# ---- uart_time_rx ----
uart_time_rx, placement view:
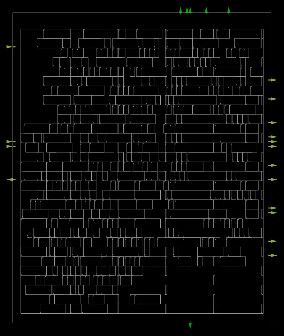

$ cat config.mk
export PLATFORM = sky130hd
export DESIGN_NAME = uart_time_rx
export DESIGN_NICKNAME = d
export VERILOG_FILES = /design/src/rtl/uart_time_pkg.sv /design/src/rtl/uart_rx_byte.sv /design/src/rtl/uart_time_rx.sv
export SDC_FILE = /design/constraint.sdc
export NUM_CORES = 1
export LEC_CHECK = 0
export ABC_AREA = 1
export CAP_MARGIN = 20
export CORE_AREA = 2 2 72 87
export CTS_BUF_LIST = sky130_fd_sc_hd__clkbuf_4 sky130_fd_sc_hd__clkbuf_8 sky130_fd_sc_hd__clkbuf_16
export DETAILED_ROUTE_END_ITERATION = 10
export DIE_AREA = 0 0 74 89
export PLACE_DENSITY = 0.74
export SLEW_MARGIN = 25
export SYNTH_ARGS = -nofsm -noshare
export SYNTH_HDL_FRONTEND = slang
export SYNTH_SLANG_ARGS = --single-unit
$ cat constraint.sdc
create_clock -name clk -period 2.1 [get_ports clk]
set_input_delay 0.315 -clock clk [delete_from_list [all_inputs] [get_ports clk]]
set_output_delay 0.315 -clock clk [all_outputs]
set_load 0.01 [all_outputs]
$ cat src/rtl/uart_time_pkg.sv
// Shared types and constants for the ASCII time-stream receiver.
// Holds the bit-FSM state encoding and the digit-range helpers.
package uart_time_pkg;

    typedef enum logic [1:0] {
        IDLE  = 2'd0,
        START = 2'd1,
        DATA  = 2'd2,
        STOP  = 2'd3
    } rx_state_e;

    localparam logic [7:0] ASCII_ZERO  = 8'h30;
    localparam logic [7:0] ASCII_NINE  = 8'h39;
    localparam int         FRAME_BYTES = 4;

    function automatic logic is_digit(input logic [7:0] b);
        return (b >= ASCII_ZERO) && (b <= ASCII_NINE);
    endfunction

    function automatic logic [3:0] bcd_of(input logic [7:0] b);
        return b[3:0];
    endfunction

endpackage

$ cat src/rtl/uart_rx_byte.sv
// 8N1 byte receiver: two-flop synchroniser feeding a mid-bit sampling FSM.
// Emits one-cycle byte_ok / frm_err pulses when the stop bit is sampled.
module uart_rx_byte
    import uart_time_pkg::*;
#(
    parameter int CLKS_PER_BIT = 10416
) (
    input  logic       clk,
    input  logic       reset,
    input  logic       rxd,
    output logic [7:0] rx_byte,
    output logic       byte_ok,
    output logic       frm_err,
    output logic       active
);

    localparam int CNT_W = (CLKS_PER_BIT > 2) ? $clog2(CLKS_PER_BIT) : 1;
    localparam logic [CNT_W-1:0] BIT_LAST  = CNT_W'(CLKS_PER_BIT - 1);
    localparam logic [CNT_W-1:0] HALF_LAST = CNT_W'(CLKS_PER_BIT / 2 - 1);
    localparam logic [CNT_W-1:0] CNT_ONE   = CNT_W'(1);

    logic [1:0]       sync_r;
    logic             rx_s;
    rx_state_e        state_r;
    logic [CNT_W-1:0] cnt_r;
    logic [2:0]       bit_idx_r;
    logic [7:0]       shift_r;
    logic [7:0]       rx_byte_r;
    logic             byte_ok_r;
    logic             frm_err_r;

    assign rx_s = sync_r[1];

    // Synchroniser, bit timing and byte capture; the stop bit is judged at its
    // midpoint so a following start edge is caught even with one stop bit.
    always_ff @(posedge clk) begin
        if (reset) begin
            sync_r    <= 2'b11;
            state_r   <= IDLE;
            cnt_r     <= '0;
            bit_idx_r <= 3'd0;
            shift_r   <= 8'h00;
            rx_byte_r <= 8'h00;
            byte_ok_r <= 1'b0;
            frm_err_r <= 1'b0;
        end else begin
            sync_r    <= {sync_r[0], rxd};
            byte_ok_r <= 1'b0;
            frm_err_r <= 1'b0;
            case (state_r)
                IDLE: begin
                    cnt_r     <= '0;
                    bit_idx_r <= 3'd0;
                    if (!rx_s) begin
                        state_r <= START;
                    end else begin
                        state_r <= IDLE;
                    end
                end
                START: begin
                    if (cnt_r == HALF_LAST) begin
                        cnt_r   <= '0;
                        state_r <= rx_s ? IDLE : DATA;
                    end else begin
                        cnt_r <= cnt_r + CNT_ONE;
                    end
                end
                DATA: begin
                    if (cnt_r == BIT_LAST) begin
                        cnt_r   <= '0;
                        shift_r <= {rx_s, shift_r[7:1]};
                        if (bit_idx_r == 3'd7) begin
                            bit_idx_r <= 3'd0;
                            state_r   <= STOP;
                        end else begin
                            bit_idx_r <= bit_idx_r + 3'd1;
                        end
                    end else begin
                        cnt_r <= cnt_r + CNT_ONE;
                    end
                end
                STOP: begin
                    if (cnt_r == BIT_LAST) begin
                        cnt_r   <= '0;
                        state_r <= IDLE;
                        if (rx_s) begin
                            byte_ok_r <= 1'b1;
                            rx_byte_r <= shift_r;
                        end else begin
                            frm_err_r <= 1'b1;
                        end
                    end else begin
                        cnt_r <= cnt_r + CNT_ONE;
                    end
                end
                default: begin
                    cnt_r   <= '0;
                    state_r <= IDLE;
                end
            endcase
        end
    end

    assign rx_byte = rx_byte_r;
    assign byte_ok = byte_ok_r;
    assign frm_err = frm_err_r;
    assign active  = (state_r != IDLE);

endmodule

$ cat src/rtl/uart_time_rx.sv
// ASCII time-stream receiver: four decimal digits per frame become BCD outputs.
// Optional inter-byte idle timeout is enabled with `define RX_TIMEOUT_EN.
module uart_time_rx
    import uart_time_pkg::*;
#(
    parameter int CLK_HZ       = 100_000_000,
    parameter int BAUD         = 9600,
    parameter int TIMEOUT_CLKS = 50_000_000
) (
    input  logic       clk,
    input  logic       reset,
    input  logic       rxd,
    output logic [3:0] digit0,
    output logic [3:0] digit1,
    output logic [3:0] digit2,
    output logic [3:0] digit3,
    output logic       frame_valid,
    output logic       frame_err,
    output logic       busy
);

    localparam int         CLKS_PER_BIT = CLK_HZ / BAUD;
    localparam logic [1:0] IDX_LAST     = 2'(FRAME_BYTES - 1);

    logic [7:0] rx_byte_s;
    logic       byte_ok_s;
    logic       frm_err_s;
    logic       active_s;
    logic       timeout_hit_s;

    logic [1:0] idx_r;
    logic [3:0] slot_r [0:FRAME_BYTES-2];
    logic [3:0] digit0_r;
    logic [3:0] digit1_r;
    logic [3:0] digit2_r;
    logic [3:0] digit3_r;
    logic       frame_valid_r;
    logic       frame_err_r;

    uart_rx_byte #(
        .CLKS_PER_BIT(CLKS_PER_BIT)
    ) u_rx_byte (
        .clk    (clk),
        .reset  (reset),
        .rxd    (rxd),
        .rx_byte(rx_byte_s),
        .byte_ok(byte_ok_s),
        .frm_err(frm_err_s),
        .active (active_s)
    );

`ifdef RX_TIMEOUT_EN
    localparam int            TO_W    = $clog2(TIMEOUT_CLKS + 1);
    localparam logic [TO_W-1:0] TO_LAST = TO_W'(TIMEOUT_CLKS - 1);
    localparam logic [TO_W-1:0] TO_ONE  = TO_W'(1);

    logic [TO_W-1:0] idle_cnt_r;
    logic            counting_s;

    assign counting_s    = (idx_r != 2'd0) && !active_s && !byte_ok_s && !frm_err_s;
    assign timeout_hit_s = counting_s && (idle_cnt_r == TO_LAST);

    // Idle time between bytes of a partial frame; any line activity restarts it.
    always_ff @(posedge clk) begin
        if (reset) begin
            idle_cnt_r <= '0;
        end else if (!counting_s || timeout_hit_s) begin
            idle_cnt_r <= '0;
        end else begin
            idle_cnt_r <= idle_cnt_r + TO_ONE;
        end
    end
`else
    assign timeout_hit_s = 1'b0;
`endif

    // Frame assembler: a framing error outranks everything, then received bytes,
    // then the idle timeout; errors always leave the displayed frame intact.
    always_ff @(posedge clk) begin
        if (reset) begin
            idx_r         <= 2'd0;
            for (int i = 0; i < FRAME_BYTES - 1; i++) begin
                slot_r[i] <= 4'd0;
            end
            digit0_r      <= 4'd0;
            digit1_r      <= 4'd0;
            digit2_r      <= 4'd0;
            digit3_r      <= 4'd0;
            frame_valid_r <= 1'b0;
            frame_err_r   <= 1'b0;
        end else begin
            frame_valid_r <= 1'b0;
            frame_err_r   <= 1'b0;
            if (frm_err_s) begin
                frame_err_r <= 1'b1;
                idx_r       <= 2'd0;
            end else if (byte_ok_s) begin
                if (!is_digit(rx_byte_s)) begin
                    frame_err_r <= 1'b1;
                    idx_r       <= 2'd0;
                end else if (idx_r == IDX_LAST) begin
                    digit0_r      <= slot_r[0];
                    digit1_r      <= slot_r[1];
                    digit2_r      <= slot_r[2];
                    digit3_r      <= bcd_of(rx_byte_s);
                    frame_valid_r <= 1'b1;
                    idx_r         <= 2'd0;
                end else begin
                    slot_r[idx_r] <= bcd_of(rx_byte_s);
                    idx_r         <= idx_r + 2'd1;
                end
            end else if (timeout_hit_s) begin
                frame_err_r <= 1'b1;
                idx_r       <= 2'd0;
            end else begin
                idx_r <= idx_r;
            end
        end
    end

    assign digit0      = digit0_r;
    assign digit1      = digit1_r;
    assign digit2      = digit2_r;
    assign digit3      = digit3_r;
    assign frame_valid = frame_valid_r;
    assign frame_err   = frame_err_r;
    // A just-received byte counts as busy until the assembler has consumed it.
    assign busy        = active_s || (idx_r != 2'd0) || byte_ok_s;

endmodule

# ---- board_tx ----
==> src/rtl/board_pkg.sv <==
// Shared widths, frame payload and FSM encoding for the board transmitter.
package board_pkg;

  localparam int unsigned BOARD_W  = 32;
  localparam int unsigned ROW_W    = 4;
  localparam int unsigned NUM_ROWS = 8;
  localparam int unsigned FRAME_W  = BOARD_W + 1;
  localparam int unsigned BIT_W    = 6;
  localparam int unsigned DIV_W    = 8;
  localparam int unsigned LAST_BIT = FRAME_W - 1;

  typedef enum logic [1:0] {
    IDLE  = 2'd0,
    SHIFT = 2'd1,
    LATCH = 2'd2,
    DONE  = 2'd3
  } tx_state_t;

  // Error flag goes out first, so it sits in the MSB of the frame.
  typedef struct packed {
    logic               err;
    logic [BOARD_W-1:0] board;
  } frame_t;

  // Maps a transmit position (0 = first bit on the wire) to a frame bit index.
  function automatic logic [BIT_W-1:0] frame_index(input logic [BIT_W-1:0] pos);
    return BIT_W'(LAST_BIT) - pos;
  endfunction

endpackage

==> src/rtl/board_tx_tick_gen.sv <==
// Half-period divider: strobes every CLK_DIV enabled cycles and tracks ser_clk phase.
module tick_gen
  import board_pkg::*;
#(
  parameter int unsigned CLK_DIV = 2
) (
  input  logic clk_i,
  input  logic rst_ni,
  input  logic clr_i,
  input  logic en_i,
  output logic tick_c_o,
  output logic phase_o
);

  logic [DIV_W-1:0] cnt_q, cnt_d;
  logic             phase_q, phase_d;

  // Terminal count of the current half-period; depends on registered state only.
  assign tick_c_o = (cnt_q == DIV_W'(CLK_DIV - 1));
  assign phase_o  = phase_q;

  // Next divider count and phase.
  always_comb begin
    cnt_d   = cnt_q;
    phase_d = phase_q;
    if (clr_i) begin
      cnt_d   = '0;
      phase_d = 1'b0;
    end else if (en_i) begin
      if (tick_c_o) begin
        cnt_d   = '0;
        phase_d = ~phase_q;
      end else begin
        cnt_d = cnt_q + DIV_W'(1);
      end
    end
  end

  // Divider registers with synchronous active-low reset.
  always_ff @(posedge clk_i) begin
    if (!rst_ni) begin
      cnt_q   <= '0;
      phase_q <= 1'b0;
    end else begin
      cnt_q   <= cnt_d;
      phase_q <= phase_d;
    end
  end

endmodule

==> src/rtl/board_tx.sv <==
// Serialises a 33-bit {error, board} snapshot to a shift-register display, then latches it.
module board_tx
  import board_pkg::*;
#(
  parameter int unsigned CLK_DIV = 2
) (
  input  logic               clka,
  input  logic               restart_n,
  input  logic [BOARD_W-1:0] board_in,
  input  logic               error_in,
  input  logic               frame_req,
  output logic               busy,
  output logic               ser_data,
  output logic               ser_clk,
  output logic               ser_latch,
  output logic               frame_done
);

  tx_state_t          state_q, state_d;
  logic [BIT_W-1:0]   bit_q, bit_d;
  frame_t             shadow_q, shadow_d;
  logic [FRAME_W-1:0] frame_bits;

  logic busy_q, busy_d;
  logic ser_data_q, ser_data_d;
  logic ser_clk_q, ser_clk_d;
  logic ser_latch_q, ser_latch_d;
  logic frame_done_q, frame_done_d;

  logic div_clr, div_en, div_tick, div_phase;

  tick_gen #(
    .CLK_DIV (CLK_DIV)
  ) u_tick_gen (
    .clk_i    (clka),
    .rst_ni   (restart_n),
    .clr_i    (div_clr),
    .en_i     (div_en),
    .tick_c_o (div_tick),
    .phase_o  (div_phase)
  );

  // Next-state logic and the output values for the cycle after this edge.
  always_comb begin
    state_d      = state_q;
    bit_d        = bit_q;
    shadow_d     = shadow_q;
    div_clr      = 1'b0;
    div_en       = 1'b0;
    busy_d       = 1'b0;
    ser_data_d   = 1'b0;
    ser_clk_d    = 1'b0;
    ser_latch_d  = 1'b0;
    frame_done_d = 1'b0;
    frame_bits   = '0;

    unique case (state_q)
      IDLE: begin
        if (frame_req) begin
          shadow_d = '{err: error_in, board: board_in};
          bit_d    = '0;
          div_clr  = 1'b1;
          state_d  = SHIFT;
        end
      end
      SHIFT: begin
        div_en = 1'b1;
        // A bit ends at the terminal count of its high half.
        if (div_tick && div_phase) begin
          if (bit_q == BIT_W'(LAST_BIT)) begin
            state_d = LATCH;
          end else begin
            bit_d = bit_q + BIT_W'(1);
          end
        end
      end
      LATCH: begin
        div_en = 1'b1;
        if (div_tick) begin
          state_d = DONE;
        end
      end
      DONE: begin
        state_d = IDLE;
      end
      default: begin
        state_d = IDLE;
      end
    endcase

    frame_bits   = shadow_d;
    busy_d       = (state_d != IDLE);
    ser_latch_d  = (state_d == LATCH);
    frame_done_d = (state_d == DONE);
    if (state_d == SHIFT) begin
      ser_data_d = frame_bits[frame_index(bit_d)];
      ser_clk_d  = div_clr ? 1'b0 : (div_phase ^ div_tick);
    end
  end

  // State, shadow and output registers with synchronous active-low reset.
  always_ff @(posedge clka) begin
    if (!restart_n) begin
      state_q      <= IDLE;
      bit_q        <= '0;
      shadow_q     <= '0;
      busy_q       <= 1'b0;
      ser_data_q   <= 1'b0;
      ser_clk_q    <= 1'b0;
      ser_latch_q  <= 1'b0;
      frame_done_q <= 1'b0;
    end else begin
      state_q      <= state_d;
      bit_q        <= bit_d;
      shadow_q     <= shadow_d;
      busy_q       <= busy_d;
      ser_data_q   <= ser_data_d;
      ser_clk_q    <= ser_clk_d;
      ser_latch_q  <= ser_latch_d;
      frame_done_q <= frame_done_d;
    end
  end

  assign busy       = busy_q;
  assign ser_data   = ser_data_q;
  assign ser_clk    = ser_clk_q;
  assign ser_latch  = ser_latch_q;
  assign frame_done = frame_done_q;

endmodule

==> config.mk <==
export PLATFORM = sky130hd
export DESIGN_NAME = board_tx
export DESIGN_NICKNAME = d
export VERILOG_FILES = /design/src/rtl/board_pkg.sv /design/src/rtl/board_tx_tick_gen.sv /design/src/rtl/board_tx.sv
export SDC_FILE = /design/constraint.sdc
export NUM_CORES = 1
export LEC_CHECK = 0
export ABC_AREA = 1
export CAP_MARGIN = 10
export CORE_ASPECT_RATIO = 0.7
export CORE_UTILIZATION = 55
export DETAILED_ROUTE_END_ITERATION = 12
export PLACE_DENSITY_LB_ADDON = 0.08
export REMOVE_ABC_BUFFERS = 1
export SLEW_MARGIN = 20
export SYNTH_ARGS = -nofsm -noshare
export SYNTH_HDL_FRONTEND = slang
export SYNTH_SLANG_ARGS = --single-unit
==> constraint.sdc <==
create_clock -name clka -period 5.44 [get_ports clka]
set_input_delay 1.088 -clock clka [delete_from_list [all_inputs] [get_ports clka]]
set_output_delay 1.088 -clock clka [all_outputs]
set_load 0.05 [all_outputs]
# ---- clic_ctrl ----
`src/rtl/clic_ctrl.sv`:
```
// clic_ctrl: core-local interrupt controller. Per-vector edge/level pending, a
// registered priority arbiter, tail chaining and a nested epc/threshold stack.
module clic_ctrl #(
  parameter int          VecSize        = 8,
  parameter int          PrioLevels     = 8,
  parameter int          IMemAddrWidth  = 16,
  parameter logic [11:0] VecCsrBase     = 12'hb00,
  parameter logic [11:0] EntryCsrBase   = 12'hb20,
  parameter logic [11:0] MIntThreshAddr = 12'h347,
  parameter logic [11:0] StackDepthAddr = 12'h350
) (
  input  logic                     clk,
  input  logic                     reset,
  input  logic                     csr_enable,
  input  logic [11:0]              csr_addr,
  input  logic [4:0]               rs1_zimm,
  input  logic [31:0]              rs1_data,
  input  logic [2:0]               csr_op,
  input  logic [VecSize-1:0]       irq_in,
  input  logic [IMemAddrWidth-1:0] pc_in,
  output logic [31:0]              out,
  output logic [IMemAddrWidth-1:0] pc_out,
  output logic                     int_take
);
  localparam int VecWidth  = (VecSize > 1) ? $clog2(VecSize) : 1;
  localparam int PrioWidth = (PrioLevels > 1) ? $clog2(PrioLevels) : 1;
  localparam int AddrW     = IMemAddrWidth - 2;
  localparam int EntW      = 3 + PrioWidth;
  localparam int MaskW     = (AddrW > EntW) ? AddrW : EntW;
  localparam int DepthW    = PrioWidth + 1;

  logic [AddrW-1:0]         vec_q    [VecSize];
  logic [AddrW-1:0]         vec_d    [VecSize];
  logic [PrioWidth-1:0]     prio_q   [VecSize];
  logic [PrioWidth-1:0]     prio_d   [VecSize];
  logic [VecSize-1:0]       pend_q, pend_d, en_q, en_d, edge_q, edge_d, irq_prev_q;
  logic [PrioWidth-1:0]     thresh_q, thresh_d;
  logic [IMemAddrWidth-1:0] stk_pc_q [PrioLevels];
  logic [PrioWidth-1:0]     stk_th_q [PrioLevels];
  logic [DepthW-1:0]        depth_q, depth_d;
  logic                     ovf_q, ovf_d, udf_q, udf_d;
  logic                     arb_valid_q, arb_valid_d;
  logic [VecWidth-1:0]      arb_vec_q, arb_vec_d;
  logic [PrioWidth-1:0]     arb_prio_q, arb_prio_d;

  logic [31:0]          src;
  logic [MaskW-1:0]     wr_set, wr_clr;
  logic [VecSize-1:0]   vec_hit, ent_hit, vec_wr, ent_wr;
  logic                 thr_hit, dep_hit, thr_wr, dep_clr;
  logic [31:0]          ent_rd  [VecSize];
  logic [EntW-1:0]      ent_new [VecSize];
  logic [AddrW-1:0]     vec_new [VecSize];
  logic [PrioWidth-1:0] thr_new, top_idx, push_idx;
  logic                 all_ones, full, empty, tail, take, pop;

  // CSR ops reduce to a set mask and a clear mask applied to each implemented field
  assign src = csr_op[2] ? {27'd0, rs1_zimm} : rs1_data;
  always_comb begin
    wr_set = '0;
    wr_clr = '0;
    case (csr_op[1:0])
      2'b01:   begin wr_set = src[MaskW-1:0]; wr_clr = '1; end
      2'b10:   wr_set = src[MaskW-1:0];
      2'b11:   wr_clr = src[MaskW-1:0];
      default: ;
    endcase
  end

  genvar gi;
  generate
    for (gi = 0; gi < VecSize; gi++) begin : g_vec
      assign vec_hit[gi] = (csr_addr == VecCsrBase + 12'(gi));
      assign ent_hit[gi] = (csr_addr == EntryCsrBase + 12'(gi));
      assign ent_rd[gi]  = 32'({prio_q[gi], edge_q[gi], en_q[gi], pend_q[gi]});
      assign ent_new[gi] = (ent_rd[gi][EntW-1:0] & ~wr_clr[EntW-1:0]) | wr_set[EntW-1:0];
      assign vec_new[gi] = (vec_q[gi] & ~wr_clr[AddrW-1:0]) | wr_set[AddrW-1:0];
    end
  endgenerate

  assign thr_hit = (csr_addr == MIntThreshAddr);
  assign dep_hit = (csr_addr == StackDepthAddr);
  assign vec_wr  = {VecSize{csr_enable}} & vec_hit;
  assign ent_wr  = {VecSize{csr_enable}} & ent_hit;
  assign thr_wr  = csr_enable & thr_hit;
  assign dep_clr = csr_enable & dep_hit & (csr_op[1:0] == 2'b01) & (src == '0);
  assign thr_new = (thresh_q & ~wr_clr[PrioWidth-1:0]) | wr_set[PrioWidth-1:0];

  assign all_ones = &pc_in;
  assign full     = (depth_q == DepthW'(PrioLevels));
  assign empty    = (depth_q == '0);
  assign top_idx  = PrioWidth'(depth_q - DepthW'(1));
  assign push_idx = PrioWidth'(depth_q);
  assign tail     = all_ones & arb_valid_q;
  assign take     = ~all_ones & arb_valid_q & ~full;
  assign pop      = all_ones & ~arb_valid_q & ~empty;
  assign int_take = tail | take;

  always_comb begin
    pc_out = pc_in;
    if (int_take)
      pc_out = {vec_q[arb_vec_q], 2'b00};
    else if (pop)
      pc_out = stk_pc_q[top_idx];
  end

  // Highest priority above threshold wins; strict compare keeps the lowest index on ties
  always_comb begin
    arb_valid_d = 1'b0;
    arb_vec_d   = '0;
    arb_prio_d  = '0;
    for (int k = 0; k < VecSize; k++) begin
      if (pend_q[k] && en_q[k] && (prio_q[k] > thresh_q) &&
          (!arb_valid_d || (prio_q[k] > arb_prio_d))) begin
        arb_valid_d = 1'b1;
        arb_vec_d   = VecWidth'(k);
        arb_prio_d  = prio_q[k];
      end
    end
    if (int_take || pop || thr_wr || (|ent_wr))
      arb_valid_d = 1'b0;
  end

  always_comb begin
    vec_d  = vec_q;
    prio_d = prio_q;
    en_d   = en_q;
    edge_d = edge_q;
    pend_d = pend_q;
    for (int k = 0; k < VecSize; k++) begin
      if (vec_wr[k]) vec_d[k] = vec_new[k];
      if (ent_wr[k]) begin
        prio_d[k] = ent_new[k][EntW-1:3];
        edge_d[k] = ent_new[k][2];
        en_d[k]   = ent_new[k][1];
        pend_d[k] = ent_new[k][0];
      end
      if (int_take && (arb_vec_q == VecWidth'(k))) pend_d[k] = 1'b0;
      // hardware pend has the last word over both software clear and take clear
      if (edge_q[k] ? (irq_in[k] & ~irq_prev_q[k]) : irq_in[k]) pend_d[k] = 1'b1;
    end
    thresh_d = thr_wr ? thr_new : thresh_q;
    depth_d  = depth_q;
    if (take) begin
      thresh_d = arb_prio_q;
      depth_d  = depth_q + DepthW'(1);
    end else if (pop) begin
      thresh_d = stk_th_q[top_idx];
      depth_d  = depth_q - DepthW'(1);
    end
    ovf_d = dep_clr ? 1'b0 : ovf_q;
    udf_d = dep_clr ? 1'b0 : udf_q;
    if (~all_ones & arb_valid_q & full) ovf_d = 1'b1;
    if (all_ones & ~arb_valid_q & empty) udf_d = 1'b1;
  end

  always_comb begin
    out = '0;
    for (int k = 0; k < VecSize; k++) begin
      if (vec_hit[k]) out = 32'(vec_q[k]);
      if (ent_hit[k]) out = ent_rd[k];
    end
    if (thr_hit) out = 32'(thresh_q);
    if (dep_hit) out = 32'({udf_q, ovf_q, depth_q});
  end

  always_ff @(posedge clk or negedge reset) begin
    if (!reset) begin
      for (int k = 0; k < VecSize; k++) begin
        vec_q[k]  <= '0;
        prio_q[k] <= '0;
      end
      for (int s = 0; s < PrioLevels; s++) begin
        stk_pc_q[s] <= '0;
        stk_th_q[s] <= '0;
      end
      pend_q      <= '0;
      en_q        <= '0;
      edge_q      <= '0;
      irq_prev_q  <= '0;
      thresh_q    <= '0;
      depth_q     <= '0;
      ovf_q       <= 1'b0;
      udf_q       <= 1'b0;
      arb_valid_q <= 1'b0;
      arb_vec_q   <= '0;
      arb_prio_q  <= '0;
    end else begin
      vec_q       <= vec_d;
      prio_q      <= prio_d;
      pend_q      <= pend_d;
      en_q        <= en_d;
      edge_q      <= edge_d;
      irq_prev_q  <= irq_in;
      thresh_q    <= thresh_d;
      depth_q     <= depth_d;
      ovf_q       <= ovf_d;
      udf_q       <= udf_d;
      arb_valid_q <= arb_valid_d;
      arb_vec_q   <= arb_vec_d;
      arb_prio_q  <= arb_prio_d;
      if (take) begin
        stk_pc_q[push_idx] <= pc_in;
        stk_th_q[push_idx] <= thresh_q;
      end
    end
  end
endmodule

```
`config.mk`:
```
export PLATFORM = sky130hd
export DESIGN_NAME = clic_ctrl
export DESIGN_NICKNAME = d
export VERILOG_FILES = /design/src/rtl/clic_ctrl.sv
export SDC_FILE = /design/constraint.sdc
export NUM_CORES = 1
export LEC_CHECK = 0
export ABC_CLOCK_PERIOD_IN_PS = 10700
export CAP_MARGIN = 20
export CORE_MARGIN = 3
export CORE_UTILIZATION = 43
export CTS_CLUSTER_SIZE = 24
export DETAILED_ROUTE_END_ITERATION = 8
export PLACE_DENSITY_LB_ADDON = 0.15
export SYNTH_ARGS = -nofsm -noshare
export SYNTH_HDL_FRONTEND = slang
export SYNTH_SLANG_ARGS = --single-unit
```
`constraint.sdc`:
```
create_clock -name clk -period 10.7 [get_ports clk]
set_clock_uncertainty 0.2 [all_clocks]
set_input_delay 3.21 -clock clk [delete_from_list [all_inputs] [get_ports clk]]
set_output_delay 3.21 -clock clk [all_outputs]
set_load 0.01 [all_outputs]
```
board_tx, placement view:
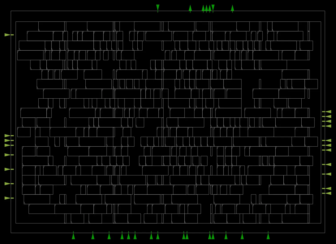
layout filler cell count: 442
CORE AREA: 4940 um2
num rows: 21
register share of the cell area: 32.4%

==> impl_metrics.yaml, board_tx <==
# yosys + openroad results
placed_design:
  placed_cell_area_um2: 3310
  place.gp.congestion: 0.972
  place_ws_ps: 1800
sta:
  timing.setup.tns_ps: 0
  slew_violations: 0
clock_tree:
  cts_max_level: 2
  clock_sinks: 55
  clock_path_buffers: 2
  clock-root-buffer: "clkbuf_8"
  cts_setup_buffers: 0
synthesis:
  ys_chip_area_um2: 2910
  synth_cell_types: 40
  ys_ff: 55
  ys_cells: 358
  topCellsByArea: "dfxtp_1, mux2i_1, nand3_1"
global_route:
  antenna_found_initial: 0
  met2_usage_pct: 34.3
  grt_pass1_wl_um: 10500
  track_usage_pct: 24.3
  grt-ovfl-total: 0
setup_path:
  critical_path_class: "reg -> reg"
  cp_num_buf_inv: 3
  worst_setup_path_end_kind: "flip-flop"
  critPathTopFamily: "simple AND/OR/NAND/NOR gates"
  ff2ff_path_depth: 18
  r2r_setup_slack_ps: 1740
  cp_max_fo: 18
pwr:
  clock_power_uw: 228
  power_frac_seq_pct: 50.0
  pg_seq_uw: 442
  p_switching_uw: 263
  p_leak_uw: 0.00153
route:
  firstDrtPassIters: 4
  vias: 2383
  wl_met1_um: 3360
  drt-wirelength-per-cell_um: 13.4
  met2_length_um: 2430
  drcViolationCount: 0
  ant_nets: 0
worst_hold_path:
  worst_hold_path_type: "reg -> reg"
cells_and_area:
  nClkBuffers: 6
  fin_cells: 461
  reg_top3: "shadow_q x33, u_tick_gen.cnt_q x8, bit_q x6"
  inverters: 37
  area_growth_pct: 16.8
  largest_class: "combinational gates"
  fin_util_pct: 68.8
  logic_area_um2: 1570
flow_run:
  drv_cap: 0
die:
  fp_util_pct: 59.0
  ios: 41
  n_tap_cell: 69
outcome:
  status: "finished clean"
[board_tx: worst max path at each step]
| stage | start | slack (ps) | cells past startpoint | to |
|---|---|---|---|---|
| 3_5_place_dp | frame_req | 1800 | 15 | ser_data |
| 3_3_place_gp | frame_req | 1910 | 15 | ser_data |
| 5_1_grt | u_tick_gen.cnt_q[1] | 1430 | 18 | ser_data |
| 4_1_cts | u_tick_gen.cnt_q[1] | 1780 | 18 | ser_data |
| 2_1_floorplan | u_tick_gen.cnt_q[1] | 2460 | 18 | ser_data |
| 6_report | u_tick_gen.cnt_q[1] | 1740 | 18 | ser_data |
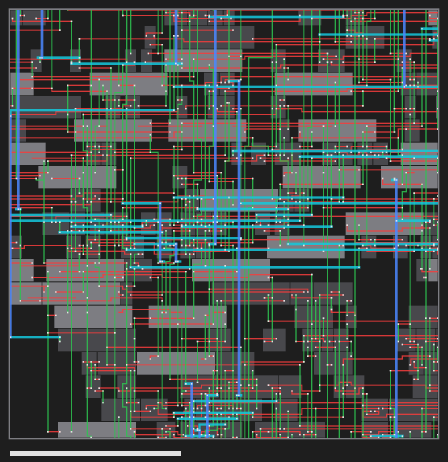
clic_ctrl: a small window of the routed layout
Scale bar: 20 um. Region (28, 28) to (78, 78) um. Cells in gray, sequential cells in the stronger gray; small squares are vias.
| color | layer |
|---|---|
| red | M1 |
| green | M2 |
| cyan | M3 |
| blue | M4 |
cells with their middle in the window: 137
netlist names of flops here include: ent_rd (9), pend_q (4), irq_prev_q (3)
most frequent: o21ai_0 (41), dfrtp_1 (19), ha_1 (11)
sequential cells in the window: 19

clic_ctrl, wire density map:
Scale bar: 50 um. The die is cut into 21 by 21 equal tiles; black is low, pale yellow is high, scaled to the fullest tile. Values are wire area over tile area, all layers added.
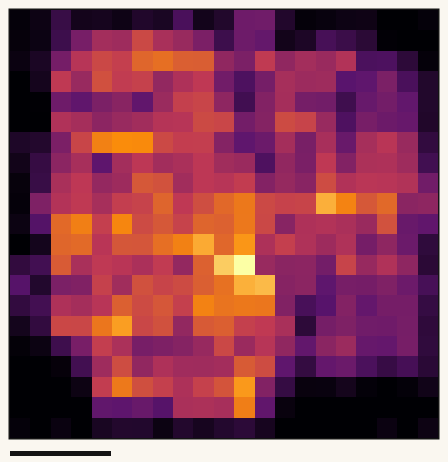
nearly empty tiles: 11%
mean over tiles: 0.21
fullest tile: 0.62
tiles over half the peak: 26%
densest ninth of the die: middle
GRT Overall Usage: 25.9%
Routed WL: 59600 um
via count: 14800

==> impl_metrics.yaml, clic_ctrl <==
# yosys + openroad results
pwr:
  peakVddDrop_mv: 0.0842
flow_run:
  drv_cap: 1
outcome:
  violations: "max-capacitance violations, max-slew violations"
  status: "complete, but fails checks"
route:
  ant_nets: 0
  viasPerCell: 6.35
global_route:
  grt_busiest_layer: "met2"
  antenna_found_initial: 3
  grt_pass1_wl_um: 89400
setup_path:
  worst_setup_path_end_kind: "primary output"
  reg2reg_to: "arb_prio_q[2]"
cells_and_area:
  final_common_cell: "o21ai_0"
  final-seq-area_um2: 8410
  final_cell_mix: "o21ai_0, dfrtp_1, mux2_2"
placed_design:
  io_buffer_count: 109
  place_hpwl_um: 39900
clock_tree:
  ctsResizeCount: 5
  clkLatencyLatePin_ps: 530
die:
  chipArea_um2: 45100
  die_w_um: 212
  fp_util_pct: 44.2
sta:
  slew_violations: 6
synthesis:
  ys_cells: 1675
  top_area_cell: "dfrtp_1"
==> clic_ctrl: logic make-up after synthesis <==
kind of cell	after synthesis	synth area share, %
compound gates	571	18.4
flops	336	45.9
simple gates	276	8.10
mux	258	19.8
buf+inv	180	4.22
fa+ha+maj	49	3.35
xor+xnor	4	0.191
other cells	1	0.0205
==> clic_ctrl: area by class of cell <==
class                      count  area share [%]
multi-input combinational   1177            43.8
clock buffer                  56            5.15
tap                          532            3.06
clock inverter                14           0.748
sequential                   336            38.7
timing repair buffer         186            7.91
inverter                      37           0.651
uart_time_rx, wire density map:
Scale bar: 20 um. The die is cut into 15 by 18 equal tiles; black is low, pale yellow is high, scaled to the fullest tile. Values are wire area over tile area, all layers added.
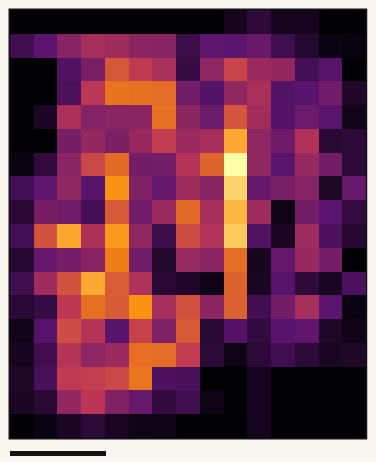
nearly empty tiles: 14%
fullest tile: 0.44
mean over tiles: 0.12
emptiest ninth of the die: bottom right
densest ninth of the die: middle
tiles over half the peak: 17%

Notes on 'placement view' of uart_time_rx above:
final cell count without fillers: 512
Flops: 71

==> impl_metrics.yaml, uart_time_rx <==
# yosys + openroad results
global_route:
  met2_usage_pct: 30.0
  grtUsageMet1_pct: 21.7
  grt_busiest_layer: "met2"
  grt-ovfl-total: 0
  antenna_found_initial: 0
  grt_max_degree: 34
  grt_pass1_vias: 2225
cells_and_area:
  comb_area_share_pct: 35.9
  seq-cell-share_pct: 43.3
  final_cell_mix: "nor2_1, nand2_1, dfxtp_1"
  largest_class: "flip-flops and latches"
  final_common_cell: "nor2_1"
  n_fill_cell: 496
  fin_nets: 437
  buf_share_pct: 6.74
  nClkBuffers: 14
synthesis:
  synth_cells: 402
  top_cell: "nor2_1"
  async_flop_share_pct: 0
  ys_ff: 71
  syn_nets: 412
  ys_chip_area_um2: 3070
  syn_avg_cell_area_um2: 7.64
  ff_type: "dfxtp_1"
setup_path:
  ff2ff_path_depth: 6
  critical_path_class: "reg -> out"
  crit_path_start: "idx_r[1]"
  cp_num_cells: 4
  r2r-start: "u_rx_byte.cnt_r[0]"
  reg2reg_to: "u_rx_byte.shift_r[4]"
  cp-endpoint: "busy"
sta:
  min_period_over_period_pct: 93.8
  worst_slack_ps: 131
  rsz0062_at_grt: "false"
  fin_crit_ps: 1970
pwr:
  clock_power_uw: 1090
  clkPwrFrac_pct: 42.5
  combPwrFrac_pct: 2.4
  p_switching_uw: 542
  power_leader: "registers"
  pg_seq_uw: 1410
clock_tree:
  clkLatencyLatePin_ps: 350
  clkTransAtPathRegs_ps: 70
  tritoncts: "done"
die:
  core-area_um2: 5670
  fp_util_pct: 54.2
placed_design:
  io_buffer_count: 21
flow_run:
  drv_cap: 0
  warnings: 29
worst_hold_path:
  holdPathStages: 1
  worstHoldEndpoint: "u_rx_byte.sync_r[1]"
outcome:
  status: "finished clean"
route:
  wirelength_um: 5160
  wl_met3_um: 193
==> uart_time_rx: registers in the layout, summed over array words and instances (netlist names), 2 cells and up, named ones only <==
register,cells
digit3,4
u_rx_byte.bit_idx_r,3
digit2,4
slot_r,12
digit1,4
u_rx_byte.cnt_r,14
idx_r,2
u_rx_byte.shift_r,8
u_rx_byte.rx_byte,8
u_rx_byte.sync_r,2
digit0,4
==> uart_time_rx: cell families after synthesis <==
logic type	synth area share [%]
AND/OR/NAND/NOR	31.5
buffers and inverters	8.11
flip-flops	50.2
AND-OR/OR-AND	4.44
adder cells (fa/ha/maj)	2.85
XOR/XNOR	2.85

# ---- ram_rr_arbiter ----
ram_rr_arbiter, placed cells, one color a class:
Fill, decap, tap and diode cells in gray.
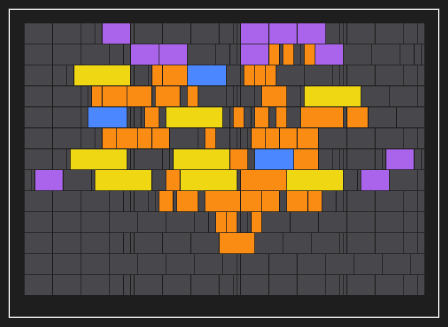

`src/rtl/ram_rr_arbiter.sv`:
```
// ram_rr_arbiter
//   Round-robin arbiter that gives two requesters alternating ownership of a
//   single RAM. Each granted transaction is one READ cycle followed by one
//   WRITE cycle. If the RAM reports SlowRAM during WRITE, DELAY_CYCLES
//   recovery cycles follow. At least one IDLE cycle separates transactions.
//
// Parameters
//   DELAY_CYCLES : recovery cycles after a slow write (1..15)
//
// Ports
//   Clock    in   system clock, rising edge
//   Reset    in   synchronous active-high reset
//   Req0     in   requester 0 transaction request, held until Done0
//   Req1     in   requester 1 transaction request, held until Done1
//   SlowRAM  in   RAM needs recovery time (only looked at in WRITE)
//   Read     out  RAM read strobe
//   Write    out  RAM write strobe
//   Grant0   out  RAM owned by requester 0
//   Grant1   out  RAM owned by requester 1
//   Done0    out  final-cycle pulse of a requester-0 transaction
//   Done1    out  final-cycle pulse of a requester-1 transaction
//   Busy     out  arbiter not idle
module ram_rr_arbiter #(
  parameter int unsigned DELAY_CYCLES = 1
) (
  input  logic Clock,
  input  logic Reset,
  input  logic Req0,
  input  logic Req1,
  input  logic SlowRAM,
  output logic Read,
  output logic Write,
  output logic Grant0,
  output logic Grant1,
  output logic Done0,
  output logic Done1,
  output logic Busy
);

  typedef enum logic [1:0] {
    IDLE  = 2'd0,
    READ  = 2'd1,
    WRITE = 2'd2,
    DELAY = 2'd3
  } state_t;

  state_t      r_state;
  logic        r_owner;   // 0: requester 0 owns the RAM, 1: requester 1
  logic        r_last;    // requester served most recently
  logic [3:0]  r_count;

  state_t      w_state_nxt;
  logic        w_owner_nxt;
  logic        w_last_nxt;
  logic [3:0]  w_count_nxt;
  logic        w_done;

  // State register
  always_ff @(posedge Clock) begin
    if (Reset) begin
      r_state <= IDLE;
      r_owner <= 1'b0;
      r_last  <= 1'b1;    // requester 0 wins the first tie
      r_count <= '0;
    end else begin
      r_state <= w_state_nxt;
      r_owner <= w_owner_nxt;
      r_last  <= w_last_nxt;
      r_count <= w_count_nxt;
    end
  end

  // Next-state logic
  always_comb begin
    w_state_nxt = r_state;
    w_owner_nxt = r_owner;
    w_last_nxt  = r_last;
    w_count_nxt = r_count;
    case (r_state)
      IDLE: begin
        if (Req0 || Req1) begin
          // Tie goes to whoever was not served last; otherwise the lone requester.
          if (Req0 && Req1) w_owner_nxt = ~r_last;
          else              w_owner_nxt = Req1;
          w_last_nxt  = w_owner_nxt;
          w_state_nxt = READ;
        end
      end
      READ: begin
        w_state_nxt = WRITE;
      end
      WRITE: begin
        if (SlowRAM) begin
          w_state_nxt = DELAY;
          w_count_nxt = 4'(DELAY_CYCLES - 1);
        end else begin
          w_state_nxt = IDLE;
        end
      end
      DELAY: begin
        if (r_count == '0) begin
          w_state_nxt = IDLE;
        end else begin
          w_count_nxt = r_count - 4'd1;
        end
      end
      default: begin
        w_state_nxt = IDLE;
        w_count_nxt = '0;
      end
    endcase
  end

  // Output decode. Done in WRITE depends on SlowRAM because a fast write
  // completes the transaction in that same cycle.
  always_comb begin
    Read   = 1'b0;
    Write  = 1'b0;
    Busy   = 1'b0;
    w_done = 1'b0;
    case (r_state)
      READ: begin
        Read = 1'b1;
        Busy = 1'b1;
      end
      WRITE: begin
        Write  = 1'b1;
        Busy   = 1'b1;
        w_done = ~SlowRAM;
      end
      DELAY: begin
        Busy   = 1'b1;
        w_done = (r_count == '0);
      end
      default: begin
        Read   = 1'b0;
        Write  = 1'b0;
        Busy   = 1'b0;
        w_done = 1'b0;
      end
    endcase
    Grant0 = Busy & ~r_owner;
    Grant1 = Busy &  r_owner;
    Done0  = w_done & ~r_owner;
    Done1  = w_done &  r_owner;
  end

endmodule

```
`config.mk`:
```
export PLATFORM = sky130hd
export DESIGN_NAME = ram_rr_arbiter
export DESIGN_NICKNAME = d
export VERILOG_FILES = /design/src/rtl/ram_rr_arbiter.sv
export SDC_FILE = /design/constraint.sdc
export NUM_CORES = 1
export LEC_CHECK = 0
export CORE_ASPECT_RATIO = 0.7
export CORE_MARGIN = 1.5
export CORE_UTILIZATION = 23
export CTS_BUF_LIST = sky130_fd_sc_hd__clkbuf_8 sky130_fd_sc_hd__clkbuf_16
export DETAILED_ROUTE_END_ITERATION = 7
export PLACE_DENSITY = 0.45
export SETUP_SLACK_MARGIN = 0.2
export SLEW_MARGIN = 20
export SYNTH_ARGS = -nofsm -noshare
export SYNTH_HDL_FRONTEND = slang
export SYNTH_SLANG_ARGS = --single-unit
```
`constraint.sdc`:
```
create_clock -name Clock -period 3.9 [get_ports Clock]
set_input_delay 0.78 -clock Clock [delete_from_list [all_inputs] [get_ports Clock]]
set_output_delay 0.78 -clock Clock [all_outputs]
set_load 0.01 [all_outputs]
```
# ---- syn_fifo_prog ----
**config.mk**
```make
export PLATFORM = sky130hd
export DESIGN_NAME = syn_fifo_prog
export DESIGN_NICKNAME = d
export VERILOG_FILES = /design/src/rtl/syn_fifo_pkg.sv /design/src/rtl/fifo_dpram.sv /design/src/rtl/syn_fifo_prog.sv
export SDC_FILE = /design/constraint.sdc
export NUM_CORES = 1
export LEC_CHECK = 0
export CELL_PAD_IN_SITES_DETAIL_PLACEMENT = 2
export CELL_PAD_IN_SITES_GLOBAL_PLACEMENT = 2
export CORE_UTILIZATION = 25
export CTS_CLUSTER_SIZE = 24
export DETAILED_ROUTE_END_ITERATION = 10
export MAX_ROUTING_LAYER = met4
export PLACE_DENSITY = 0.45
export SYNTH_ARGS = -nofsm -noshare
export SYNTH_HDL_FRONTEND = slang
export SYNTH_SLANG_ARGS = --single-unit
```
**constraint.sdc**
```tcl
create_clock -name clk -period 3.2 [get_ports clk]
set_clock_uncertainty 0.2 [all_clocks]
set_input_delay 0.96 -clock clk [delete_from_list [all_inputs] [get_ports clk]]
set_output_delay 0.96 -clock clk [all_outputs]
set_load 0.005 [all_outputs]
```
**src/rtl/syn_fifo_pkg.sv**
```systemverilog
// Shared constants and helpers for the programmable synchronous FIFO family.
package syn_fifo_pkg;

  typedef enum logic {
    FIFO_MODE_STD  = 1'b0,
    FIFO_MODE_FWFT = 1'b1
  } fifo_mode_e;

  function automatic int unsigned ptr_w(input int unsigned depth);
    return $clog2(depth);
  endfunction

  function automatic int unsigned cnt_w(input int unsigned depth);
    return $clog2(depth) + 1;
  endfunction

endpackage

```
**src/rtl/fifo_dpram.sv**
```systemverilog
// Simple dual-port RAM: synchronous write, registered read gated by rd_en.
module fifo_dpram
  import syn_fifo_pkg::*;
#(
  parameter int unsigned WIDTH = 8,
  parameter int unsigned DEPTH = 16
) (
  input  logic                      clk,
  input  logic                      rst,
  input  logic                      wr_en,
  input  logic [ptr_w(DEPTH)-1:0]   wr_addr,
  input  logic [WIDTH-1:0]          wr_data,
  input  logic                      rd_en,
  input  logic [ptr_w(DEPTH)-1:0]   rd_addr,
  output logic [WIDTH-1:0]          rd_data
);

  logic [WIDTH-1:0] mem [DEPTH];
  logic [WIDTH-1:0] rd_data_q, rd_data_d;

  // Array is left uninitialised on reset; only the output register clears.
  always_ff @(posedge clk) begin
    if (wr_en) mem[wr_addr] <= wr_data;
  end

  always_comb begin
    rd_data_d = rd_data_q;
    if (rd_en) rd_data_d = mem[rd_addr];
  end

  always_ff @(posedge clk or posedge rst) begin
    if (rst) rd_data_q <= '0;
    else     rd_data_q <= rd_data_d;
  end

  assign rd_data = rd_data_q;

endmodule

```
**src/rtl/syn_fifo_prog.sv**
```systemverilog
// Single-clock FIFO with selectable standard/FWFT read, programmable
// almost-full/almost-empty thresholds and overflow/underflow pulses.
module syn_fifo_prog
  import syn_fifo_pkg::*;
#(
  parameter int FIFO_WIDTH    = 8,
  parameter int FIFO_DEPTH    = 16,
  parameter int FWFT          = 0,
  parameter int AFULL_THRESH  = FIFO_DEPTH - 2,
  parameter int AEMPTY_THRESH = 2
) (
  input  logic                        clk,
  input  logic                        reset,
  input  logic                        fifoWrEn,
  input  logic [FIFO_WIDTH-1:0]       fifoWrData,
  output logic                        fifoFull,
  output logic                        fifoAlmostFull,
  output logic                        fifoOverflow,
  input  logic                        fifoRdEn,
  output logic [FIFO_WIDTH-1:0]       fifoRdData,
  output logic                        fifoRdValid,
  output logic                        fifoEmpty,
  output logic                        fifoAlmostEmpty,
  output logic                        fifoUnderflow,
  output logic [$clog2(FIFO_DEPTH):0] fifoDataCount
);

  localparam int unsigned PTR_W = ptr_w(FIFO_DEPTH);
  localparam int unsigned CNT_W = cnt_w(FIFO_DEPTH);
  localparam logic [CNT_W-1:0] DEPTH_C  = CNT_W'(FIFO_DEPTH);
  localparam logic [CNT_W-1:0] AFULL_C  = CNT_W'(AFULL_THRESH);
  localparam logic [CNT_W-1:0] AEMPTY_C = CNT_W'(AEMPTY_THRESH);

  logic [PTR_W-1:0] wr_ptr_q, wr_ptr_d, rd_ptr_q, rd_ptr_d;
  logic [CNT_W-1:0] count_q, count_d;
  logic             valid_q, valid_d;
  logic             ovf_q, ovf_d, udf_q, udf_d;
  logic             wr_accept, rd_accept, ram_rd_en, can_read;

  assign fifoFull        = (count_q == DEPTH_C);
  assign fifoAlmostFull  = (count_q >= AFULL_C);
  assign fifoAlmostEmpty = (count_q <= AEMPTY_C);
  assign fifoEmpty       = ~can_read;
  assign fifoDataCount   = count_q;
  assign fifoRdValid     = valid_q;
  assign fifoOverflow    = ovf_q;
  assign fifoUnderflow   = udf_q;

  assign wr_accept = fifoWrEn & ~fifoFull;
  assign rd_accept = fifoRdEn & can_read;

  if (FWFT == int'(FIFO_MODE_FWFT)) begin : g_fwft
    // count includes the word parked in the RAM output register, so words
    // still in the array are count - valid; refill whenever the head slot
    // is free or being acknowledged this cycle.
    assign can_read  = valid_q;
    assign ram_rd_en = (count_q > CNT_W'(valid_q)) & (~valid_q | rd_accept);
    assign valid_d   = ram_rd_en | (valid_q & ~rd_accept);
  end else begin : g_std
    assign can_read  = (count_q != '0);
    assign ram_rd_en = rd_accept;
    assign valid_d   = rd_accept;
  end

  always_comb begin
    count_d = count_q;
    if (wr_accept && !rd_accept)      count_d = count_q + CNT_W'(1);
    else if (rd_accept && !wr_accept) count_d = count_q - CNT_W'(1);
    wr_ptr_d = wr_ptr_q + PTR_W'(wr_accept);
    rd_ptr_d = rd_ptr_q + PTR_W'(ram_rd_en);
    ovf_d    = fifoWrEn & fifoFull;
    udf_d    = fifoRdEn & ~can_read;
  end

  always_ff @(posedge clk or posedge reset) begin
    if (reset) begin
      count_q  <= '0;
      wr_ptr_q <= '0;
      rd_ptr_q <= '0;
      valid_q  <= 1'b0;
      ovf_q    <= 1'b0;
      udf_q    <= 1'b0;
    end else begin
      count_q  <= count_d;
      wr_ptr_q <= wr_ptr_d;
      rd_ptr_q <= rd_ptr_d;
      valid_q  <= valid_d;
      ovf_q    <= ovf_d;
      udf_q    <= udf_d;
    end
  end

  fifo_dpram #(
    .WIDTH (FIFO_WIDTH),
    .DEPTH (FIFO_DEPTH)
  ) u_ram (
    .clk     (clk),
    .rst     (reset),
    .wr_en   (wr_accept),
    .wr_addr (wr_ptr_q),
    .wr_data (fifoWrData),
    .rd_en   (ram_rd_en),
    .rd_addr (rd_ptr_q),
    .rd_data (fifoRdData)
  );

endmodule

```
# ---- result_collector ----
**config.mk**
```make
export PLATFORM = sky130hd
export DESIGN_NAME = result_collector
export DESIGN_NICKNAME = d
export VERILOG_FILES = /design/src/rtl/othello_pkg.sv /design/src/rtl/sync_fifo.sv /design/src/rtl/result_collector.sv
export SDC_FILE = /design/constraint.sdc
export NUM_CORES = 1
export LEC_CHECK = 0
export CAP_MARGIN = 25
export CELL_PAD_IN_SITES_DETAIL_PLACEMENT = 0
export CELL_PAD_IN_SITES_GLOBAL_PLACEMENT = 1
export CORE_UTILIZATION = 50
export CTS_CLUSTER_DIAMETER = 120
export DETAILED_ROUTE_END_ITERATION = 6
export PLACE_DENSITY = 0.9
export SYNTH_ARGS = -nofsm -noshare
export SYNTH_HDL_FRONTEND = slang
export SYNTH_SLANG_ARGS = --single-unit
export TNS_END_PERCENT = 1
```
**constraint.sdc**
```tcl
create_clock -name iCLOCK -period 7 [get_ports iCLOCK]
set_input_delay 1.4 -clock iCLOCK [delete_from_list [all_inputs] [get_ports iCLOCK]]
set_output_delay 1.4 -clock iCLOCK [all_outputs]
set_load 0.01 [all_outputs]
```
**src/rtl/othello_pkg.sv**
```systemverilog
// Shared types and constants for the alpha-beta search pipeline and its
// result-collection back end.
package othello_pkg;

  localparam int NUM_SLOTS = 8;
  localparam int SCORE_MIN = -64;
  localparam int SCORE_MAX = 64;
  localparam int TASKID_W  = 16;
  localparam int SPUR_W    = 16;

  typedef struct packed {
    logic [15:0]       taskid;
    logic signed [7:0] score;
    logic [2:0]        slot;
  } result_t;

  localparam int RESULT_W = $bits(result_t);

  // Saturating increment for event counters that must never wrap back to 0.
  function automatic logic [SPUR_W-1:0] satInc16(input logic [SPUR_W-1:0] value);
    return (value == {SPUR_W{1'b1}}) ? value : value + 1'b1;
  endfunction

endpackage

```
**src/rtl/sync_fifo.sv**
```systemverilog
// First-word-fall-through FIFO on a register array; the head entry is
// visible on data_o whenever empty_o is low.
module sync_fifo #(
  parameter int WIDTH = 27,
  parameter int DEPTH = 16
) (
  input  logic             clk_i,
  input  logic             rst_i,
  input  logic             push_i,
  input  logic             pop_i,
  input  logic [WIDTH-1:0] data_i,
  output logic [WIDTH-1:0] data_o,
  output logic             full_o,
  output logic             empty_o
);

  localparam int AW = $clog2(DEPTH);

  logic [AW:0]      wrPtr_q, wrPtr_d;
  logic [AW:0]      rdPtr_q, rdPtr_d;
  logic             valid_q, valid_d;
  logic [WIDTH-1:0] mem_q [DEPTH];
  logic             doPush;
  logic             doPop;

  // Extra pointer MSB distinguishes full from empty when the low bits match.
  assign full_o  = (wrPtr_q[AW] != rdPtr_q[AW]) &&
                   (wrPtr_q[AW-1:0] == rdPtr_q[AW-1:0]);
  assign empty_o = !valid_q;
  assign data_o  = mem_q[rdPtr_q[AW-1:0]];

  // A pop frees a slot this cycle, so a push into a full FIFO still lands.
  assign doPop  = pop_i && valid_q;
  assign doPush = push_i && (!full_o || doPop);

  always_comb begin
    wrPtr_d = wrPtr_q;
    rdPtr_d = rdPtr_q;
    if (doPush) begin
      wrPtr_d = wrPtr_q + 1'b1;
    end
    if (doPop) begin
      rdPtr_d = rdPtr_q + 1'b1;
    end
    valid_d = (wrPtr_d != rdPtr_d);
  end

  always_ff @(posedge clk_i) begin
    if (rst_i) begin
      wrPtr_q <= '0;
      rdPtr_q <= '0;
      valid_q <= 1'b0;
      for (int i = 0; i < DEPTH; i++) begin
        mem_q[i] <= '0;
      end
    end else begin
      wrPtr_q <= wrPtr_d;
      rdPtr_q <= rdPtr_d;
      valid_q <= valid_d;
      if (doPush) begin
        mem_q[wrPtr_q[AW-1:0]] <= data_i;
      end
    end
  end

endmodule

```
**src/rtl/result_collector.sv**
```systemverilog
// Matches pipeline solve pulses against a bitmap of issued task ids and queues
// accepted results for the host reader; unmatched solves are only counted.
module result_collector
  import othello_pkg::*;
#(
  parameter int IDW   = 6,
  parameter int DEPTH = 16
) (
  input  logic              iCLOCK,
  input  logic              iRESET,
  input  logic              iIssue,
  input  logic [15:0]       iIssueTaskid,
  input  logic              iSolved,
  input  logic [15:0]       iTaskid,
  input  logic signed [7:0] iRes,
  input  logic [2:0]        iSlot,
  output logic              oValid,
  input  logic              iReady,
  output logic [15:0]       oTaskid,
  output logic signed [7:0] oScore,
  output logic [2:0]        oSlot,
  output logic [IDW:0]      oOutstanding,
  output logic [15:0]       oSpurious,
  output logic              oOverflow,
  output logic              oDupIssue
);

  localparam int NIDS = 1 << IDW;

  logic [NIDS-1:0] pend_q, pend_d;
  logic [IDW:0]    outstanding_q, outstanding_d;
  logic [15:0]     spurious_q, spurious_d;
  logic            overflow_q, overflow_d;
  logic            dupIssue_q, dupIssue_d;

  logic [IDW-1:0]  issueIdx;
  logic [IDW-1:0]  solveIdx;
  logic            solveMatch;
  logic            sameIdxMatch;
  logic            issueAdds;
  logic            popHead;
  logic            fifoFull;
  logic            fifoEmpty;
  result_t         pushData;
  result_t         headData;
  logic            unusedIdHigh;

  assign issueIdx     = iIssueTaskid[IDW-1:0];
  assign solveIdx     = iTaskid[IDW-1:0];
  assign unusedIdHigh = ^{iIssueTaskid[15:IDW]};

  // Match uses the pre-cycle bitmap; a same-index issue re-arms the cleared bit,
  // so it counts as a fresh issue rather than a duplicate.
  assign solveMatch   = iSolved && pend_q[solveIdx];
  assign sameIdxMatch = iIssue && solveMatch && (issueIdx == solveIdx);
  assign issueAdds    = iIssue && (!pend_q[issueIdx] || sameIdxMatch);
  assign popHead      = oValid && iReady;

  always_comb begin
    pend_d = pend_q;
    if (solveMatch) begin
      pend_d[solveIdx] = 1'b0;
    end
    if (iIssue) begin
      pend_d[issueIdx] = 1'b1;
    end

    outstanding_d = outstanding_q;
    case ({issueAdds, solveMatch})
      2'b10:   outstanding_d = outstanding_q + 1'b1;
      2'b01:   outstanding_d = outstanding_q - 1'b1;
      default: outstanding_d = outstanding_q;
    endcase

    spurious_d = (iSolved && !solveMatch) ? satInc16(spurious_q) : spurious_q;
    overflow_d = overflow_q || (solveMatch && fifoFull && !popHead);
    dupIssue_d = dupIssue_q || (iIssue && !issueAdds);
  end

  always_ff @(posedge iCLOCK) begin
    if (iRESET) begin
      pend_q        <= '0;
      outstanding_q <= '0;
      spurious_q    <= '0;
      overflow_q    <= 1'b0;
      dupIssue_q    <= 1'b0;
    end else begin
      pend_q        <= pend_d;
      outstanding_q <= outstanding_d;
      spurious_q    <= spurious_d;
      overflow_q    <= overflow_d;
      dupIssue_q    <= dupIssue_d;
    end
  end

  always_comb begin
    pushData        = '0;
    pushData.taskid = iTaskid;
    pushData.score  = iRes;
    pushData.slot   = iSlot;
  end

  sync_fifo #(
    .WIDTH(RESULT_W),
    .DEPTH(DEPTH)
  ) uFifo (
    .clk_i  (iCLOCK),
    .rst_i  (iRESET),
    .push_i (solveMatch),
    .pop_i  (popHead),
    .data_i (pushData),
    .data_o (headData),
    .full_o (fifoFull),
    .empty_o(fifoEmpty)
  );

  assign oValid       = !fifoEmpty;
  assign oTaskid      = headData.taskid;
  assign oScore       = headData.score;
  assign oSlot        = headData.slot;
  assign oOutstanding = outstanding_q;
  assign oSpurious    = spurious_q;
  assign oOverflow    = overflow_q;
  assign oDupIssue    = dupIssue_q;

endmodule

```
# ---- spi_packet_router ----
`config.mk`:
```
export PLATFORM = sky130hd
export DESIGN_NAME = spi_packet_router
export DESIGN_NICKNAME = d
export VERILOG_FILES = /design/src/rtl/spi_router_pkg.sv /design/src/rtl/spi_router_order_fifo.sv /design/src/rtl/spi_packet_router.sv
export SDC_FILE = /design/constraint.sdc
export NUM_CORES = 1
export LEC_CHECK = 0
export ABC_AREA = 1
export CAP_MARGIN = 20
export CORE_AREA = 5 5 93 95
export DETAILED_ROUTE_END_ITERATION = 10
export DIE_AREA = 0 0 98 100
export GPL_TIMING_DRIVEN = 0
export PLACE_DENSITY_LB_ADDON = 0.1
export SYNTH_ARGS = -nofsm -noshare
export SYNTH_HDL_FRONTEND = slang
export SYNTH_SLANG_ARGS = --single-unit
```
`constraint.sdc`:
```
create_clock -name clk -period 4.05 [get_ports clk]
set_clock_uncertainty 0.1 [all_clocks]
set_input_delay 0.81 -clock clk [delete_from_list [all_inputs] [get_ports clk]]
set_output_delay 0.81 -clock clk [all_outputs]
set_load 0.03 [all_outputs]
```
`src/rtl/spi_router_pkg.sv`:
```
// spi_router_pkg: shared defaults, port ID type and destination-field helper for the SPI packet router.
package spi_router_pkg;
    localparam int default_nbits = 32;
    localparam int default_num_ports = 4;
    localparam int default_order_depth = 4;
    localparam int default_addr_bits = $clog2(default_num_ports);
    typedef logic [default_addr_bits-1:0] port_id_t;
    function automatic port_id_t get_dest(input logic [default_nbits-1:0] msg);
        return msg[default_nbits-1 -: default_addr_bits];
    endfunction
endpackage

```
`src/rtl/spi_router_order_fifo.sv`:
```
// spi_router_order_fifo: in-order queue of destination IDs for outstanding requests.
module spi_router_order_fifo #(
    parameter int depth = 4,
    parameter int width = 2,
    localparam int ptr_bits = $clog2(depth),
    localparam int cnt_bits = ptr_bits + 1
) (
    input  logic                clk,
    input  logic                reset,
    input  logic                push_i,
    input  logic                pop_i,
    input  logic [width-1:0]    din_i,
    output logic [width-1:0]    dout_o,
    output logic                full_o,
    output logic                empty_o,
    output logic [cnt_bits-1:0] count_o
);
    logic [width-1:0]    mem_q [depth];
    logic [ptr_bits-1:0] wr_q, rd_q;
    logic [cnt_bits-1:0] count_q, count_d;
    logic                full_q, do_push, do_pop;

    // push is refused while full even if a pop happens this cycle, so full never depends on pop
    always_comb begin
        do_push = push_i & ~full_q;
        do_pop  = pop_i & (count_q != '0);
        count_d = count_q + cnt_bits'(do_push) - cnt_bits'(do_pop);
    end

    always_ff @(posedge clk or negedge reset) begin
        if (!reset) begin
            wr_q    <= '0;
            rd_q    <= '0;
            count_q <= '0;
            full_q  <= 1'b0;
        end else begin
            if (do_push) wr_q <= wr_q + 1'b1;
            if (do_pop) rd_q <= rd_q + 1'b1;
            count_q <= count_d;
            full_q  <= (count_d == cnt_bits'(depth));
        end
    end

    always_ff @(posedge clk) begin
        if (do_push) mem_q[wr_q] <= din_i;
    end

    assign dout_o  = mem_q[rd_q];
    assign full_o  = full_q;
    assign empty_o = (count_q == '0);
    assign count_o = count_q;
endmodule

```
`src/rtl/spi_packet_router.sv`:
```
// spi_packet_router: routes SPI request packets to endpoints by destination field and
// returns endpoint responses in request order, tagged with the source port.
module spi_packet_router
    import spi_router_pkg::*;
#(
    parameter int nbits = default_nbits,
    parameter int num_ports = default_num_ports,
    parameter int order_depth = default_order_depth,
    localparam int addr_bits = $clog2(num_ports),
    localparam int cnt_bits = $clog2(order_depth) + 1
) (
    input  logic                       clk,
    input  logic                       reset,
    input  logic                       recv_val,
    input  logic [nbits-1:0]           recv_msg,
    output logic                       recv_rdy,
    output logic                       send_val,
    output logic [nbits-1:0]           send_msg,
    input  logic                       send_rdy,
    output logic [num_ports-1:0]       port_req_val,
    output logic [nbits-1:0]           port_req_msg,
    input  logic [num_ports-1:0]       port_req_rdy,
    input  logic [num_ports-1:0]       port_resp_val,
    input  logic [num_ports*nbits-1:0] port_resp_msg,
    output logic [num_ports-1:0]       port_resp_rdy,
    output logic [cnt_bits-1:0]        outstanding
);
    logic [addr_bits-1:0] dest, head;
    logic                 full, empty, push, pop;
    logic [nbits-1:0]     resp_arr [num_ports];

    for (genvar g = 0; g < num_ports; g++) begin : g_resp
        assign resp_arr[g] = port_resp_msg[g*nbits +: nbits];
    end

    // request-side handshakes are gated by reset so nothing is offered while it is held
    always_comb begin
        dest         = recv_msg[nbits-1 -: addr_bits];
        recv_rdy     = reset & ~full & port_req_rdy[dest];
        port_req_msg = recv_msg;
        send_val     = ~empty & port_resp_val[head];
        send_msg     = resp_arr[head];
        send_msg[nbits-1 -: addr_bits] = head;
        for (int i = 0; i < num_ports; i++) begin
            port_req_val[i]  = reset & recv_val & ~full & (dest == addr_bits'(i));
            port_resp_rdy[i] = ~empty & (head == addr_bits'(i)) & send_rdy;
        end
        push = recv_val & recv_rdy;
        pop  = send_val & send_rdy;
    end

    spi_router_order_fifo #(
        .depth(order_depth),
        .width(addr_bits)
    ) u_order (
        .clk(clk),
        .reset(reset),
        .push_i(push),
        .pop_i(pop),
        .din_i(dest),
        .dout_o(head),
        .full_o(full),
        .empty_o(empty),
        .count_o(outstanding)
    );
endmodule

```
# ---- uart_tx_frame ----
**src/rtl/uart_pkg.sv**
```systemverilog
// Shared UART definitions: parity mode constants and the frame state encoding.
// The RX block imports the same package.
package uart_pkg;

  localparam int PARITY_NONE = 0;
  localparam int PARITY_EVEN = 1;
  localparam int PARITY_ODD  = 2;

  typedef enum logic [2:0] {
    ST_IDLE,
    ST_START,
    ST_DATA,
    ST_PARITY,
    ST_STOP
  } uart_state_t;

endpackage

```
**src/rtl/uart_baud_tick.sv**
```systemverilog
// Bit-period timer: o_tick pulses for one cycle at the end of every CLK_DIV-cycle bit.
// i_restart realigns the bit period so the next tick lands CLK_DIV cycles later.
module uart_baud_tick #(
  parameter int CLK_DIV = 5000
) (
  input  logic clk,
  input  logic res,
  input  logic i_restart,
  output logic o_tick
);

  localparam int            CW   = $clog2(CLK_DIV);
  localparam logic [CW-1:0] LAST = CW'(CLK_DIV - 1);

  logic [CW-1:0] r_cnt;

  always_ff @(posedge clk) begin
    if (res || i_restart || (r_cnt == LAST)) begin
      r_cnt <= '0;
    end else begin
      r_cnt <= r_cnt + 1'b1;
    end
  end

  assign o_tick = (r_cnt == LAST);

endmodule

```
**src/rtl/uart_tx_frame.sv**
```systemverilog
// Parametrised UART transmitter: start bit, DATA_BITS data bits LSB first, optional
// parity, STOP_BITS stop bits; back-to-back frames with no idle gap.
module uart_tx_frame
  import uart_pkg::*;
#(
  parameter int CLK_DIV   = 5000,
  parameter int DATA_BITS = 8,
  parameter int PARITY    = 0,
  parameter int STOP_BITS = 1
) (
  input  logic                 clk,
  input  logic                 res,
  input  logic [DATA_BITS-1:0] data_in,
  input  logic                 en_data_in,
  output logic                 in_ready,
  output logic                 TX,
  output logic                 busy
);

  localparam logic       HAS_PAR   = (PARITY != PARITY_NONE);
  localparam logic [2:0] LAST_DATA = 3'(DATA_BITS - 1);
  localparam logic [2:0] LAST_STOP = 3'(STOP_BITS - 1);

  uart_state_t          r_state, w_state;
  logic [DATA_BITS-1:0] r_shift, w_shift;
  logic [2:0]           r_bit,   w_bit;
  logic                 r_par,   w_par;
  logic                 r_tx,    w_tx;
  logic                 r_busy,  w_busy;

  logic w_tick;
  logic w_last_stop;
  logic w_accept;

  uart_baud_tick #(
    .CLK_DIV(CLK_DIV)
  ) u_baud (
    .clk      (clk),
    .res      (res),
    .i_restart(w_accept),
    .o_tick   (w_tick)
  );

  // Ready in IDLE and in the final cycle of the last stop bit, so a waiting word
  // chains straight into the next start bit.
  assign w_last_stop = (r_state == ST_STOP) && w_tick && (r_bit == LAST_STOP);
  assign in_ready    = (r_state == ST_IDLE) || w_last_stop;
  assign w_accept    = en_data_in && in_ready;

  always_ff @(posedge clk) begin
    if (res) begin
      r_state <= ST_IDLE;
      r_shift <= '0;
      r_bit   <= '0;
      r_par   <= 1'b0;
      r_tx    <= 1'b1;
      r_busy  <= 1'b0;
    end else begin
      r_state <= w_state;
      r_shift <= w_shift;
      r_bit   <= w_bit;
      r_par   <= w_par;
      r_tx    <= w_tx;
      r_busy  <= w_busy;
    end
  end

  always_comb begin
    w_state = r_state;
    w_shift = r_shift;
    w_bit   = r_bit;
    w_par   = r_par;
    w_tx    = r_tx;
    w_busy  = r_busy;

    if (w_accept) begin
      w_state = ST_START;
      w_shift = data_in;
      w_bit   = '0;
      w_par   = (PARITY == PARITY_ODD) ? ~^data_in : ^data_in;
      w_tx    = 1'b0;
      w_busy  = 1'b1;
    end else if (w_tick) begin
      case (r_state)
        ST_START: begin
          w_state = ST_DATA;
          w_tx    = r_shift[0];
          w_shift = r_shift >> 1;
          w_bit   = '0;
        end
        ST_DATA: begin
          if (r_bit == LAST_DATA) begin
            w_state = HAS_PAR ? ST_PARITY : ST_STOP;
            w_tx    = HAS_PAR ? r_par : 1'b1;
            w_bit   = '0;
          end else begin
            w_tx    = r_shift[0];
            w_shift = r_shift >> 1;
            w_bit   = r_bit + 1'b1;
          end
        end
        ST_PARITY: begin
          w_state = ST_STOP;
          w_tx    = 1'b1;
          w_bit   = '0;
        end
        ST_STOP: begin
          if (r_bit == LAST_STOP) begin
            w_state = ST_IDLE;
            w_busy  = 1'b0;
          end else begin
            w_bit = r_bit + 1'b1;
          end
        end
        default: begin
          w_state = ST_IDLE;
          w_tx    = 1'b1;
          w_busy  = 1'b0;
        end
      endcase
    end
  end

  assign TX   = r_tx;
  assign busy = r_busy;

endmodule

```
**config.mk**
```make
export PLATFORM = sky130hd
export DESIGN_NAME = uart_tx_frame
export DESIGN_NICKNAME = d
export VERILOG_FILES = /design/src/rtl/uart_pkg.sv /design/src/rtl/uart_baud_tick.sv /design/src/rtl/uart_tx_frame.sv
export SDC_FILE = /design/constraint.sdc
export NUM_CORES = 1
export LEC_CHECK = 0
export CAP_MARGIN = 20
export CORE_ASPECT_RATIO = 1.1
export CORE_MARGIN = 10
export CORE_UTILIZATION = 33
export DETAILED_ROUTE_END_ITERATION = 8
export DONT_BUFFER_PORTS = 1
export SLEW_MARGIN = 25
export SYNTH_ARGS = -nofsm -noshare
export SYNTH_HDL_FRONTEND = slang
export SYNTH_SLANG_ARGS = --single-unit
```
**constraint.sdc**
```tcl
create_clock -name clk -period 3.4 [get_ports clk]
set_input_delay 0.34 -clock clk [delete_from_list [all_inputs] [get_ports clk]]
set_output_delay 0.34 -clock clk [all_outputs]
set_load 0.1 [all_outputs]
```
uart_tx_frame, wire density map:
Scale bar: 20 um. The die is cut into 16 by 18 equal tiles; black is low, pale yellow is high, scaled to the fullest tile. Values are wire area over tile area, all layers added.
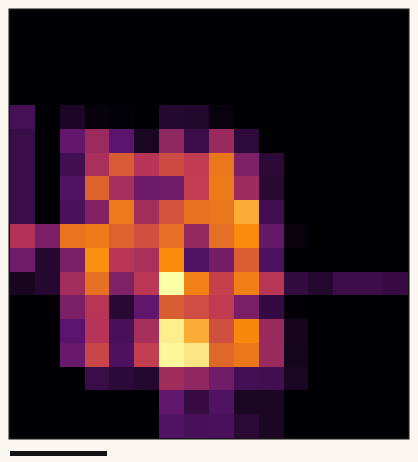
densest ninth of the die: middle
fullest tile: 0.37
nearly empty tiles: 55%
mean over tiles: 0.063
tiles over half the peak: 14%
emptiest ninth of the die: top right

==> impl_metrics.yaml, uart_tx_frame <==
# yosys + openroad results
setup_path:
  cp-endpoint: "in_ready"
  critical_path_required_ps: 3060
  r2r_setup_slack_ps: 1200
  worstPathArrival_ps: 2090
  worst_setup_path_start_kind: "flip-flop"
  cp_num_cells: 5
  r2r-start: "r_bit[0]"
  cp_max_fo: 3
  cp_num_buf_inv: 1
cells_and_area:
  seq-cell-share_pct: 38.4
  clk_share_pct: 5.29
  num-nonclk-buffers: 1
  final_area_um2: 1510
  flops: 29
  fin_nets: 184
clock_tree:
  postCtsHoldBufs: 0
  ctsResizeCount: 0
  numCtsBuffers: 5
  clkTransAtPathRegs_ps: 60
  clkLatencyLatePin_ps: 280
  cts_max_level: 2
die:
  core-area_um2: 4020
  fp_util_pct: 34.7
  die_h_um: 88.2
  n_tap_cell: 52
  placementRows: 24
  ios: 14
worst_hold_path:
  holdPathStages: 1
  worstHoldEndpoint: "r_shift[1]"
  hp-start: "res"
placed_design:
  placed_cell_area_um2: 1430
  place_hpwl_um: 2060
  dp.cells: 214
  place.gp.congestion: 0.802
sta:
  max_clock_freq_mhz: 412
  hold_viol_final: 0
  timing.setup.tns_ps: 0
  worst_slack_ps: 971
  max_slew_margin_pct: 34.3
  hold_slack_ps: 116
pwr:
  clock_power_uw: 272
  combPwrFrac_pct: 6.8
  p_leak_uw: 0.000507
  intPower_uw: 514
  peakVddDrop_mv: 0.365
  clkPwrFrac_pct: 39.1
  pwr_density_cell_nw_per_um2: 461
  power_frac_seq_pct: 54.1
  power_leader: "registers"
  comb_cell_power_uw: 47.4
  pg_seq_uw: 377
global_route:
  use_met3_pct: 3.96
  track_usage_pct: 8.35
  grt_max_degree: 18
  antenna_found_initial: 0
  grt_pass1_wl_um: 4640
synthesis:
  top_area_cell: "dfxtp_1"
  synth_cell_types: 38
  simple_gate_share_pct: 29.5
  top_cell: "dfxtp_1"
  seq_area_frac_synth_pct: 41.6
  ys_cells: 168
  async_flop_share_pct: 0
  topCellsByArea: "dfxtp_1, nand2_1, nor2_1"
route:
  firstDrtPassIters: 7
  wl_met3_um: 155
outcome:
  status: "finished clean"
flow_run:
  warnings: 27
uart_tx_frame: registers in the layout (all words and copies together) (netlist names):
name	flops
TX	1
busy	1
r_bit	3
r_shift	8
r_state	3
u_baud.r_cnt	13
uart_tx_frame: cells in the final DEF (no fill, tap or decap), types with 4 or more instances in the layout:
cell type,instances
dfxtp_1,29
nand2_1,24
nor2_1,24
nand3_1,12
a21oi_1,12
xnor2_1,6
inv_1,5
xor2_1,5
a311oi_1,5
clkbuf_8,5
ha_1,4
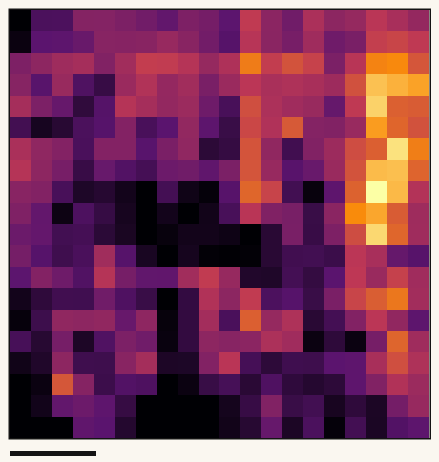
spi_packet_router: wire density map
Scale bar: 20 um. The die is cut into 20 by 20 equal tiles; black is low, pale yellow is high, scaled to the fullest tile. Values are wire area over tile area, all layers added.
mean over tiles: 0.17
tiles over half the peak: 15%
nearly empty tiles: 7.2%
densest ninth of the die: top right

spi_packet_router, a small window of the routed layout:
Scale bar: 20 um. Region (0, 0) to (50, 50) um. Cells in gray, sequential cells in the stronger gray; small squares are vias.
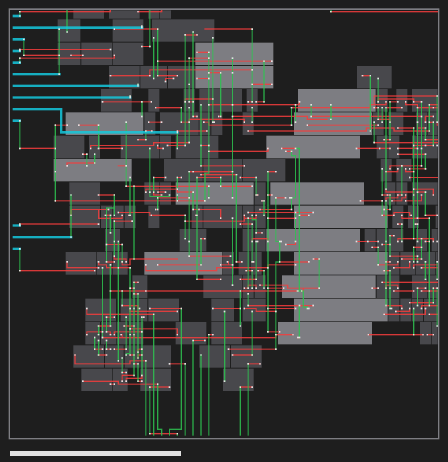
| color | layer |
|---|---|
| red | M1 |
| cyan | M3 |
| green | M2 |
cells with their middle in the window: 127
sequential cells in the window: 16
netlist names of flops here include: u_order.mem_q (8), u_order.count_o (3), u_order.rd_q (2)
most frequent: inv_1 (22), nand2_1 (21), clkdlybuf4s50_1 (20)

==> impl_metrics.yaml, spi_packet_router <==
# yosys + openroad results
cells_and_area:
  fin_cells: 639
setup_path:
  worstPathArrival_ps: 2660
  max_stage_delay_ps: 730
  cp_cell_sequence: "clkdlybuf4s50_1, nand3_1, nor3_1, clkdlybuf4s50_1"
  worst_setup_path_end_kind: "primary output"
synthesis:
  xor_area_share_pct: 1.65
  ys_cells: 323
  edf_count: 8
  mux_area_share_pct: 0
  ys_chip_area_um2: 2130
  seq_area_frac_synth_pct: 20.7
outcome:
  status: "finished clean"
sta:
  timing.setup.tns_ps: 0
global_route:
  grt_pass1_wl_um: 14700
clock_tree:
  cts_setup_buffers: 0
## spi_packet_router: routing by layer
metal / GRT usage (%) / wire (um) / vias to the layer above
met2: 35.4 / 5230 / 125
li1: - / - / 1433
met5: 0 / 0 / -
met4: 2.98 / 172 / 0
met3: 5.07 / 834 / 8
met1: 20.3 / 3790 / 1247
## spi_packet_router: registers in the layout, indices dropped and copies added, names as in the netlist
name,cells
u_order.rd_q,2
u_order.mem_q,8
u_order.wr_q,2
u_order.count_o,3
u_order.full_o,1
result_collector, placement view:
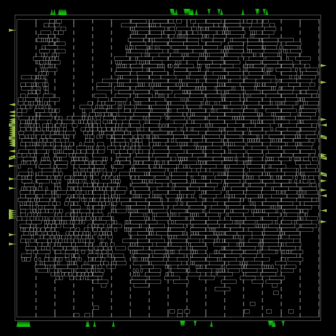
well tap count: 656
final cell count without fillers: 2719
layout filler cell count: 3705
CORE AREA: 48100 um2
register share of the cell area: 53.4%

result_collector, wire density map:
Scale bar: 50 um. The die is cut into 22 by 22 equal tiles; black is low, pale yellow is high, scaled to the fullest tile. Values are wire area over tile area, all layers added.
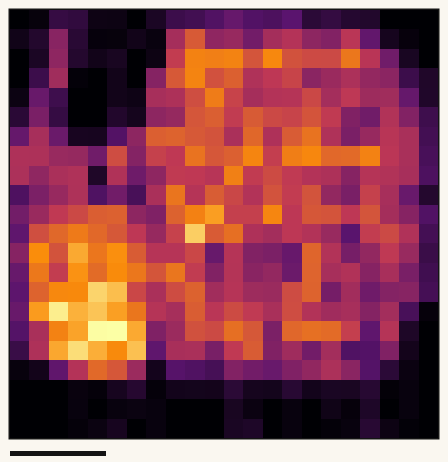
tiles over half the peak: 31%
mean over tiles: 0.22
nearly empty tiles: 12%
fullest tile: 0.60

==> impl_metrics.yaml, result_collector <==
# yosys + openroad results
cells_and_area:
  final-seq-area_um2: 15000
  inverters: 14
  buf_share_pct: 5.76
  fin_nets: 2084
  layout-drive-gt1-share_pct: 15.1
sta:
  worst_slack_ps: 783
  hold_viol_final: 0
  worst_slew_pin_slew_ps: 1000
  max_slew_margin_pct: 32.9
flow_run:
  drv_cap: 0
setup_path:
  cp_cell_sequence: "clkdlybuf4s50_1, mux2_2, a221oi_1, a21boi_0, o311ai_1, nor4_1, buf_4, a21bo_1, o22ai_1, nand2_1, ha_1, xor2_1, ha_1, a21oi_1, o21ai_0, a221oi_1, nand2b_1, nand2_1, a31oi_1, or3_1, a21oi_1"
  cp_num_buf_inv: 2
  reg2reg_to: "oOutstanding[6]"
  worst_setup_path_end_kind: "flip-flop"
  cp_max_fo: 14
pwr:
  power_uw: 6820
  combPwrFrac_pct: 8.5
  pg_seq_uw: 3560
  peakVddDrop_mv: 0.158
clock_tree:
  tritoncts: "done"
  clock_sinks: 532
  clock-root-buffer: "clkbuf_16"
  cts_setup_buffers: 0
  numCtsBuffers: 52
route:
  drtIter0Drc: 2064
  highest_layer: "met5"
  firstDrtPassIters: 5
  ant_nets: 0
  met2_length_um: 31900
  wl_met3_um: 6310
synthesis:
  xor_area_share_pct: 1.59
  ys_ff: 532
  ys_cells: 1966
  synth_cells: 1966
  syn_avg_cell_area_um2: 12.5
  top_area_cell: "edfxtp_1"
  seq_area_frac_synth_pct: 61.0
  yosysWarnings: 0
placed_design:
  place_hpwl_um: 37000
  placed_cell_area_um2: 26500
die:
  die_w_um: 224
  chipArea_um2: 50000
global_route:
  grt_pass1_vias: 17000
  track_usage_pct: 25.9
  grtUsageMet1_pct: 33.7
  met2_usage_pct: 43.6
  grt-ovfl-total: 0
worst_hold_path:
  worst_hold_path_type: "reg -> reg"
outcome:
  status: "finished clean"
-- result_collector: placed cells by master, fill, tap and decap left out, drive strengths merged, types with 18 or more instances in the layout --
cell type / Yosys / routed
mux4: 145 / 145
clkdlybuf4s50: 0 / 89
o21ai: 48 / 48
dfxtp: 100 / 100
buf: 57 / 68
clkbuf: 93 / 62
a21oi: 58 / 58
nand3: 24 / 24
xnor2: 23 / 23
clkinv: 0 / 19
mux2i: 18 / 18
xor2: 19 / 19
edfxtp: 432 / 432
o31ai: 33 / 33
nand2: 206 / 206
nor2: 485 / 485
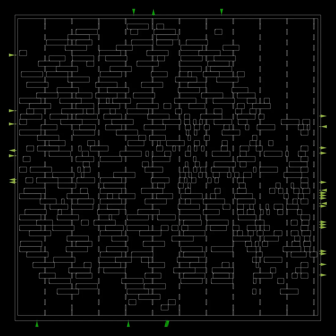
syn_fifo_prog: placement view
Flops: 152
well tap count: 319
post-route core utilization: 31.8%
num rows: 56

==> impl_metrics.yaml, syn_fifo_prog <==
# yosys + openroad results
die:
  core-area_um2: 23500
  die_w_um: 157
  chipArea_um2: 24600
clock_tree:
  clock-root-buffer: "clkbuf_16"
  clkLatencyLatePin_ps: 420
sta:
  min_period_over_period_pct: 96.7
  max_slew_margin_pct: 59.4
  worst_slew_pin_slew_ps: 607
placed_design:
  place_ws_ps: -55.2
outcome:
  status: "finished clean"
cells_and_area:
  final_area_um2: 7470
  logic_area_um2: 1480
route:
  wl_met1_um: 6270
  met2_length_um: 7640
  wl_met3_um: 463
  firstDrtPassIters: 4
global_route:
  grt_max_degree: 35
  grt-ovfl-total: 0
  met2_usage_pct: 22.6
synthesis:
  ys_chip_area_um2: 6000
  seq_area_frac_synth_pct: 74.1
setup_path:
  cp_max_fo: 6
  cp_num_buf_inv: 2
  cp_cell_sequence: "nor4_4, nand2_2, inv_1, clkdlybuf4s50_1"
  cp-endpoint: "fifoFull"
  crit_path_start: "fifoDataCount[0]"
pwr:
  peakVddDrop_mv: 0.320
worst_hold_path:
  worst_hold_path_type: "reg -> reg"
[syn_fifo_prog: layout make-up]
class | count | area share [%]
Sequential cell | 152 | 59.5
Inverter | 4 | 0.234
Clock inverter | 13 | 1.64
Multi-Input combinational cell | 130 | 19.9
Timing Repair Buffer | 65 | 7.64
Clock buffer | 19 | 5.79
Tap cell | 319 | 5.34
[syn_fifo_prog: flip-flops by register name, summed over array words and instances, names as in the netlist]
register and count:
fifoDataCount 5, fifoOverflow 1, fifoRdValid 1, fifoUnderflow 1
rd_ptr_q 4, u_ram.mem 128, u_ram.rd_data 8, wr_ptr_q 4
ram_rr_arbiter, sequential cells grouped by signal name:
Other sequential cells in the stronger gray, the rest of the logic in the fainter gray.
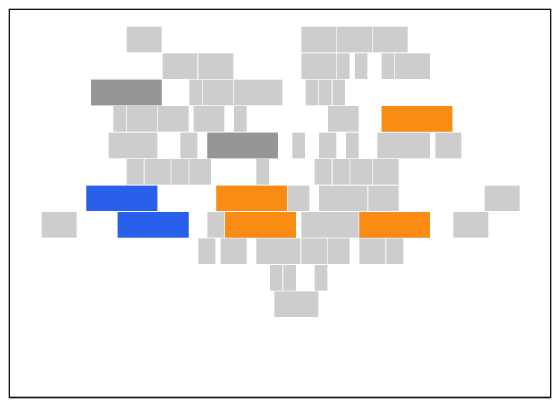
| color | netlist name | placed flops |
|---|---|---|
| orange | r_count | 4 |
| blue | r_state | 2 |

About 'placed cells, one color a class' of ram_rr_arbiter:
| color | class | cells | share of their area |
|---|---|---|---|
| orange | remaining logic cells | 44 | 47% |
| blue | clock-net drivers | 3 | 7.0% |
| yellow | registers | 8 | 27% |
| purple | remaining buffers and delay cells | 11 | 19% |
num rows: 13
register share of the cell area: 25.9%

==> impl_metrics.yaml, ram_rr_arbiter <==
# yosys + openroad results
outcome:
  status: "finished clean"
sta:
  fin_crit_ps: 2950
  max_clock_freq_mhz: 339
  worst_slew_pin_slew_ps: 414
  timing.setup.tns_ps: 0
route:
  vias: 432
  firstDrtPassIters: 4
  viasPerCell: 4.91
  drcViolationCount: 0
  drt-wirelength-per-cell_um: 11.1
clock_tree:
  cts_max_level: 1
  clock-root-buffer: "clkbuf_8"
  clkLatencyLatePin_ps: 230
  postCtsHoldBufs: 0
  cts_setup_buffers: 0
  numCtsBuffers: 3
setup_path:
  cp_num_cells: 5
  cp_max_fo: 5
  reg2reg_to: "r_count[3]"
  worst_setup_path_start_kind: "input port"
  max_stage_delay_ps: 570
  cp_slowest_cell: "clkdlybuf4s50_1"
  crit_path_start: "SlowRAM"
  cp-endpoint: "Done0"
global_route:
  antenna_found_initial: 0
  met2_usage_pct: 14.6
  grtUsageMet1_pct: 12.1
  track_usage_pct: 10.1
  grt_pass1_vias: 362
synthesis:
  synth_area_um2: 444
  common_cells: "dfxtp_1, nor2_1, inv_1"
  synth_cell_types: 23
  ys_cells: 53
  seq_area_frac_synth_pct: 36.1
  syn_avg_cell_area_um2: 8.38
  ys_ff: 8
  top_area_cell: "dfxtp_1"
  ff_type: "dfxtp_1"
pwr:
  pwr_density_cell_nw_per_um2: 411
die:
  chipArea_um2: 2210
  ios: 12
  die_w_um: 55.5
  fp_util_pct: 24.2
cells_and_area:
  num_antenna_cells: 0
  final_common_cell: "clkdlybuf4s50_1"
  layout-drive-gt1-share_pct: 10.6
worst_hold_path:
  hp-start: "r_last"
flow_run:
  warnings: 27
placed_design:
  io_buffer_count: 11
[ram_rr_arbiter: cell type report]
cell class,instances,area (um2)
Inverter,6,22.5
Clock buffer,3,41.3
Multi-Input combinational cell,38,258
Timing Repair Buffer,11,110
Sequential cell,8,160
Fill cell,201,1220
Tap cell,22,27.5
[ram_rr_arbiter: registers in the layout, indices dropped and copies added, names as in the netlist]
register  flops
r_count       4
r_state       2
r_last        1
r_owner       1
[ram_rr_arbiter: power by group]
part	leakage, uW	internal (uW)	switching [uW]	total [uW]
clock network	0.0000216	66.8	31.7	98.5
registers	0.0000655	88.9	8.39	97.3
logic	0.000145	31.6	27.3	58.9

# ---- id_registry ----
==> src/rtl/scoring_pkg.sv <==
// Shared types and constants for the scoring subsystem: player-ID widths,
// BCD limits and the login state encoding used by id_registry.
package scoring_pkg;

  localparam int ID_DIGITS = 4;
  localparam int INT_ID_W  = 3;
  localparam int LOOKUP_W  = 5;
  localparam int PID_W     = 4 * ID_DIGITS;

  localparam logic [3:0]          BCD_MAX  = 4'd9;
  localparam logic [INT_ID_W-1:0] GUEST_ID = '0;

  typedef enum logic [3:0] {
    IDLE   = 4'd0,
    D1     = 4'd1,
    D2     = 4'd2,
    D3     = 4'd3,
    D4     = 4'd4,
    SEARCH = 4'd5,
    ALLOC  = 4'd6,
    DONE   = 4'd7,
    ERR    = 4'd8
  } regState_t;

  function automatic logic isBcd(input logic [3:0] digit);
    return digit <= BCD_MAX;
  endfunction

  // Digit-collection states step D1 -> D2 -> D3 -> D4.
  function automatic regState_t nextDigitState(input regState_t cur);
    case (cur)
      D1:      return D2;
      D2:      return D3;
      default: return D4;
    endcase
  endfunction

endpackage

==> src/rtl/id_table.sv <==
// Player-ID storage: DEPTH 16-bit entries with valid bits, one write port,
// a combinational compare port for the search, and a LAT-deep lookup pipe.
module id_table
  import scoring_pkg::*;
#(
  parameter int DEPTH = 7,
  parameter int LAT   = 2
) (
  input  logic                clk,
  input  logic                rst,
  input  logic                wrEn,
  input  logic [INT_ID_W-1:0] wrIdx,
  input  logic [PID_W-1:0]    wrData,
  input  logic [INT_ID_W-1:0] cmpIdx,
  input  logic [PID_W-1:0]    cmpKey,
  output logic                cmpHit,
  input  logic [LOOKUP_W-1:0] rdIdx,
  output logic [PID_W-1:0]    rdData
);

  localparam int SLOTS = 1 << INT_ID_W;

  logic [PID_W-1:0] mem [SLOTS];
  logic [SLOTS-1:0] valid;
  logic             rdHit;
  logic [PID_W-1:0] rdRaw;
  logic [PID_W-1:0] pipe [LAT];

  // Slot 0 is the guest ID and is never written, so it never reads as valid.
  always_ff @(posedge clk) begin
    if (wrEn) mem[wrIdx] <= wrData;
  end

  always_ff @(posedge clk or negedge rst) begin
    if (!rst) valid <= '0;
    else if (wrEn) valid[wrIdx] <= 1'b1;
  end

  assign cmpHit = valid[cmpIdx] && (mem[cmpIdx] == cmpKey);

  assign rdHit = (rdIdx != '0) && (rdIdx <= LOOKUP_W'(DEPTH)) &&
                 valid[rdIdx[INT_ID_W-1:0]];
  assign rdRaw = rdHit ? mem[rdIdx[INT_ID_W-1:0]] : '0;

  // The first stage samples the array in the same edge that captures the
  // index, so a write landing on that edge is seen one cycle later.
  always_ff @(posedge clk or negedge rst) begin
    if (!rst) begin
      for (int i = 0; i < LAT; i++) pipe[i] <= '0;
    end else begin
      pipe[0] <= rdRaw;
      for (int i = 1; i < LAT; i++) pipe[i] <= pipe[i-1];
    end
  end

  assign rdData = pipe[LAT-1];

endmodule

==> src/rtl/id_registry.sv <==
// Player-ID registry: collects a 4-digit BCD login, finds or allocates a
// 3-bit internal ID, and answers the scorer's pipelined ID lookups.
module id_registry
  import scoring_pkg::*;
#(
  parameter int DEPTH = 7,
  parameter int LAT   = 2
) (
  input  logic                clk,
  input  logic                rst,
  input  logic [3:0]          digitIn,
  input  logic                digitValid,
  input  logic                isGuest,
  output logic [INT_ID_W-1:0] intID,
  output logic                loginDone,
  output logic                loginErr,
  output logic                busy,
  input  logic [LOOKUP_W-1:0] lookupID,
  output logic [PID_W-1:0]    topID,
  output regState_t           dbgState
);

  localparam logic [INT_ID_W-1:0] DEPTH_ID = INT_ID_W'(DEPTH);

  regState_t           state;
  logic [PID_W-1:0]    key;
  logic [INT_ID_W-1:0] count;
  logic [INT_ID_W-1:0] srchIdx;
  logic                wrEn;
  logic [INT_ID_W-1:0] wrIdx;
  logic                cmpHit;

  assign wrEn     = (state == ALLOC);
  assign wrIdx    = count + INT_ID_W'(1);
  assign dbgState = state;

  id_table #(
    .DEPTH(DEPTH),
    .LAT  (LAT)
  ) uTable (
    .clk   (clk),
    .rst   (rst),
    .wrEn  (wrEn),
    .wrIdx (wrIdx),
    .wrData(key),
    .cmpIdx(srchIdx),
    .cmpKey(key),
    .cmpHit(cmpHit),
    .rdIdx (lookupID),
    .rdData(topID)
  );

  // Digits shift in from the right; after four strobes the first digit
  // sits in [15:12]. Pulses are raised on entry to DONE / ERR.
  always_ff @(posedge clk or negedge rst) begin
    if (!rst) begin
      state     <= IDLE;
      key       <= '0;
      count     <= '0;
      srchIdx   <= '0;
      intID     <= GUEST_ID;
      loginDone <= 1'b0;
      loginErr  <= 1'b0;
      busy      <= 1'b0;
    end else begin
      loginDone <= 1'b0;
      loginErr  <= 1'b0;
      case (state)
        IDLE: begin
          if (isGuest) begin
            intID     <= GUEST_ID;
            loginDone <= 1'b1;
            busy      <= 1'b1;
            state     <= DONE;
          end else if (digitValid) begin
            key  <= {key[PID_W-5:0], digitIn};
            busy <= 1'b1;
            if (!isBcd(digitIn)) begin
              loginErr <= 1'b1;
              state    <= ERR;
            end else begin
              state <= D1;
            end
          end
        end
        D1, D2, D3: begin
          if (digitValid) begin
            key <= {key[PID_W-5:0], digitIn};
            if (!isBcd(digitIn)) begin
              loginErr <= 1'b1;
              state    <= ERR;
            end else begin
              state <= nextDigitState(state);
            end
          end
        end
        D4: begin
          srchIdx <= INT_ID_W'(1);
          state   <= (count == '0) ? ALLOC : SEARCH;
        end
        SEARCH: begin
          if (cmpHit) begin
            intID     <= srchIdx;
            loginDone <= 1'b1;
            state     <= DONE;
          end else if (srchIdx == count) begin
            if (count < DEPTH_ID) begin
              state <= ALLOC;
            end else begin
              loginErr <= 1'b1;
              state    <= ERR;
            end
          end else begin
            srchIdx <= srchIdx + INT_ID_W'(1);
          end
        end
        ALLOC: begin
          count     <= wrIdx;
          intID     <= wrIdx;
          loginDone <= 1'b1;
          state     <= DONE;
        end
        DONE, ERR: begin
          busy  <= 1'b0;
          state <= IDLE;
        end
        default: begin
          busy  <= 1'b0;
          state <= IDLE;
        end
      endcase
    end
  end

endmodule

==> config.mk <==
export PLATFORM = sky130hd
export DESIGN_NAME = id_registry
export DESIGN_NICKNAME = d
export VERILOG_FILES = /design/src/rtl/scoring_pkg.sv /design/src/rtl/id_table.sv /design/src/rtl/id_registry.sv
export SDC_FILE = /design/constraint.sdc
export NUM_CORES = 1
export LEC_CHECK = 0
export ABC_CLOCK_PERIOD_IN_PS = 4450
export CORE_MARGIN = 2
export CORE_UTILIZATION = 40
export DETAILED_ROUTE_END_ITERATION = 8
export DONT_BUFFER_PORTS = 1
export HOLD_SLACK_MARGIN = 0.06
export PLACE_DENSITY = 0.58
export SLEW_MARGIN = 0
export SYNTH_ARGS = -nofsm -noshare
export SYNTH_HDL_FRONTEND = slang
export SYNTH_SLANG_ARGS = --single-unit
export TNS_END_PERCENT = 30
==> constraint.sdc <==
create_clock -name clk -period 4.45 [get_ports clk]
set_clock_uncertainty 0.1 [all_clocks]
set_input_delay 0.89 -clock clk [delete_from_list [all_inputs] [get_ports clk]]
set_output_delay 0.89 -clock clk [all_outputs]
set_load 0.02 [all_outputs]
# ---- fde_cpu ----
[src/rtl/fde_cpu.sv]
// Minimal 8-bit fetch-decode-execute processor running a fixed 16-word ROM
// against a 16x8 register file; every register write is exposed on the outputs.
module fde_cpu (
   input  logic       i_clk,
   input  logic       i_reset,
   input  logic       i_stop,
   output logic [3:0] o_write_add,
   output logic [7:0] o_write_data
);

   typedef enum logic [1:0] {
      ST_FETCH   = 2'd0,
      ST_DECODE  = 2'd1,
      ST_EXECUTE = 2'd2,
      ST_HALT    = 2'd3
   } state_t;

   function automatic logic [15:0] rom_word(input logic [3:0] addr);
      case (addr)
         4'd0:    rom_word = 16'h1105;
         4'd1:    rom_word = 16'h1203;
         4'd2:    rom_word = 16'h2312;
         4'd3:    rom_word = 16'h3412;
         4'd4:    rom_word = 16'h4512;
         4'd5:    rom_word = 16'h5612;
         4'd6:    rom_word = 16'h6712;
         4'd7:    rom_word = 16'h8830;
         4'd8:    rom_word = 16'hF000;
         default: rom_word = 16'h0000;
      endcase
   endfunction

   state_t           state_r;
   state_t           state_nx_s;
   logic [3:0]       pc_r;
   logic [3:0]       pc_nx_s;
   logic [15:0]      ir_r;
   logic [7:0]       a_r;
   logic [7:0]       b_r;
   logic [15:0][7:0] regs_r;
   logic [3:0]       write_add_r;
   logic [7:0]       write_data_r;
   logic             wr_en_s;
   logic [7:0]       result_s;
   logic [3:0]       op_s;
   logic [3:0]       rd_s;
   logic [3:0]       rs_s;
   logic [3:0]       rt_s;
   logic [7:0]       imm_s;

   assign op_s  = ir_r[15:12];
   assign rd_s  = ir_r[11:8];
   assign rs_s  = ir_r[7:4];
   assign rt_s  = ir_r[3:0];
   assign imm_s = ir_r[7:0];

   // Next-state, next-PC and execute-stage result selection
   always_comb begin
      state_nx_s = state_r;
      pc_nx_s    = pc_r;
      wr_en_s    = 1'b0;
      result_s   = 8'h00;
      case (state_r)
         ST_FETCH: begin
            state_nx_s = ST_DECODE;
            pc_nx_s    = pc_r + 4'd1;
         end
         ST_DECODE: begin
            state_nx_s = ST_EXECUTE;
         end
         ST_EXECUTE: begin
            state_nx_s = ST_FETCH;
            case (op_s)
               4'h1: begin wr_en_s = 1'b1; result_s = imm_s; end
               4'h2: begin wr_en_s = 1'b1; result_s = a_r + b_r; end
               4'h3: begin wr_en_s = 1'b1; result_s = a_r - b_r; end
               4'h4: begin wr_en_s = 1'b1; result_s = a_r & b_r; end
               4'h5: begin wr_en_s = 1'b1; result_s = a_r | b_r; end
               4'h6: begin wr_en_s = 1'b1; result_s = a_r ^ b_r; end
               4'h7: begin wr_en_s = 1'b1; result_s = a_r; end
               4'h8: begin wr_en_s = 1'b1; result_s = {a_r[6:0], 1'b0}; end
               4'h9: begin wr_en_s = 1'b1; result_s = {1'b0, a_r[7:1]}; end
               4'hA: pc_nx_s = rt_s;
               4'hB: begin
                  if (a_r == 8'h00) begin
                     pc_nx_s = rt_s;
                  end else begin
                     pc_nx_s = pc_r;
                  end
               end
               4'hF: state_nx_s = ST_HALT;
               default: begin
                  wr_en_s = 1'b0;
               end
            endcase
         end
         ST_HALT: begin
            state_nx_s = ST_HALT;
         end
         default: begin
            state_nx_s = ST_FETCH;
         end
      endcase
   end

   // All architectural state; i_stop freezes every register
   always_ff @(posedge i_clk or negedge i_reset) begin
      if (!i_reset) begin
         state_r      <= ST_FETCH;
         pc_r         <= 4'd0;
         ir_r         <= 16'h0000;
         a_r          <= 8'h00;
         b_r          <= 8'h00;
         regs_r       <= '0;
         write_add_r  <= 4'd0;
         write_data_r <= 8'h00;
      end else if (!i_stop) begin
         state_r <= state_nx_s;
         pc_r    <= pc_nx_s;
         if (state_r == ST_FETCH) begin
            ir_r <= rom_word(pc_r);
         end
         if (state_r == ST_DECODE) begin
            a_r <= regs_r[rs_s];
            b_r <= regs_r[rt_s];
         end
         if (wr_en_s) begin
            regs_r[rd_s] <= result_s;
            write_add_r  <= rd_s;
            write_data_r <= result_s;
         end
      end
   end

   assign o_write_add  = write_add_r;
   assign o_write_data = write_data_r;

endmodule

[config.mk]
export PLATFORM = sky130hd
export DESIGN_NAME = fde_cpu
export DESIGN_NICKNAME = d
export VERILOG_FILES = /design/src/rtl/fde_cpu.sv
export SDC_FILE = /design/constraint.sdc
export NUM_CORES = 1
export LEC_CHECK = 0
export ABC_AREA = 1
export CAP_MARGIN = 20
export CELL_PAD_IN_SITES_DETAIL_PLACEMENT = 1
export CELL_PAD_IN_SITES_GLOBAL_PLACEMENT = 1
export CORE_MARGIN = 2
export CORE_UTILIZATION = 49
export CTS_BUF_LIST = sky130_fd_sc_hd__clkbuf_4 sky130_fd_sc_hd__clkbuf_8
export CTS_CLUSTER_DIAMETER = 100
export DETAILED_ROUTE_END_ITERATION = 16
export PLACE_DENSITY_LB_ADDON = 0.1
export SYNTH_ARGS = -nofsm -noshare
export SYNTH_HDL_FRONTEND = slang
export SYNTH_SLANG_ARGS = --single-unit
[constraint.sdc]
create_clock -name i_clk -period 3.5 [get_ports i_clk]
set_clock_uncertainty 0.15 [all_clocks]
set_input_delay 0.35 -clock i_clk [delete_from_list [all_inputs] [get_ports i_clk]]
set_output_delay 0.35 -clock i_clk [all_outputs]
set_load 0.005 [all_outputs]
# ---- dec_rr_arbiter ----
File: config.mk
export PLATFORM = sky130hd
export DESIGN_NAME = dec_rr_arbiter
export DESIGN_NICKNAME = d
export VERILOG_FILES = /design/src/rtl/dec_rr_arbiter.sv
export SDC_FILE = /design/constraint.sdc
export NUM_CORES = 1
export LEC_CHECK = 0
export ABC_AREA = 1
export CORE_ASPECT_RATIO = 1.5
export CORE_UTILIZATION = 25
export CTS_CLUSTER_SIZE = 28
export DETAILED_ROUTE_END_ITERATION = 8
export SYNTH_ARGS = -nofsm -noshare
export SYNTH_HDL_FRONTEND = slang
export SYNTH_SLANG_ARGS = --single-unit
export TNS_END_PERCENT = 100
File: constraint.sdc
create_clock -name clk -period 1.6 [get_ports clk]
set_clock_uncertainty 0.1 [all_clocks]
set_input_delay 0.48 -clock clk [delete_from_list [all_inputs] [get_ports clk]]
set_output_delay 0.48 -clock clk [all_outputs]
set_load 0.005 [all_outputs]
File: src/rtl/dec_rr_arbiter.sv
// Four-way round-robin arbiter driving a 2-to-4 decoder (A1/A0/EN) with bounded grant hold time.
// Optional macro ARB_DEADTIME_EN inserts a one-cycle EN=0 gap between any two grants.
module dec_rr_arbiter #(
  parameter int HOLD_MAX = 8,
  parameter int CNT_W    = 4
) (
  input  logic       clk,
  input  logic       rst,
  input  logic [3:0] req,
  output logic       A0,
  output logic       A1,
  output logic       EN,
  output logic [3:0] gnt,
  output logic       busy
);

  localparam logic [1:0] S_IDLE  = 2'd0;
  localparam logic [1:0] S_GRANT = 2'd1;
`ifdef ARB_DEADTIME_EN
  localparam logic [1:0] S_GAP   = 2'd2;
`endif
  localparam logic [CNT_W-1:0] HOLD = CNT_W'(HOLD_MAX);

  logic [1:0]       state_q, state_d;
  logic [1:0]       last_q, last_d;
  logic [CNT_W-1:0] cnt_q, cnt_d;
  logic [3:0]       others;
  logic             timeout;
  logic             release_now;
  logic             grant_d;

  // First asserted request in the order last+1, last+2, last+3, last wins.
  // Later loop iterations overwrite earlier ones, so the loop runs lowest priority first.
  function automatic logic [1:0] rr_pick(input logic [3:0] r, input logic [1:0] last);
    logic [1:0] c;
    rr_pick = last;
    for (int k = 4; k >= 1; k--) begin
      c = last + 2'(k);
      if (r[c]) rr_pick = c;
    end
  endfunction

  // While granting, gnt is one-hot of last_q, so masking it leaves the competing requests.
  assign others      = req & ~gnt;
  assign timeout     = (cnt_q == HOLD);
  assign release_now = !req[last_q] || (timeout && (|others));

  // NOTE: every signal written here gets a default first so no latch is inferred.
  always_comb begin
    state_d = state_q;
    last_d  = last_q;
    cnt_d   = cnt_q;
    case (state_q)
      S_GRANT: begin
        if (release_now) begin
`ifdef ARB_DEADTIME_EN
          state_d = S_GAP;
          cnt_d   = '0;
`else
          if (|others) begin
            last_d = rr_pick(others, last_q);
            cnt_d  = CNT_W'(1);
          end else begin
            state_d = S_IDLE;
            cnt_d   = '0;
          end
`endif
        end else if (!timeout) begin
          cnt_d = cnt_q + CNT_W'(1);
        end
      end
      default: begin
        // IDLE, and the one-cycle GAP, arbitrate on the same edge.
        state_d = S_IDLE;
        if (|req) begin
          state_d = S_GRANT;
          last_d  = rr_pick(req, last_q);
          cnt_d   = CNT_W'(1);
        end
      end
    endcase
  end

  assign grant_d = (state_d == S_GRANT);

  // NOTE: sequential state uses non-blocking assignments so all registers update together.
  always_ff @(posedge clk) begin
    if (rst) begin
      state_q  <= S_IDLE;
      last_q   <= 2'd3;
      cnt_q    <= '0;
      EN       <= 1'b0;
      gnt      <= 4'b0000;
      {A1, A0} <= 2'b00;
      busy     <= 1'b0;
    end else begin
      state_q  <= state_d;
      last_q   <= last_d;
      cnt_q    <= cnt_d;
      EN       <= grant_d;
      gnt      <= grant_d ? (4'b0001 << last_d) : 4'b0000;
      {A1, A0} <= grant_d ? last_d : 2'b00;
      busy     <= grant_d;
    end
  end

endmodule

# ---- sprite_palette_bank ----
$ cat src/rtl/sprite_palette_bank.sv
// sprite_palette_bank
//   Writable sprite colour lookup. Converts a per-pixel palette index into
//   12-bit {R,G,B} through one of NUM_PAL run-time rewritable palettes, with
//   frame-synchronous colour cycling over [CYCLE_LO..CYCLE_HI], a saturating
//   per-request fade and a transparency flag for raw index 0.
//   Two-stage pipeline, one request per cycle, no back-pressure.
//
// Ports
//   Clk, Reset_n          clock, asynchronous active-low reset
//   valid_in              lookup request this cycle
//   pal_sel, index, fade  palette, pixel index and darkening for the request
//   wr_en, wr_pal,
//   wr_addr, wr_data      palette entry write port
//   frame_tick, cycle_en  per-frame pulse and colour-cycling enable
//   valid_out             result valid (2 cycles after valid_in)
//   red, green, blue      result colour, zero while valid_out is low
//   transparent           result came from raw index 0
module sprite_palette_bank #(
    parameter int          INDEX_W   = 4,
    parameter int          NUM_PAL   = 4,
    parameter int          PAL_W     = 2,
    parameter int          CYCLE_LO  = 8,
    parameter int          CYCLE_HI  = 11,
    parameter int          CYCLE_DIV = 8,
    parameter logic [11:0] BG_COLOR  = 12'h99F
) (
    input  logic               Clk,
    input  logic               Reset_n,
    input  logic               valid_in,
    input  logic [PAL_W-1:0]   pal_sel,
    input  logic [INDEX_W-1:0] index,
    input  logic [3:0]         fade,
    input  logic               wr_en,
    input  logic [PAL_W-1:0]   wr_pal,
    input  logic [INDEX_W-1:0] wr_addr,
    input  logic [11:0]        wr_data,
    input  logic               frame_tick,
    input  logic               cycle_en,
    output logic               valid_out,
    output logic [3:0]         red,
    output logic [3:0]         green,
    output logic [3:0]         blue,
    output logic               transparent
);

    localparam int DEPTH = 2 ** INDEX_W;
    localparam int LEN   = CYCLE_HI - CYCLE_LO + 1;
    localparam int DIV_W = (CYCLE_DIV > 1) ? $clog2(CYCLE_DIV) : 1;

    localparam logic [INDEX_W:0]   LO_C     = (INDEX_W + 1)'(CYCLE_LO);
    localparam logic [INDEX_W:0]   HI_C     = (INDEX_W + 1)'(CYCLE_HI);
    localparam logic [INDEX_W:0]   LEN_C    = (INDEX_W + 1)'(LEN);
    localparam logic [INDEX_W-1:0] ROT_MAX  = INDEX_W'(LEN - 1);
    localparam logic [DIV_W-1:0]   DIV_MAX  = DIV_W'(CYCLE_DIV - 1);
    localparam logic [PAL_W:0]     NPAL_C   = (PAL_W + 1)'(NUM_PAL);

    // Saturating channel darkening: max(ch - amt, 0).
    function automatic logic [3:0] sat_sub(input logic [3:0] ch, input logic [3:0] amt);
        logic [3:0] res;
        if (ch > amt) begin
            res = ch - amt;
        end else begin
            res = 4'd0;
        end
        return res;
    endfunction

    logic [11:0]        pal_mem_r [NUM_PAL][DEPTH];
    logic [DIV_W-1:0]   div_r;
    logic [INDEX_W-1:0] rot_r;

    logic               s1_valid_r;
    logic [PAL_W-1:0]   s1_pal_r;
    logic [INDEX_W-1:0] s1_eff_r;
    logic [3:0]         s1_fade_r;
    logic               s1_transp_r;

    logic               in_cyc_s;
    logic [INDEX_W:0]   offs_s;
    logic [INDEX_W:0]   wrap_s;
    logic [INDEX_W-1:0] eff_s;
    logic [11:0]        rd_s;

    // Palette storage: every entry returns to the background colour on reset.
    always_ff @(posedge Clk or negedge Reset_n) begin
        if (!Reset_n) begin
            for (int p = 0; p < NUM_PAL; p++) begin
                for (int a = 0; a < DEPTH; a++) begin
                    pal_mem_r[p][a] <= BG_COLOR;
                end
            end
        end else if (wr_en && ({1'b0, wr_pal} < NPAL_C)) begin
            pal_mem_r[wr_pal][wr_addr] <= wr_data;
        end
    end

    // Colour-cycle divider and rotation; disabling cycling parks both at 0,
    // which also swallows a tick arriving in the same cycle.
    always_ff @(posedge Clk or negedge Reset_n) begin
        if (!Reset_n) begin
            div_r <= '0;
            rot_r <= '0;
        end else if (!cycle_en) begin
            div_r <= '0;
            rot_r <= '0;
        end else if (frame_tick) begin
            if (div_r == DIV_MAX) begin
                div_r <= '0;
                rot_r <= (rot_r == ROT_MAX) ? '0 : rot_r + 1'b1;
            end else begin
                div_r <= div_r + 1'b1;
            end
        end
    end

    // Effective index: rotate inside the cycle range by the current offset.
    // index-LO and rot are both below LEN, so one conditional subtract wraps.
    always_comb begin
        in_cyc_s = ({1'b0, index} >= LO_C) && ({1'b0, index} <= HI_C);
        offs_s   = {1'b0, index} - LO_C + {1'b0, rot_r};
        if (offs_s >= LEN_C) begin
            wrap_s = offs_s - LEN_C;
        end else begin
            wrap_s = offs_s;
        end
        if (in_cyc_s) begin
            eff_s = INDEX_W'(LO_C + wrap_s);
        end else begin
            eff_s = index;
        end
    end

    // Stage 1: capture the request with the rotation in force this cycle.
    always_ff @(posedge Clk or negedge Reset_n) begin
        if (!Reset_n) begin
            s1_valid_r  <= 1'b0;
            s1_pal_r    <= '0;
            s1_eff_r    <= '0;
            s1_fade_r   <= 4'd0;
            s1_transp_r <= 1'b0;
        end else begin
            s1_valid_r <= valid_in;
            if (valid_in) begin
                s1_pal_r    <= pal_sel;
                s1_eff_r    <= eff_s;
                s1_fade_r   <= fade;
                s1_transp_r <= (index == '0);
            end
        end
    end

    // Stage 2 read; a write landing on the same edge is seen one cycle later.
    always_comb begin
        if ({1'b0, s1_pal_r} < NPAL_C) begin
            rd_s = pal_mem_r[s1_pal_r][s1_eff_r];
        end else begin
            rd_s = BG_COLOR;
        end
    end

    // Stage 2 output register: faded colour, or blanking when idle.
    always_ff @(posedge Clk or negedge Reset_n) begin
        if (!Reset_n) begin
            valid_out   <= 1'b0;
            red         <= 4'd0;
            green       <= 4'd0;
            blue        <= 4'd0;
            transparent <= 1'b0;
        end else if (s1_valid_r) begin
            valid_out   <= 1'b1;
            red         <= sat_sub(rd_s[11:8], s1_fade_r);
            green       <= sat_sub(rd_s[7:4],  s1_fade_r);
            blue        <= sat_sub(rd_s[3:0],  s1_fade_r);
            transparent <= s1_transp_r;
        end else begin
            valid_out   <= 1'b0;
            red         <= 4'd0;
            green       <= 4'd0;
            blue        <= 4'd0;
            transparent <= 1'b0;
        end
    end

endmodule

$ cat config.mk
export PLATFORM = sky130hd
export DESIGN_NAME = sprite_palette_bank
export DESIGN_NICKNAME = d
export VERILOG_FILES = /design/src/rtl/sprite_palette_bank.sv
export SDC_FILE = /design/constraint.sdc
export NUM_CORES = 1
export LEC_CHECK = 0
export ABC_CLOCK_PERIOD_IN_PS = 7000
export CORE_ASPECT_RATIO = 1.75
export CORE_MARGIN = 4
export CORE_UTILIZATION = 41
export DETAILED_ROUTE_END_ITERATION = 8
export GPL_TIMING_DRIVEN = 0
export PLACE_DENSITY = 0.6
export SYNTH_ARGS = -nofsm -noshare
export SYNTH_HDL_FRONTEND = slang
export SYNTH_SLANG_ARGS = --single-unit
$ cat constraint.sdc
create_clock -name Clk -period 7 [get_ports Clk]
set_clock_uncertainty 0.2 [all_clocks]
set_input_delay 1.4 -clock Clk [delete_from_list [all_inputs] [get_ports Clk]]
set_output_delay 1.4 -clock Clk [all_outputs]
set_load 0.03 [all_outputs]
fde_cpu, wire density map:
Scale bar: 20 um. The die is cut into 24 by 24 equal tiles; black is low, pale yellow is high, scaled to the fullest tile. Values are wire area over tile area, all layers added.
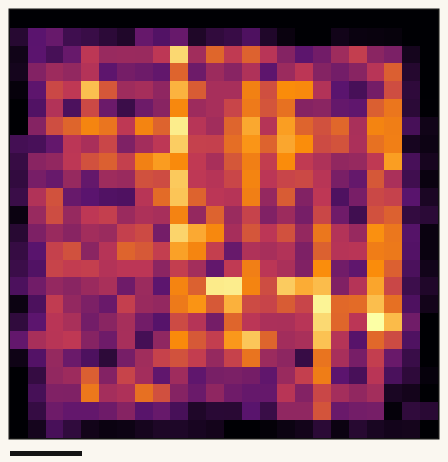
mean over tiles: 0.24
tiles over half the peak: 32%
densest ninth of the die: middle

==> impl_metrics.yaml, fde_cpu <==
# yosys + openroad results
synthesis:
  synth_area_um2: 6460
  yosysWarnings: 0
  ys_ff: 110
  syn_nets: 868
  edf_count: 0
  ff_type: "dfrtp_1"
  mux_area_share_pct: 0
  ys_sh_adder_pct: 6.51
sta:
  timing.setup.tns_ps: 0
  hold_slack_ps: 338
  worst_slew_pin_slew_ps: 950
  worst_slack_ps: 365
global_route:
  grtUsageMet1_pct: 41.5
  grt_busiest_layer: "met2"
  grt-ovfl-total: 0
pwr:
  pg_seq_uw: 1960
  power_leader: "combinational cells"
  p_leak_uw: 0.00339
die:
  chipArea_um2: 14100
  core-area_um2: 12700
placed_design:
  place_hpwl_um: 14600
  io_buffer_count: 14
clock_tree:
  clock-root-buffer: "clkbuf_8"
  clkLatencyLatePin_ps: 410
setup_path:
  critical_path_class: "reg -> reg"
  critPathTopFamily: "simple AND/OR/NAND/NOR gates"
  r2r_setup_slack_ps: 370
  r2r-start: "b_r[0]"
  worstPathArrival_ps: 3330
cells_and_area:
  area_growth_pct: 8.90
  layout-drive-gt1-share_pct: 7.46
  num_antenna_cells: 0
  final_common_cell: "nand2_1"
flow_run:
  drv_cap: 0
  warnings: 41
worst_hold_path:
  worst_hold_path_type: "reg -> reg"
outcome:
  status: "finished clean"
route:
  firstDrtPassIters: 5
  highest_layer: "met4"
fde_cpu: stage by stage:
step / instance area (um2) / utilization [%] / cells
2_1_floorplan: 6460 / - / 832
3_3_place_gp: 6780 / 53.3 / 999
3_5_place_dp: 6780 / 53.3 / 999
4_1_cts: 7030 / 55.2 / 1016
5_1_grt: 7030 / 55.3 / 1016
6_report: 7030 / 55.3 / 1016
fde_cpu: cell type report:
cell class              count  area share [%]
inverters                  85            4.54
repair buffers             23            3.13
clock inverters             6            1.39
clock buffers              10            1.96
flip-flops and latches    110            39.2
multi-input cells         610            46.8
well taps                 172            3.06
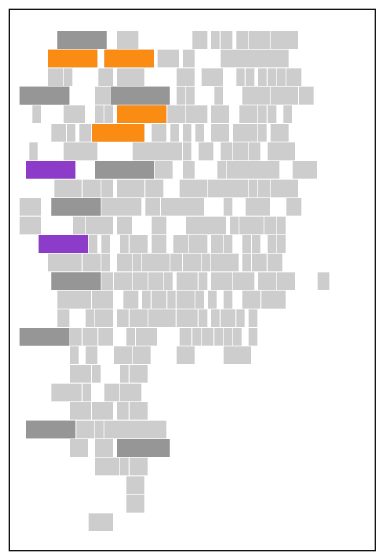
dec_rr_arbiter: sequential cells grouped by signal name
Other sequential cells in the stronger gray, the rest of the logic in the fainter gray.
| color | netlist name | placed flops |
|---|---|---|
| orange | gnt | 4 |
| purple | state_q | 2 |
sequential cell area: 310 um2
post-route core utilization: 45.7%
register share of the cell area: 18.1%
Seq group: 582 uW

dec_rr_arbiter, placed cells, one color a class:
Fill, decap, tap and diode cells in gray.
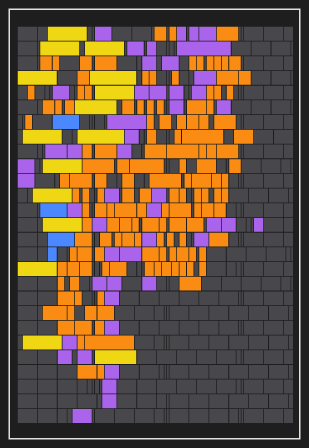
| color | class | cells | share of their area |
|---|---|---|---|
| yellow | registers | 15 | 19% |
| orange | remaining logic cells | 143 | 54% |
| blue | clock drivers and dummy loads | 4 | 2.8% |
| purple | remaining buffers and delay cells | 48 | 24% |
CORE AREA: 3750 um2
num rows: 27

==> impl_metrics.yaml, dec_rr_arbiter <==
# yosys + openroad results
sta:
  min_period_over_period_pct: 104
  slew_violations: 0
  setup_viol: 11
  worst_slack_ps: -59.5
cells_and_area:
  n_fill_cell: 338
  buf_share_pct: 23.7
  logic_gates: 118
  area_growth_pct: 72.7
  largest_class: "combinational gates"
  num-nonclk-buffers: 48
  fin_nets: 219
synthesis:
  simple_gate_share_pct: 41.4
  aoi_share_pct: 12.5
  top_area_cell: "dfxtp_1"
  seq_area_frac_synth_pct: 30.2
  top_cell: "nand2_1"
  edf_count: 0
  common_cells: "nand2_1, inv_1, dfxtp_1, nand3_1, nor2_1"
global_route:
  grt_busiest_layer: "met2"
  antenna_found_initial: 0
  grtUsageMet1_pct: 16.0
pwr:
  p_switching_uw: 1370
  pwr_density_cell_nw_per_um2: 1730
  clock_power_uw: 297
outcome:
  status: "complete, but fails checks"
  violations: "negative setup slack"
route:
  drt-wirelength-per-cell_um: 11.9
setup_path:
  cp_max_fo: 6
  crit_path_start: "last_q[0]"
  worstPathArrival_ps: 1750
  worst_setup_path_end_kind: "flip-flop"
worst_hold_path:
  worst_hold_path_type: "reg -> reg"
clock_tree:
  ctsResizeCount: 69
  numCtsBuffers: 3
  clock_path_buffers: 2
  clock-root-buffer: "clkbuf_8"
die:
  n_tap_cell: 43
-- dec_rr_arbiter: state kept, by name (all words and copies together), names as in the netlist --
register / cells
cnt_q: 4
gnt: 4
last_q: 2
state_q: 2
A0: 1
A1: 1
busy: 1
-- dec_rr_arbiter: worst max-delay path: cells and delay by family (launching register included) --
kind / cells / cell delay [ps]
and+or+nand+nor: 9 / 740
buffers and inverters: 1 / 150
DFF: 1 / 380
AOI/OAI and AO/OA: 2 / 220
sprite_palette_bank, a small window of the routed layout:
Scale bar: 20 um. Region (34, 77) to (84, 127) um. Cells in gray, sequential cells in the stronger gray; small squares are vias.
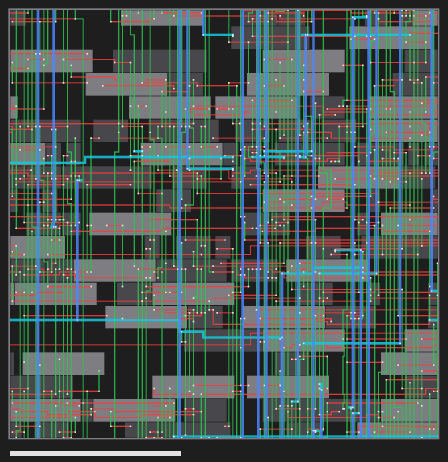
| color | layer |
|---|---|
| green | M2 |
| cyan | M3 |
| blue | M4 |
| red | M1 |
sequential cells in the window: 31
netlist names of flops here include: pal_mem_r (31)
cells with their middle in the window: 100
most frequent: dfstp_2 (31), mux2_2 (26)

==> impl_metrics.yaml, sprite_palette_bank <==
# yosys + openroad results
outcome:
  status: "finished clean"
sta:
  worst_slew_pin_slew_ps: 1450
  slew_violations: 0
synthesis:
  seq_area_frac_synth_pct: 55.1
  topCellsByArea: "dfstp_2, mux2_2, dfrtp_1"
  syn_nets: 2501
  aoi_share_pct: 2.28
  synth_area_um2: 37500
  ys_ff: 801
  yosys.area.top_type_share_pct: 35.8
  top_area_cell: "dfstp_2"
  top_cell: "mux2_2"
setup_path:
  cp_cell_sequence: "inv_1, buf_2, buf_2, buf_1, nand2_1, a31oi_1, o21ai_1, o31a_1, ha_1, fa_1, nor2b_1, o21a_1, o21ai_0, a41o_1, nor3_1"
  worst_setup_path_start_kind: "flip-flop"
  worst_setup_path_end_kind: "flip-flop"
  critical_path_required_ps: 7260
  worstPathArrival_ps: 6230
  cp_num_buf_inv: 4
die:
  n_tap_cell: 1184
  placementRows: 146
  core-area_um2: 90800
  chipArea_um2: 96700
placed_design:
  placed_cell_area_um2: 39600
  place_hpwl_um: 90100
global_route:
  grt_busiest_layer: "met2"
  grt_pass1_vias: 25400
  track_usage_pct: 25.2
  use_met3_pct: 3.87
  grt_pass1_wl_um: 178000
clock_tree:
  postCtsHoldBufs: 0
  clock_sinks: 801
  tritoncts: "done"
cells_and_area:
  inverters: 15
  final_cell_mix: "mux2_2, dfstp_2, dfrtp_1"
  area_growth_pct: 12.5
  largest_register_ff_count: 768
  flops: 801
  layout-drive-gt1-share_pct: 63.7
  final_common_cell: "mux2_2"
  largest_class: "flip-flops and latches"
pwr:
  power_leader: "registers"
  p_leak_uw: 0.0176
  peakVddDrop_mv: 0.167
  p_switching_uw: 3240
  swShare_pct: 26.3
  clock_power_uw: 4440
  pwr_density_cell_nw_per_um2: 292
  clkPwrFrac_pct: 36.1
  pg_seq_uw: 5840
route:
  met2_length_um: 64800
## sprite_palette_bank: how the worst min path moves through the flow
stage | to | start | cells after the start
floorplan | valid_out | s1_valid_r | 0
global placement | pal_mem_r[17] | pal_mem_r[17] | 1
detailed placement | pal_mem_r[17] | pal_mem_r[17] | 1
CTS | pal_mem_r[17] | pal_mem_r[17] | 1
global route | pal_mem_r[17] | pal_mem_r[17] | 1
finish | transparent | s1_transp_r | 1
## sprite_palette_bank: stage by stage
stage	setup slack, ps	instances
floorplan	3450	2437
detailed placement	1190	3663
finish	1030	3804
global placement	-28630	3654
global route	934	3802
CTS	1130	3802
id_registry, placement view:
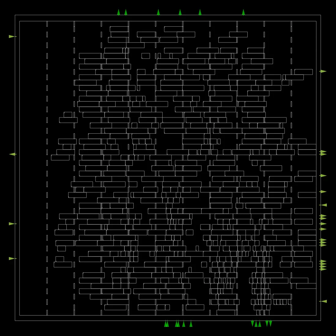
final cell count without fillers: 847
register share of the cell area: 56.3%

==> impl_metrics.yaml, id_registry <==
# yosys + openroad results
pwr:
  clock_power_uw: 1650
  pg_seq_uw: 2840
  pwr_density_cell_nw_per_um2: 590
  p_switching_uw: 1890
  intPower_uw: 4020
  power_frac_seq_pct: 48.0
  p_leak_uw: 0.00364
  power_uw: 5910
route:
  wirelength_um: 20600
  vias: 4923
  drtIter0Drc: 324
  drcViolationCount: 0
  met2_length_um: 10600
  drt-wirelength-per-cell_um: 24.3
  firstDrtPassIters: 5
synthesis:
  top_cell: "edfxtp_1"
  common_cells: "edfxtp_1, dfrtp_1, mux4_2"
  syn_nets: 578
  ys_chip_area_um2: 9180
  ys_ff: 200
  synth_area_um2: 9180
  seq_area_frac_synth_pct: 61.5
  synth_cells: 562
  topCellsByArea: "edfxtp_1, dfrtp_1, mux4_2"
  synth_cell_types: 65
  ys_cells: 562
  top_area_cell: "edfxtp_1"
sta:
  hold_viol_final: 0
  slew_violations: 0
  fin_crit_ps: 3240
  worst_slew_pin_slew_ps: 1070
  rsz0062_at_grt: "false"
  timing.setup.tns_ps: 0
setup_path:
  critPathTopFamily: "multiplexers"
  max_stage_delay_ps: 610
  reg2reg_to: "intID[2]"
  cp_cell_sequence: "buf_4, mux4_1, o21ai_0, xor2_1, nand4bb_1, nor4b_2, o21ba_4, mux2_4"
  worstPathArrival_ps: 3450
  worst_setup_path_start_kind: "flip-flop"
  critical_path_class: "reg -> reg"
  ff2ff_path_depth: 8
cells_and_area:
  final-seq-area_um2: 5650
  area_growth_pct: 9.23
  final_area_um2: 10000
  num_antenna_cells: 0
  final_cell_mix: "edfxtp_1, dfrtp_1, mux4_2"
  n_fill_cell: 1926
die:
  placementRows: 55
  ios: 39
  core-area_um2: 22600
placed_design:
  place.gp.congestion: 0.850
  place_hpwl_um: 12700
  place_ws_ps: 1200
global_route:
  grt_busiest_layer: "met2"
  track_usage_pct: 17.8
  met2_usage_pct: 30.8
  grt_pass1_wl_um: 31400
clock_tree:
  postCtsHoldBufs: 1
  tritoncts: "done"
  cts_max_level: 4
  clock_sinks: 200
  ctsResizeCount: 0
  clkLatencyLatePin_ps: 440
outcome:
  status: "finished clean"
id_registry: flip-flops by register name, indices dropped and copies added (netlist names):
name,flops
uTable.mem,128
key,16
uTable.pipe,16
uTable.rdData,16
uTable.valid,8
dbgState,4
count,3
intID,3
srchIdx,3
busy,1
loginDone,1
loginErr,1
id_registry: final cells by class:
class	instances	area share, %
Inverter	10	0.375
Timing Repair Buffer	14	1.62
Clock buffer	19	4.32
Tap cell	285	3.56
Sequential cell	200	56.3
Multi-Input combinational cell	306	31.9
Clock inverter	13	1.92

# ---- serial_demultiplexer ----
serial_demultiplexer, a small window of the routed layout:
Scale bar: 20 um. Region (8, 8) to (58, 58) um. Cells in gray, sequential cells in the stronger gray; small squares are vias.
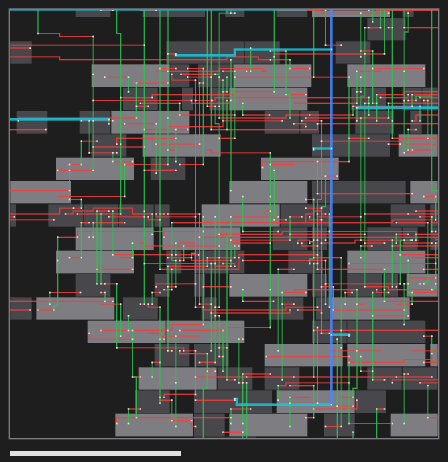
## src/rtl/serial_demultiplexer.sv

```systemverilog
// Serial-to-parallel receiver that routes each completed word to one of two
// channels selected by s on the word's first bit.
module serial_demultiplexer #(
    parameter int WIDTH = 64
) (
    input  logic             clk,
    input  logic             rst,
    input  logic             in_bit,
    input  logic             in_valid,
    output logic             in_ready,
    input  logic             s,
    output logic [WIDTH-1:0] out,
    output logic             valid0,
    output logic             valid1,
    input  logic             ready0,
    input  logic             ready1
);

    localparam int CW = (WIDTH > 1) ? $clog2(WIDTH) : 1;
    localparam logic [CW-1:0] LAST = CW'(WIDTH - 1);

    typedef enum logic {
        COLLECT,
        HOLD
    } state_t;

    state_t           state, state_d;
    logic [CW-1:0]    cnt, cnt_d;
    logic [WIDTH-1:0] shreg, shreg_d;
    logic [WIDTH-1:0] out_d;
    logic             sel_q, sel_d;
    logic             valid0_d, valid1_d;
    logic             accept;
    logic             release_word;

    // Accept only while collecting and never while reset is asserted.
    assign in_ready = (state == COLLECT) && !rst;
    assign accept   = in_valid && in_ready;

    // Handshake on the selected channel only; the other ready is ignored.
    assign release_word = (valid0 && ready0) || (valid1 && ready1);

    // Next-state and datapath updates; every target defaults to hold.
    always_comb begin
        state_d  = state;
        cnt_d    = cnt;
        shreg_d  = shreg;
        out_d    = out;
        sel_d    = sel_q;
        valid0_d = valid0;
        valid1_d = valid1;
        unique case (state)
            COLLECT: begin
                if (accept) begin
                    shreg_d[cnt] = in_bit;
                    if (cnt == '0) begin
                        sel_d = s;
                    end
                    if (cnt == LAST) begin
                        out_d   = {in_bit, shreg[WIDTH-2:0]};
                        cnt_d   = '0;
                        state_d = HOLD;
                        // A 1-bit word would need s itself; otherwise sel_q
                        // already holds the value from bit 0.
                        if (sel_q) begin
                            valid1_d = 1'b1;
                        end else begin
                            valid0_d = 1'b1;
                        end
                    end else begin
                        cnt_d = cnt + 1'b1;
                    end
                end
            end
            HOLD: begin
                if (release_word) begin
                    valid0_d = 1'b0;
                    valid1_d = 1'b0;
                    state_d  = COLLECT;
                end
            end
            default: begin
                state_d = COLLECT;
            end
        endcase
    end

    // State and datapath registers with asynchronous clear.
    always_ff @(posedge clk or posedge rst) begin
        if (rst) begin
            state  <= COLLECT;
            cnt    <= '0;
            shreg  <= '0;
            out    <= '0;
            sel_q  <= 1'b0;
            valid0 <= 1'b0;
            valid1 <= 1'b0;
        end else begin
            state  <= state_d;
            cnt    <= cnt_d;
            shreg  <= shreg_d;
            out    <= out_d;
            sel_q  <= sel_d;
            valid0 <= valid0_d;
            valid1 <= valid1_d;
        end
    end

endmodule

```

## config.mk

```make
export PLATFORM = sky130hd
export DESIGN_NAME = serial_demultiplexer
export DESIGN_NICKNAME = d
export VERILOG_FILES = /design/src/rtl/serial_demultiplexer.sv
export SDC_FILE = /design/constraint.sdc
export NUM_CORES = 1
export LEC_CHECK = 0
export CAP_MARGIN = 10
export CORE_UTILIZATION = 35
export CTS_CLUSTER_DIAMETER = 30
export CTS_CLUSTER_SIZE = 14
export DETAILED_ROUTE_END_ITERATION = 10
export PLACE_DENSITY_LB_ADDON = 0.3
export SLEW_MARGIN = 30
export SYNTH_ARGS = -nofsm -noshare
export SYNTH_HDL_FRONTEND = slang
export SYNTH_SLANG_ARGS = --single-unit
```

## constraint.sdc

```tcl
create_clock -name clk -period 8.56 [get_ports clk]
set_input_delay 1.284 -clock clk [delete_from_list [all_inputs] [get_ports clk]]
set_output_delay 1.284 -clock clk [all_outputs]
set_load 0.02 [all_outputs]
```

==> impl_metrics.yaml <==
# yosys + openroad results
outcome:
  status: "finished clean"
setup_path:
  ff2ff_path_depth: 4
  max_stage_delay_ps: 610
  cp_max_fo: 6
  r2r-start: "cnt[1]"
cells_and_area:
  layout-drive-gt1-share_pct: 35.5
  final_cell_mix: "dfrtp_1, mux2_2, clkdlybuf4s50_1"
  n_fill_cell: 1455
  num_antenna_cells: 0
  area_growth_pct: 27.4
die:
  ios: 74
  placementRows: 46
  die_w_um: 130
  fp_util_pct: 36.0
flow_run:
  warnings: 27
synthesis:
  synth_cell_types: 34
  seq_area_frac_synth_pct: 59.5
  async_flop_share_pct: 100
  common_cells: "dfrtp_1, mux2_2, nand3_1"
  top_area_cell: "dfrtp_1"
  logic_family: "multiplexers"
  ys_chip_area_um2: 5760
  syn_nets: 426
  ff_type: "dfrtp_1"
  yosysWarnings: 0
  topCellsByArea: "dfrtp_1, mux2_2, nand3_1"
  aoi_share_pct: 1.37
  simple_gate_share_pct: 9.08
  edf_count: 0
  ys_ff: 137
  syn_avg_cell_area_um2: 13.8
route:
  viasPerCell: 4.96
  firstDrtPassIters: 4
  wirelength_um: 12000
  drt-wirelength-per-cell_um: 17.0
  met2_length_um: 5440
  wl_met3_um: 521
  wl_met1_um: 5810
  highest_layer: "met4"
placed_design:
  io_buffer_count: 73
  place_hpwl_um: 7150
  dp.cells: 677
pwr:
  combPwrFrac_pct: 13.8
  clock_power_uw: 762
  p_switching_uw: 505
  power_uw: 1840
  peakVddDrop_mv: 0.157
  pwr_density_cell_nw_per_um2: 251
  intPower_uw: 1340
clock_tree:
  cts_setup_buffers: 0
  tritoncts: "done"
  clkLatencyLatePin_ps: 420
  ctsResizeCount: 0
  cts_max_level: 4
  clkTransAtPathRegs_ps: 60
  clock_sinks: 137
global_route:
  use_met3_pct: 4.18
  grt_pass1_wl_um: 19500
  grtUsageMet1_pct: 20.5
  grt_pass1_vias: 3598
  grt_busiest_layer: "met2"
  grt_max_degree: 89
sta:
  fin_skew_ps: 5.64
  rsz0062_at_grt: "false"
  setup_viol: 0
  max_clock_freq_mhz: 253
  timing.setup.tns_ps: 0
worst_hold_path:
  hp-start: "sel_q"
## Picture notes: 'a small window of the routed layout' of serial_demultiplexer
| color | layer |
|---|---|
| red | M1 |
| cyan | M3 |
| blue | M4 |
| green | M2 |
most frequent: mux2_2 (29), dfrtp_1 (28), nand3_1 (11)
sequential cells in the window: 28
cells with their middle in the window: 91
netlist names of flops here include: shreg (14), out (13)

## cell type report
type                            instances  area share [%]
Clock buffer                           20            6.09
Clock inverter                         12            2.37
Inverter                                5           0.324
Multi-Input combinational cell        238            29.9
Sequential cell                       137            46.7
Tap cell                              216            3.68
Timing Repair Buffer                   81            10.9
## registers in the layout (all words and copies together) (netlist names)
| name | cells |
|---|---|
| out | 64 |
| shreg | 63 |
| cnt | 6 |
| sel_q | 1 |
| state | 1 |
| valid0 | 1 |
| valid1 | 1 |
## worst max-delay path: cells and delay by family
family	cells	cell delay, ps
AND/OR/NAND/NOR	1	180
buffers and inverters	2	1210


==> screenshots <==
Placement view.
(a)
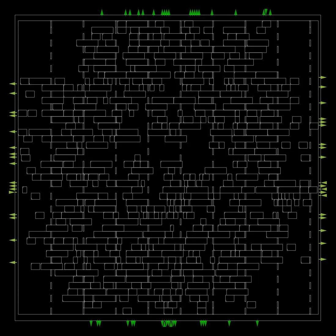
(b)
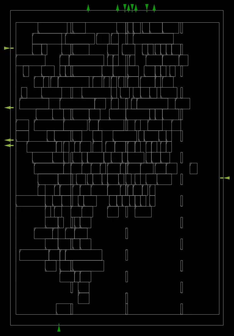
(c)
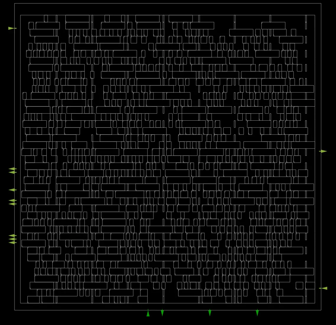
(d)
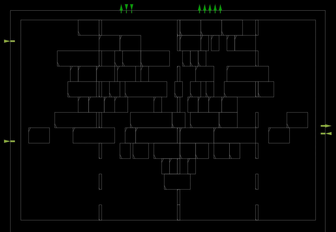
(e)
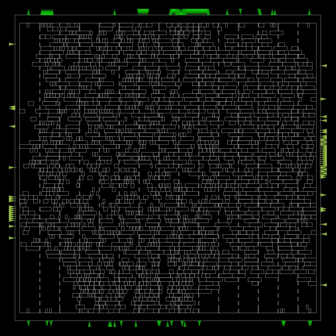
(f)
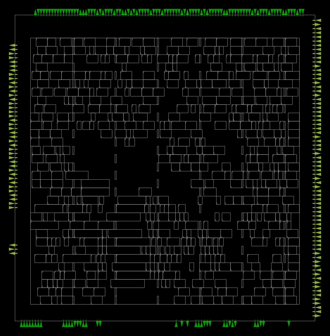
serial_demultiplexer -> (a)
ram_rr_arbiter -> (d)
fde_cpu -> (c)
clic_ctrl -> (e)
spi_packet_router -> (f)
dec_rr_arbiter -> (b)


==> gallery <==
A small window of the routed layout.
image #1
Scale bar: 20 um. Region (14, 14) to (64, 64) um. Cells in gray, sequential cells in the stronger gray; small squares are vias.
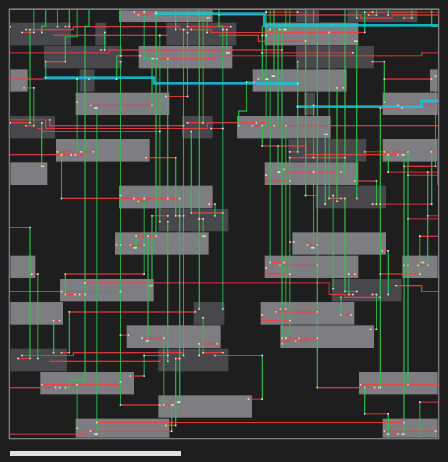
image #2
Scale bar: 20 um. Region (0, 0) to (50, 50) um. Cells in gray, sequential cells in the stronger gray; small squares are vias.
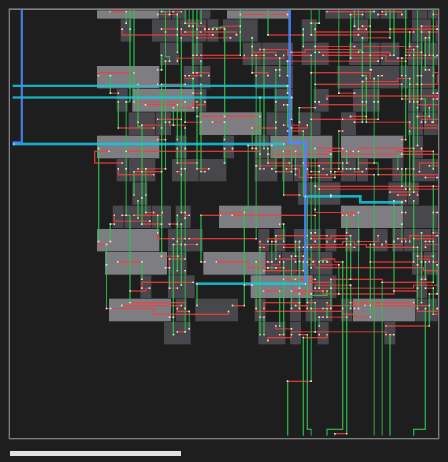
image #3
Scale bar: 20 um. Region (5, 5) to (55, 55) um. Cells in gray, sequential cells in the stronger gray; small squares are vias.
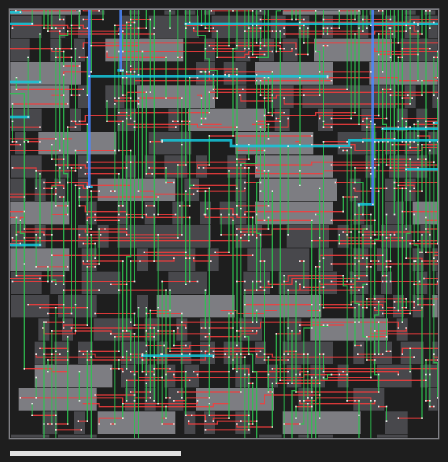
image #4
Scale bar: 20 um. Region (14, 14) to (64, 64) um. Cells in gray, sequential cells in the stronger gray; small squares are vias.
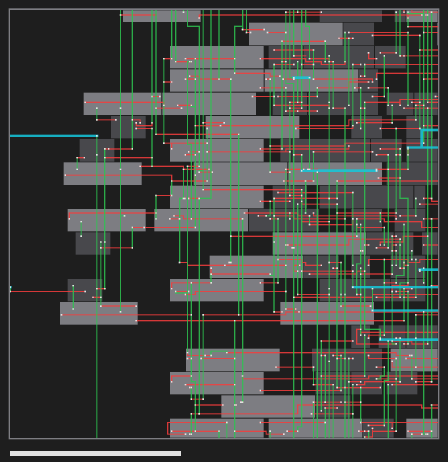
image #5
Scale bar: 20 um. Region (31, 31) to (81, 81) um. Cells in gray, sequential cells in the stronger gray; small squares are vias.
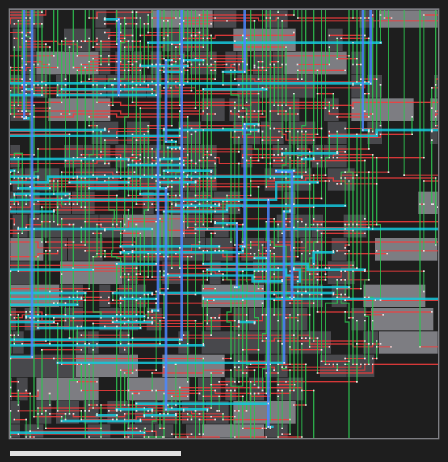
fde_cpu -> image #3
result_collector -> image #5
uart_tx_frame -> image #2
id_registry -> image #4
syn_fifo_prog -> image #1

Power and IR drop assume default switching activity.
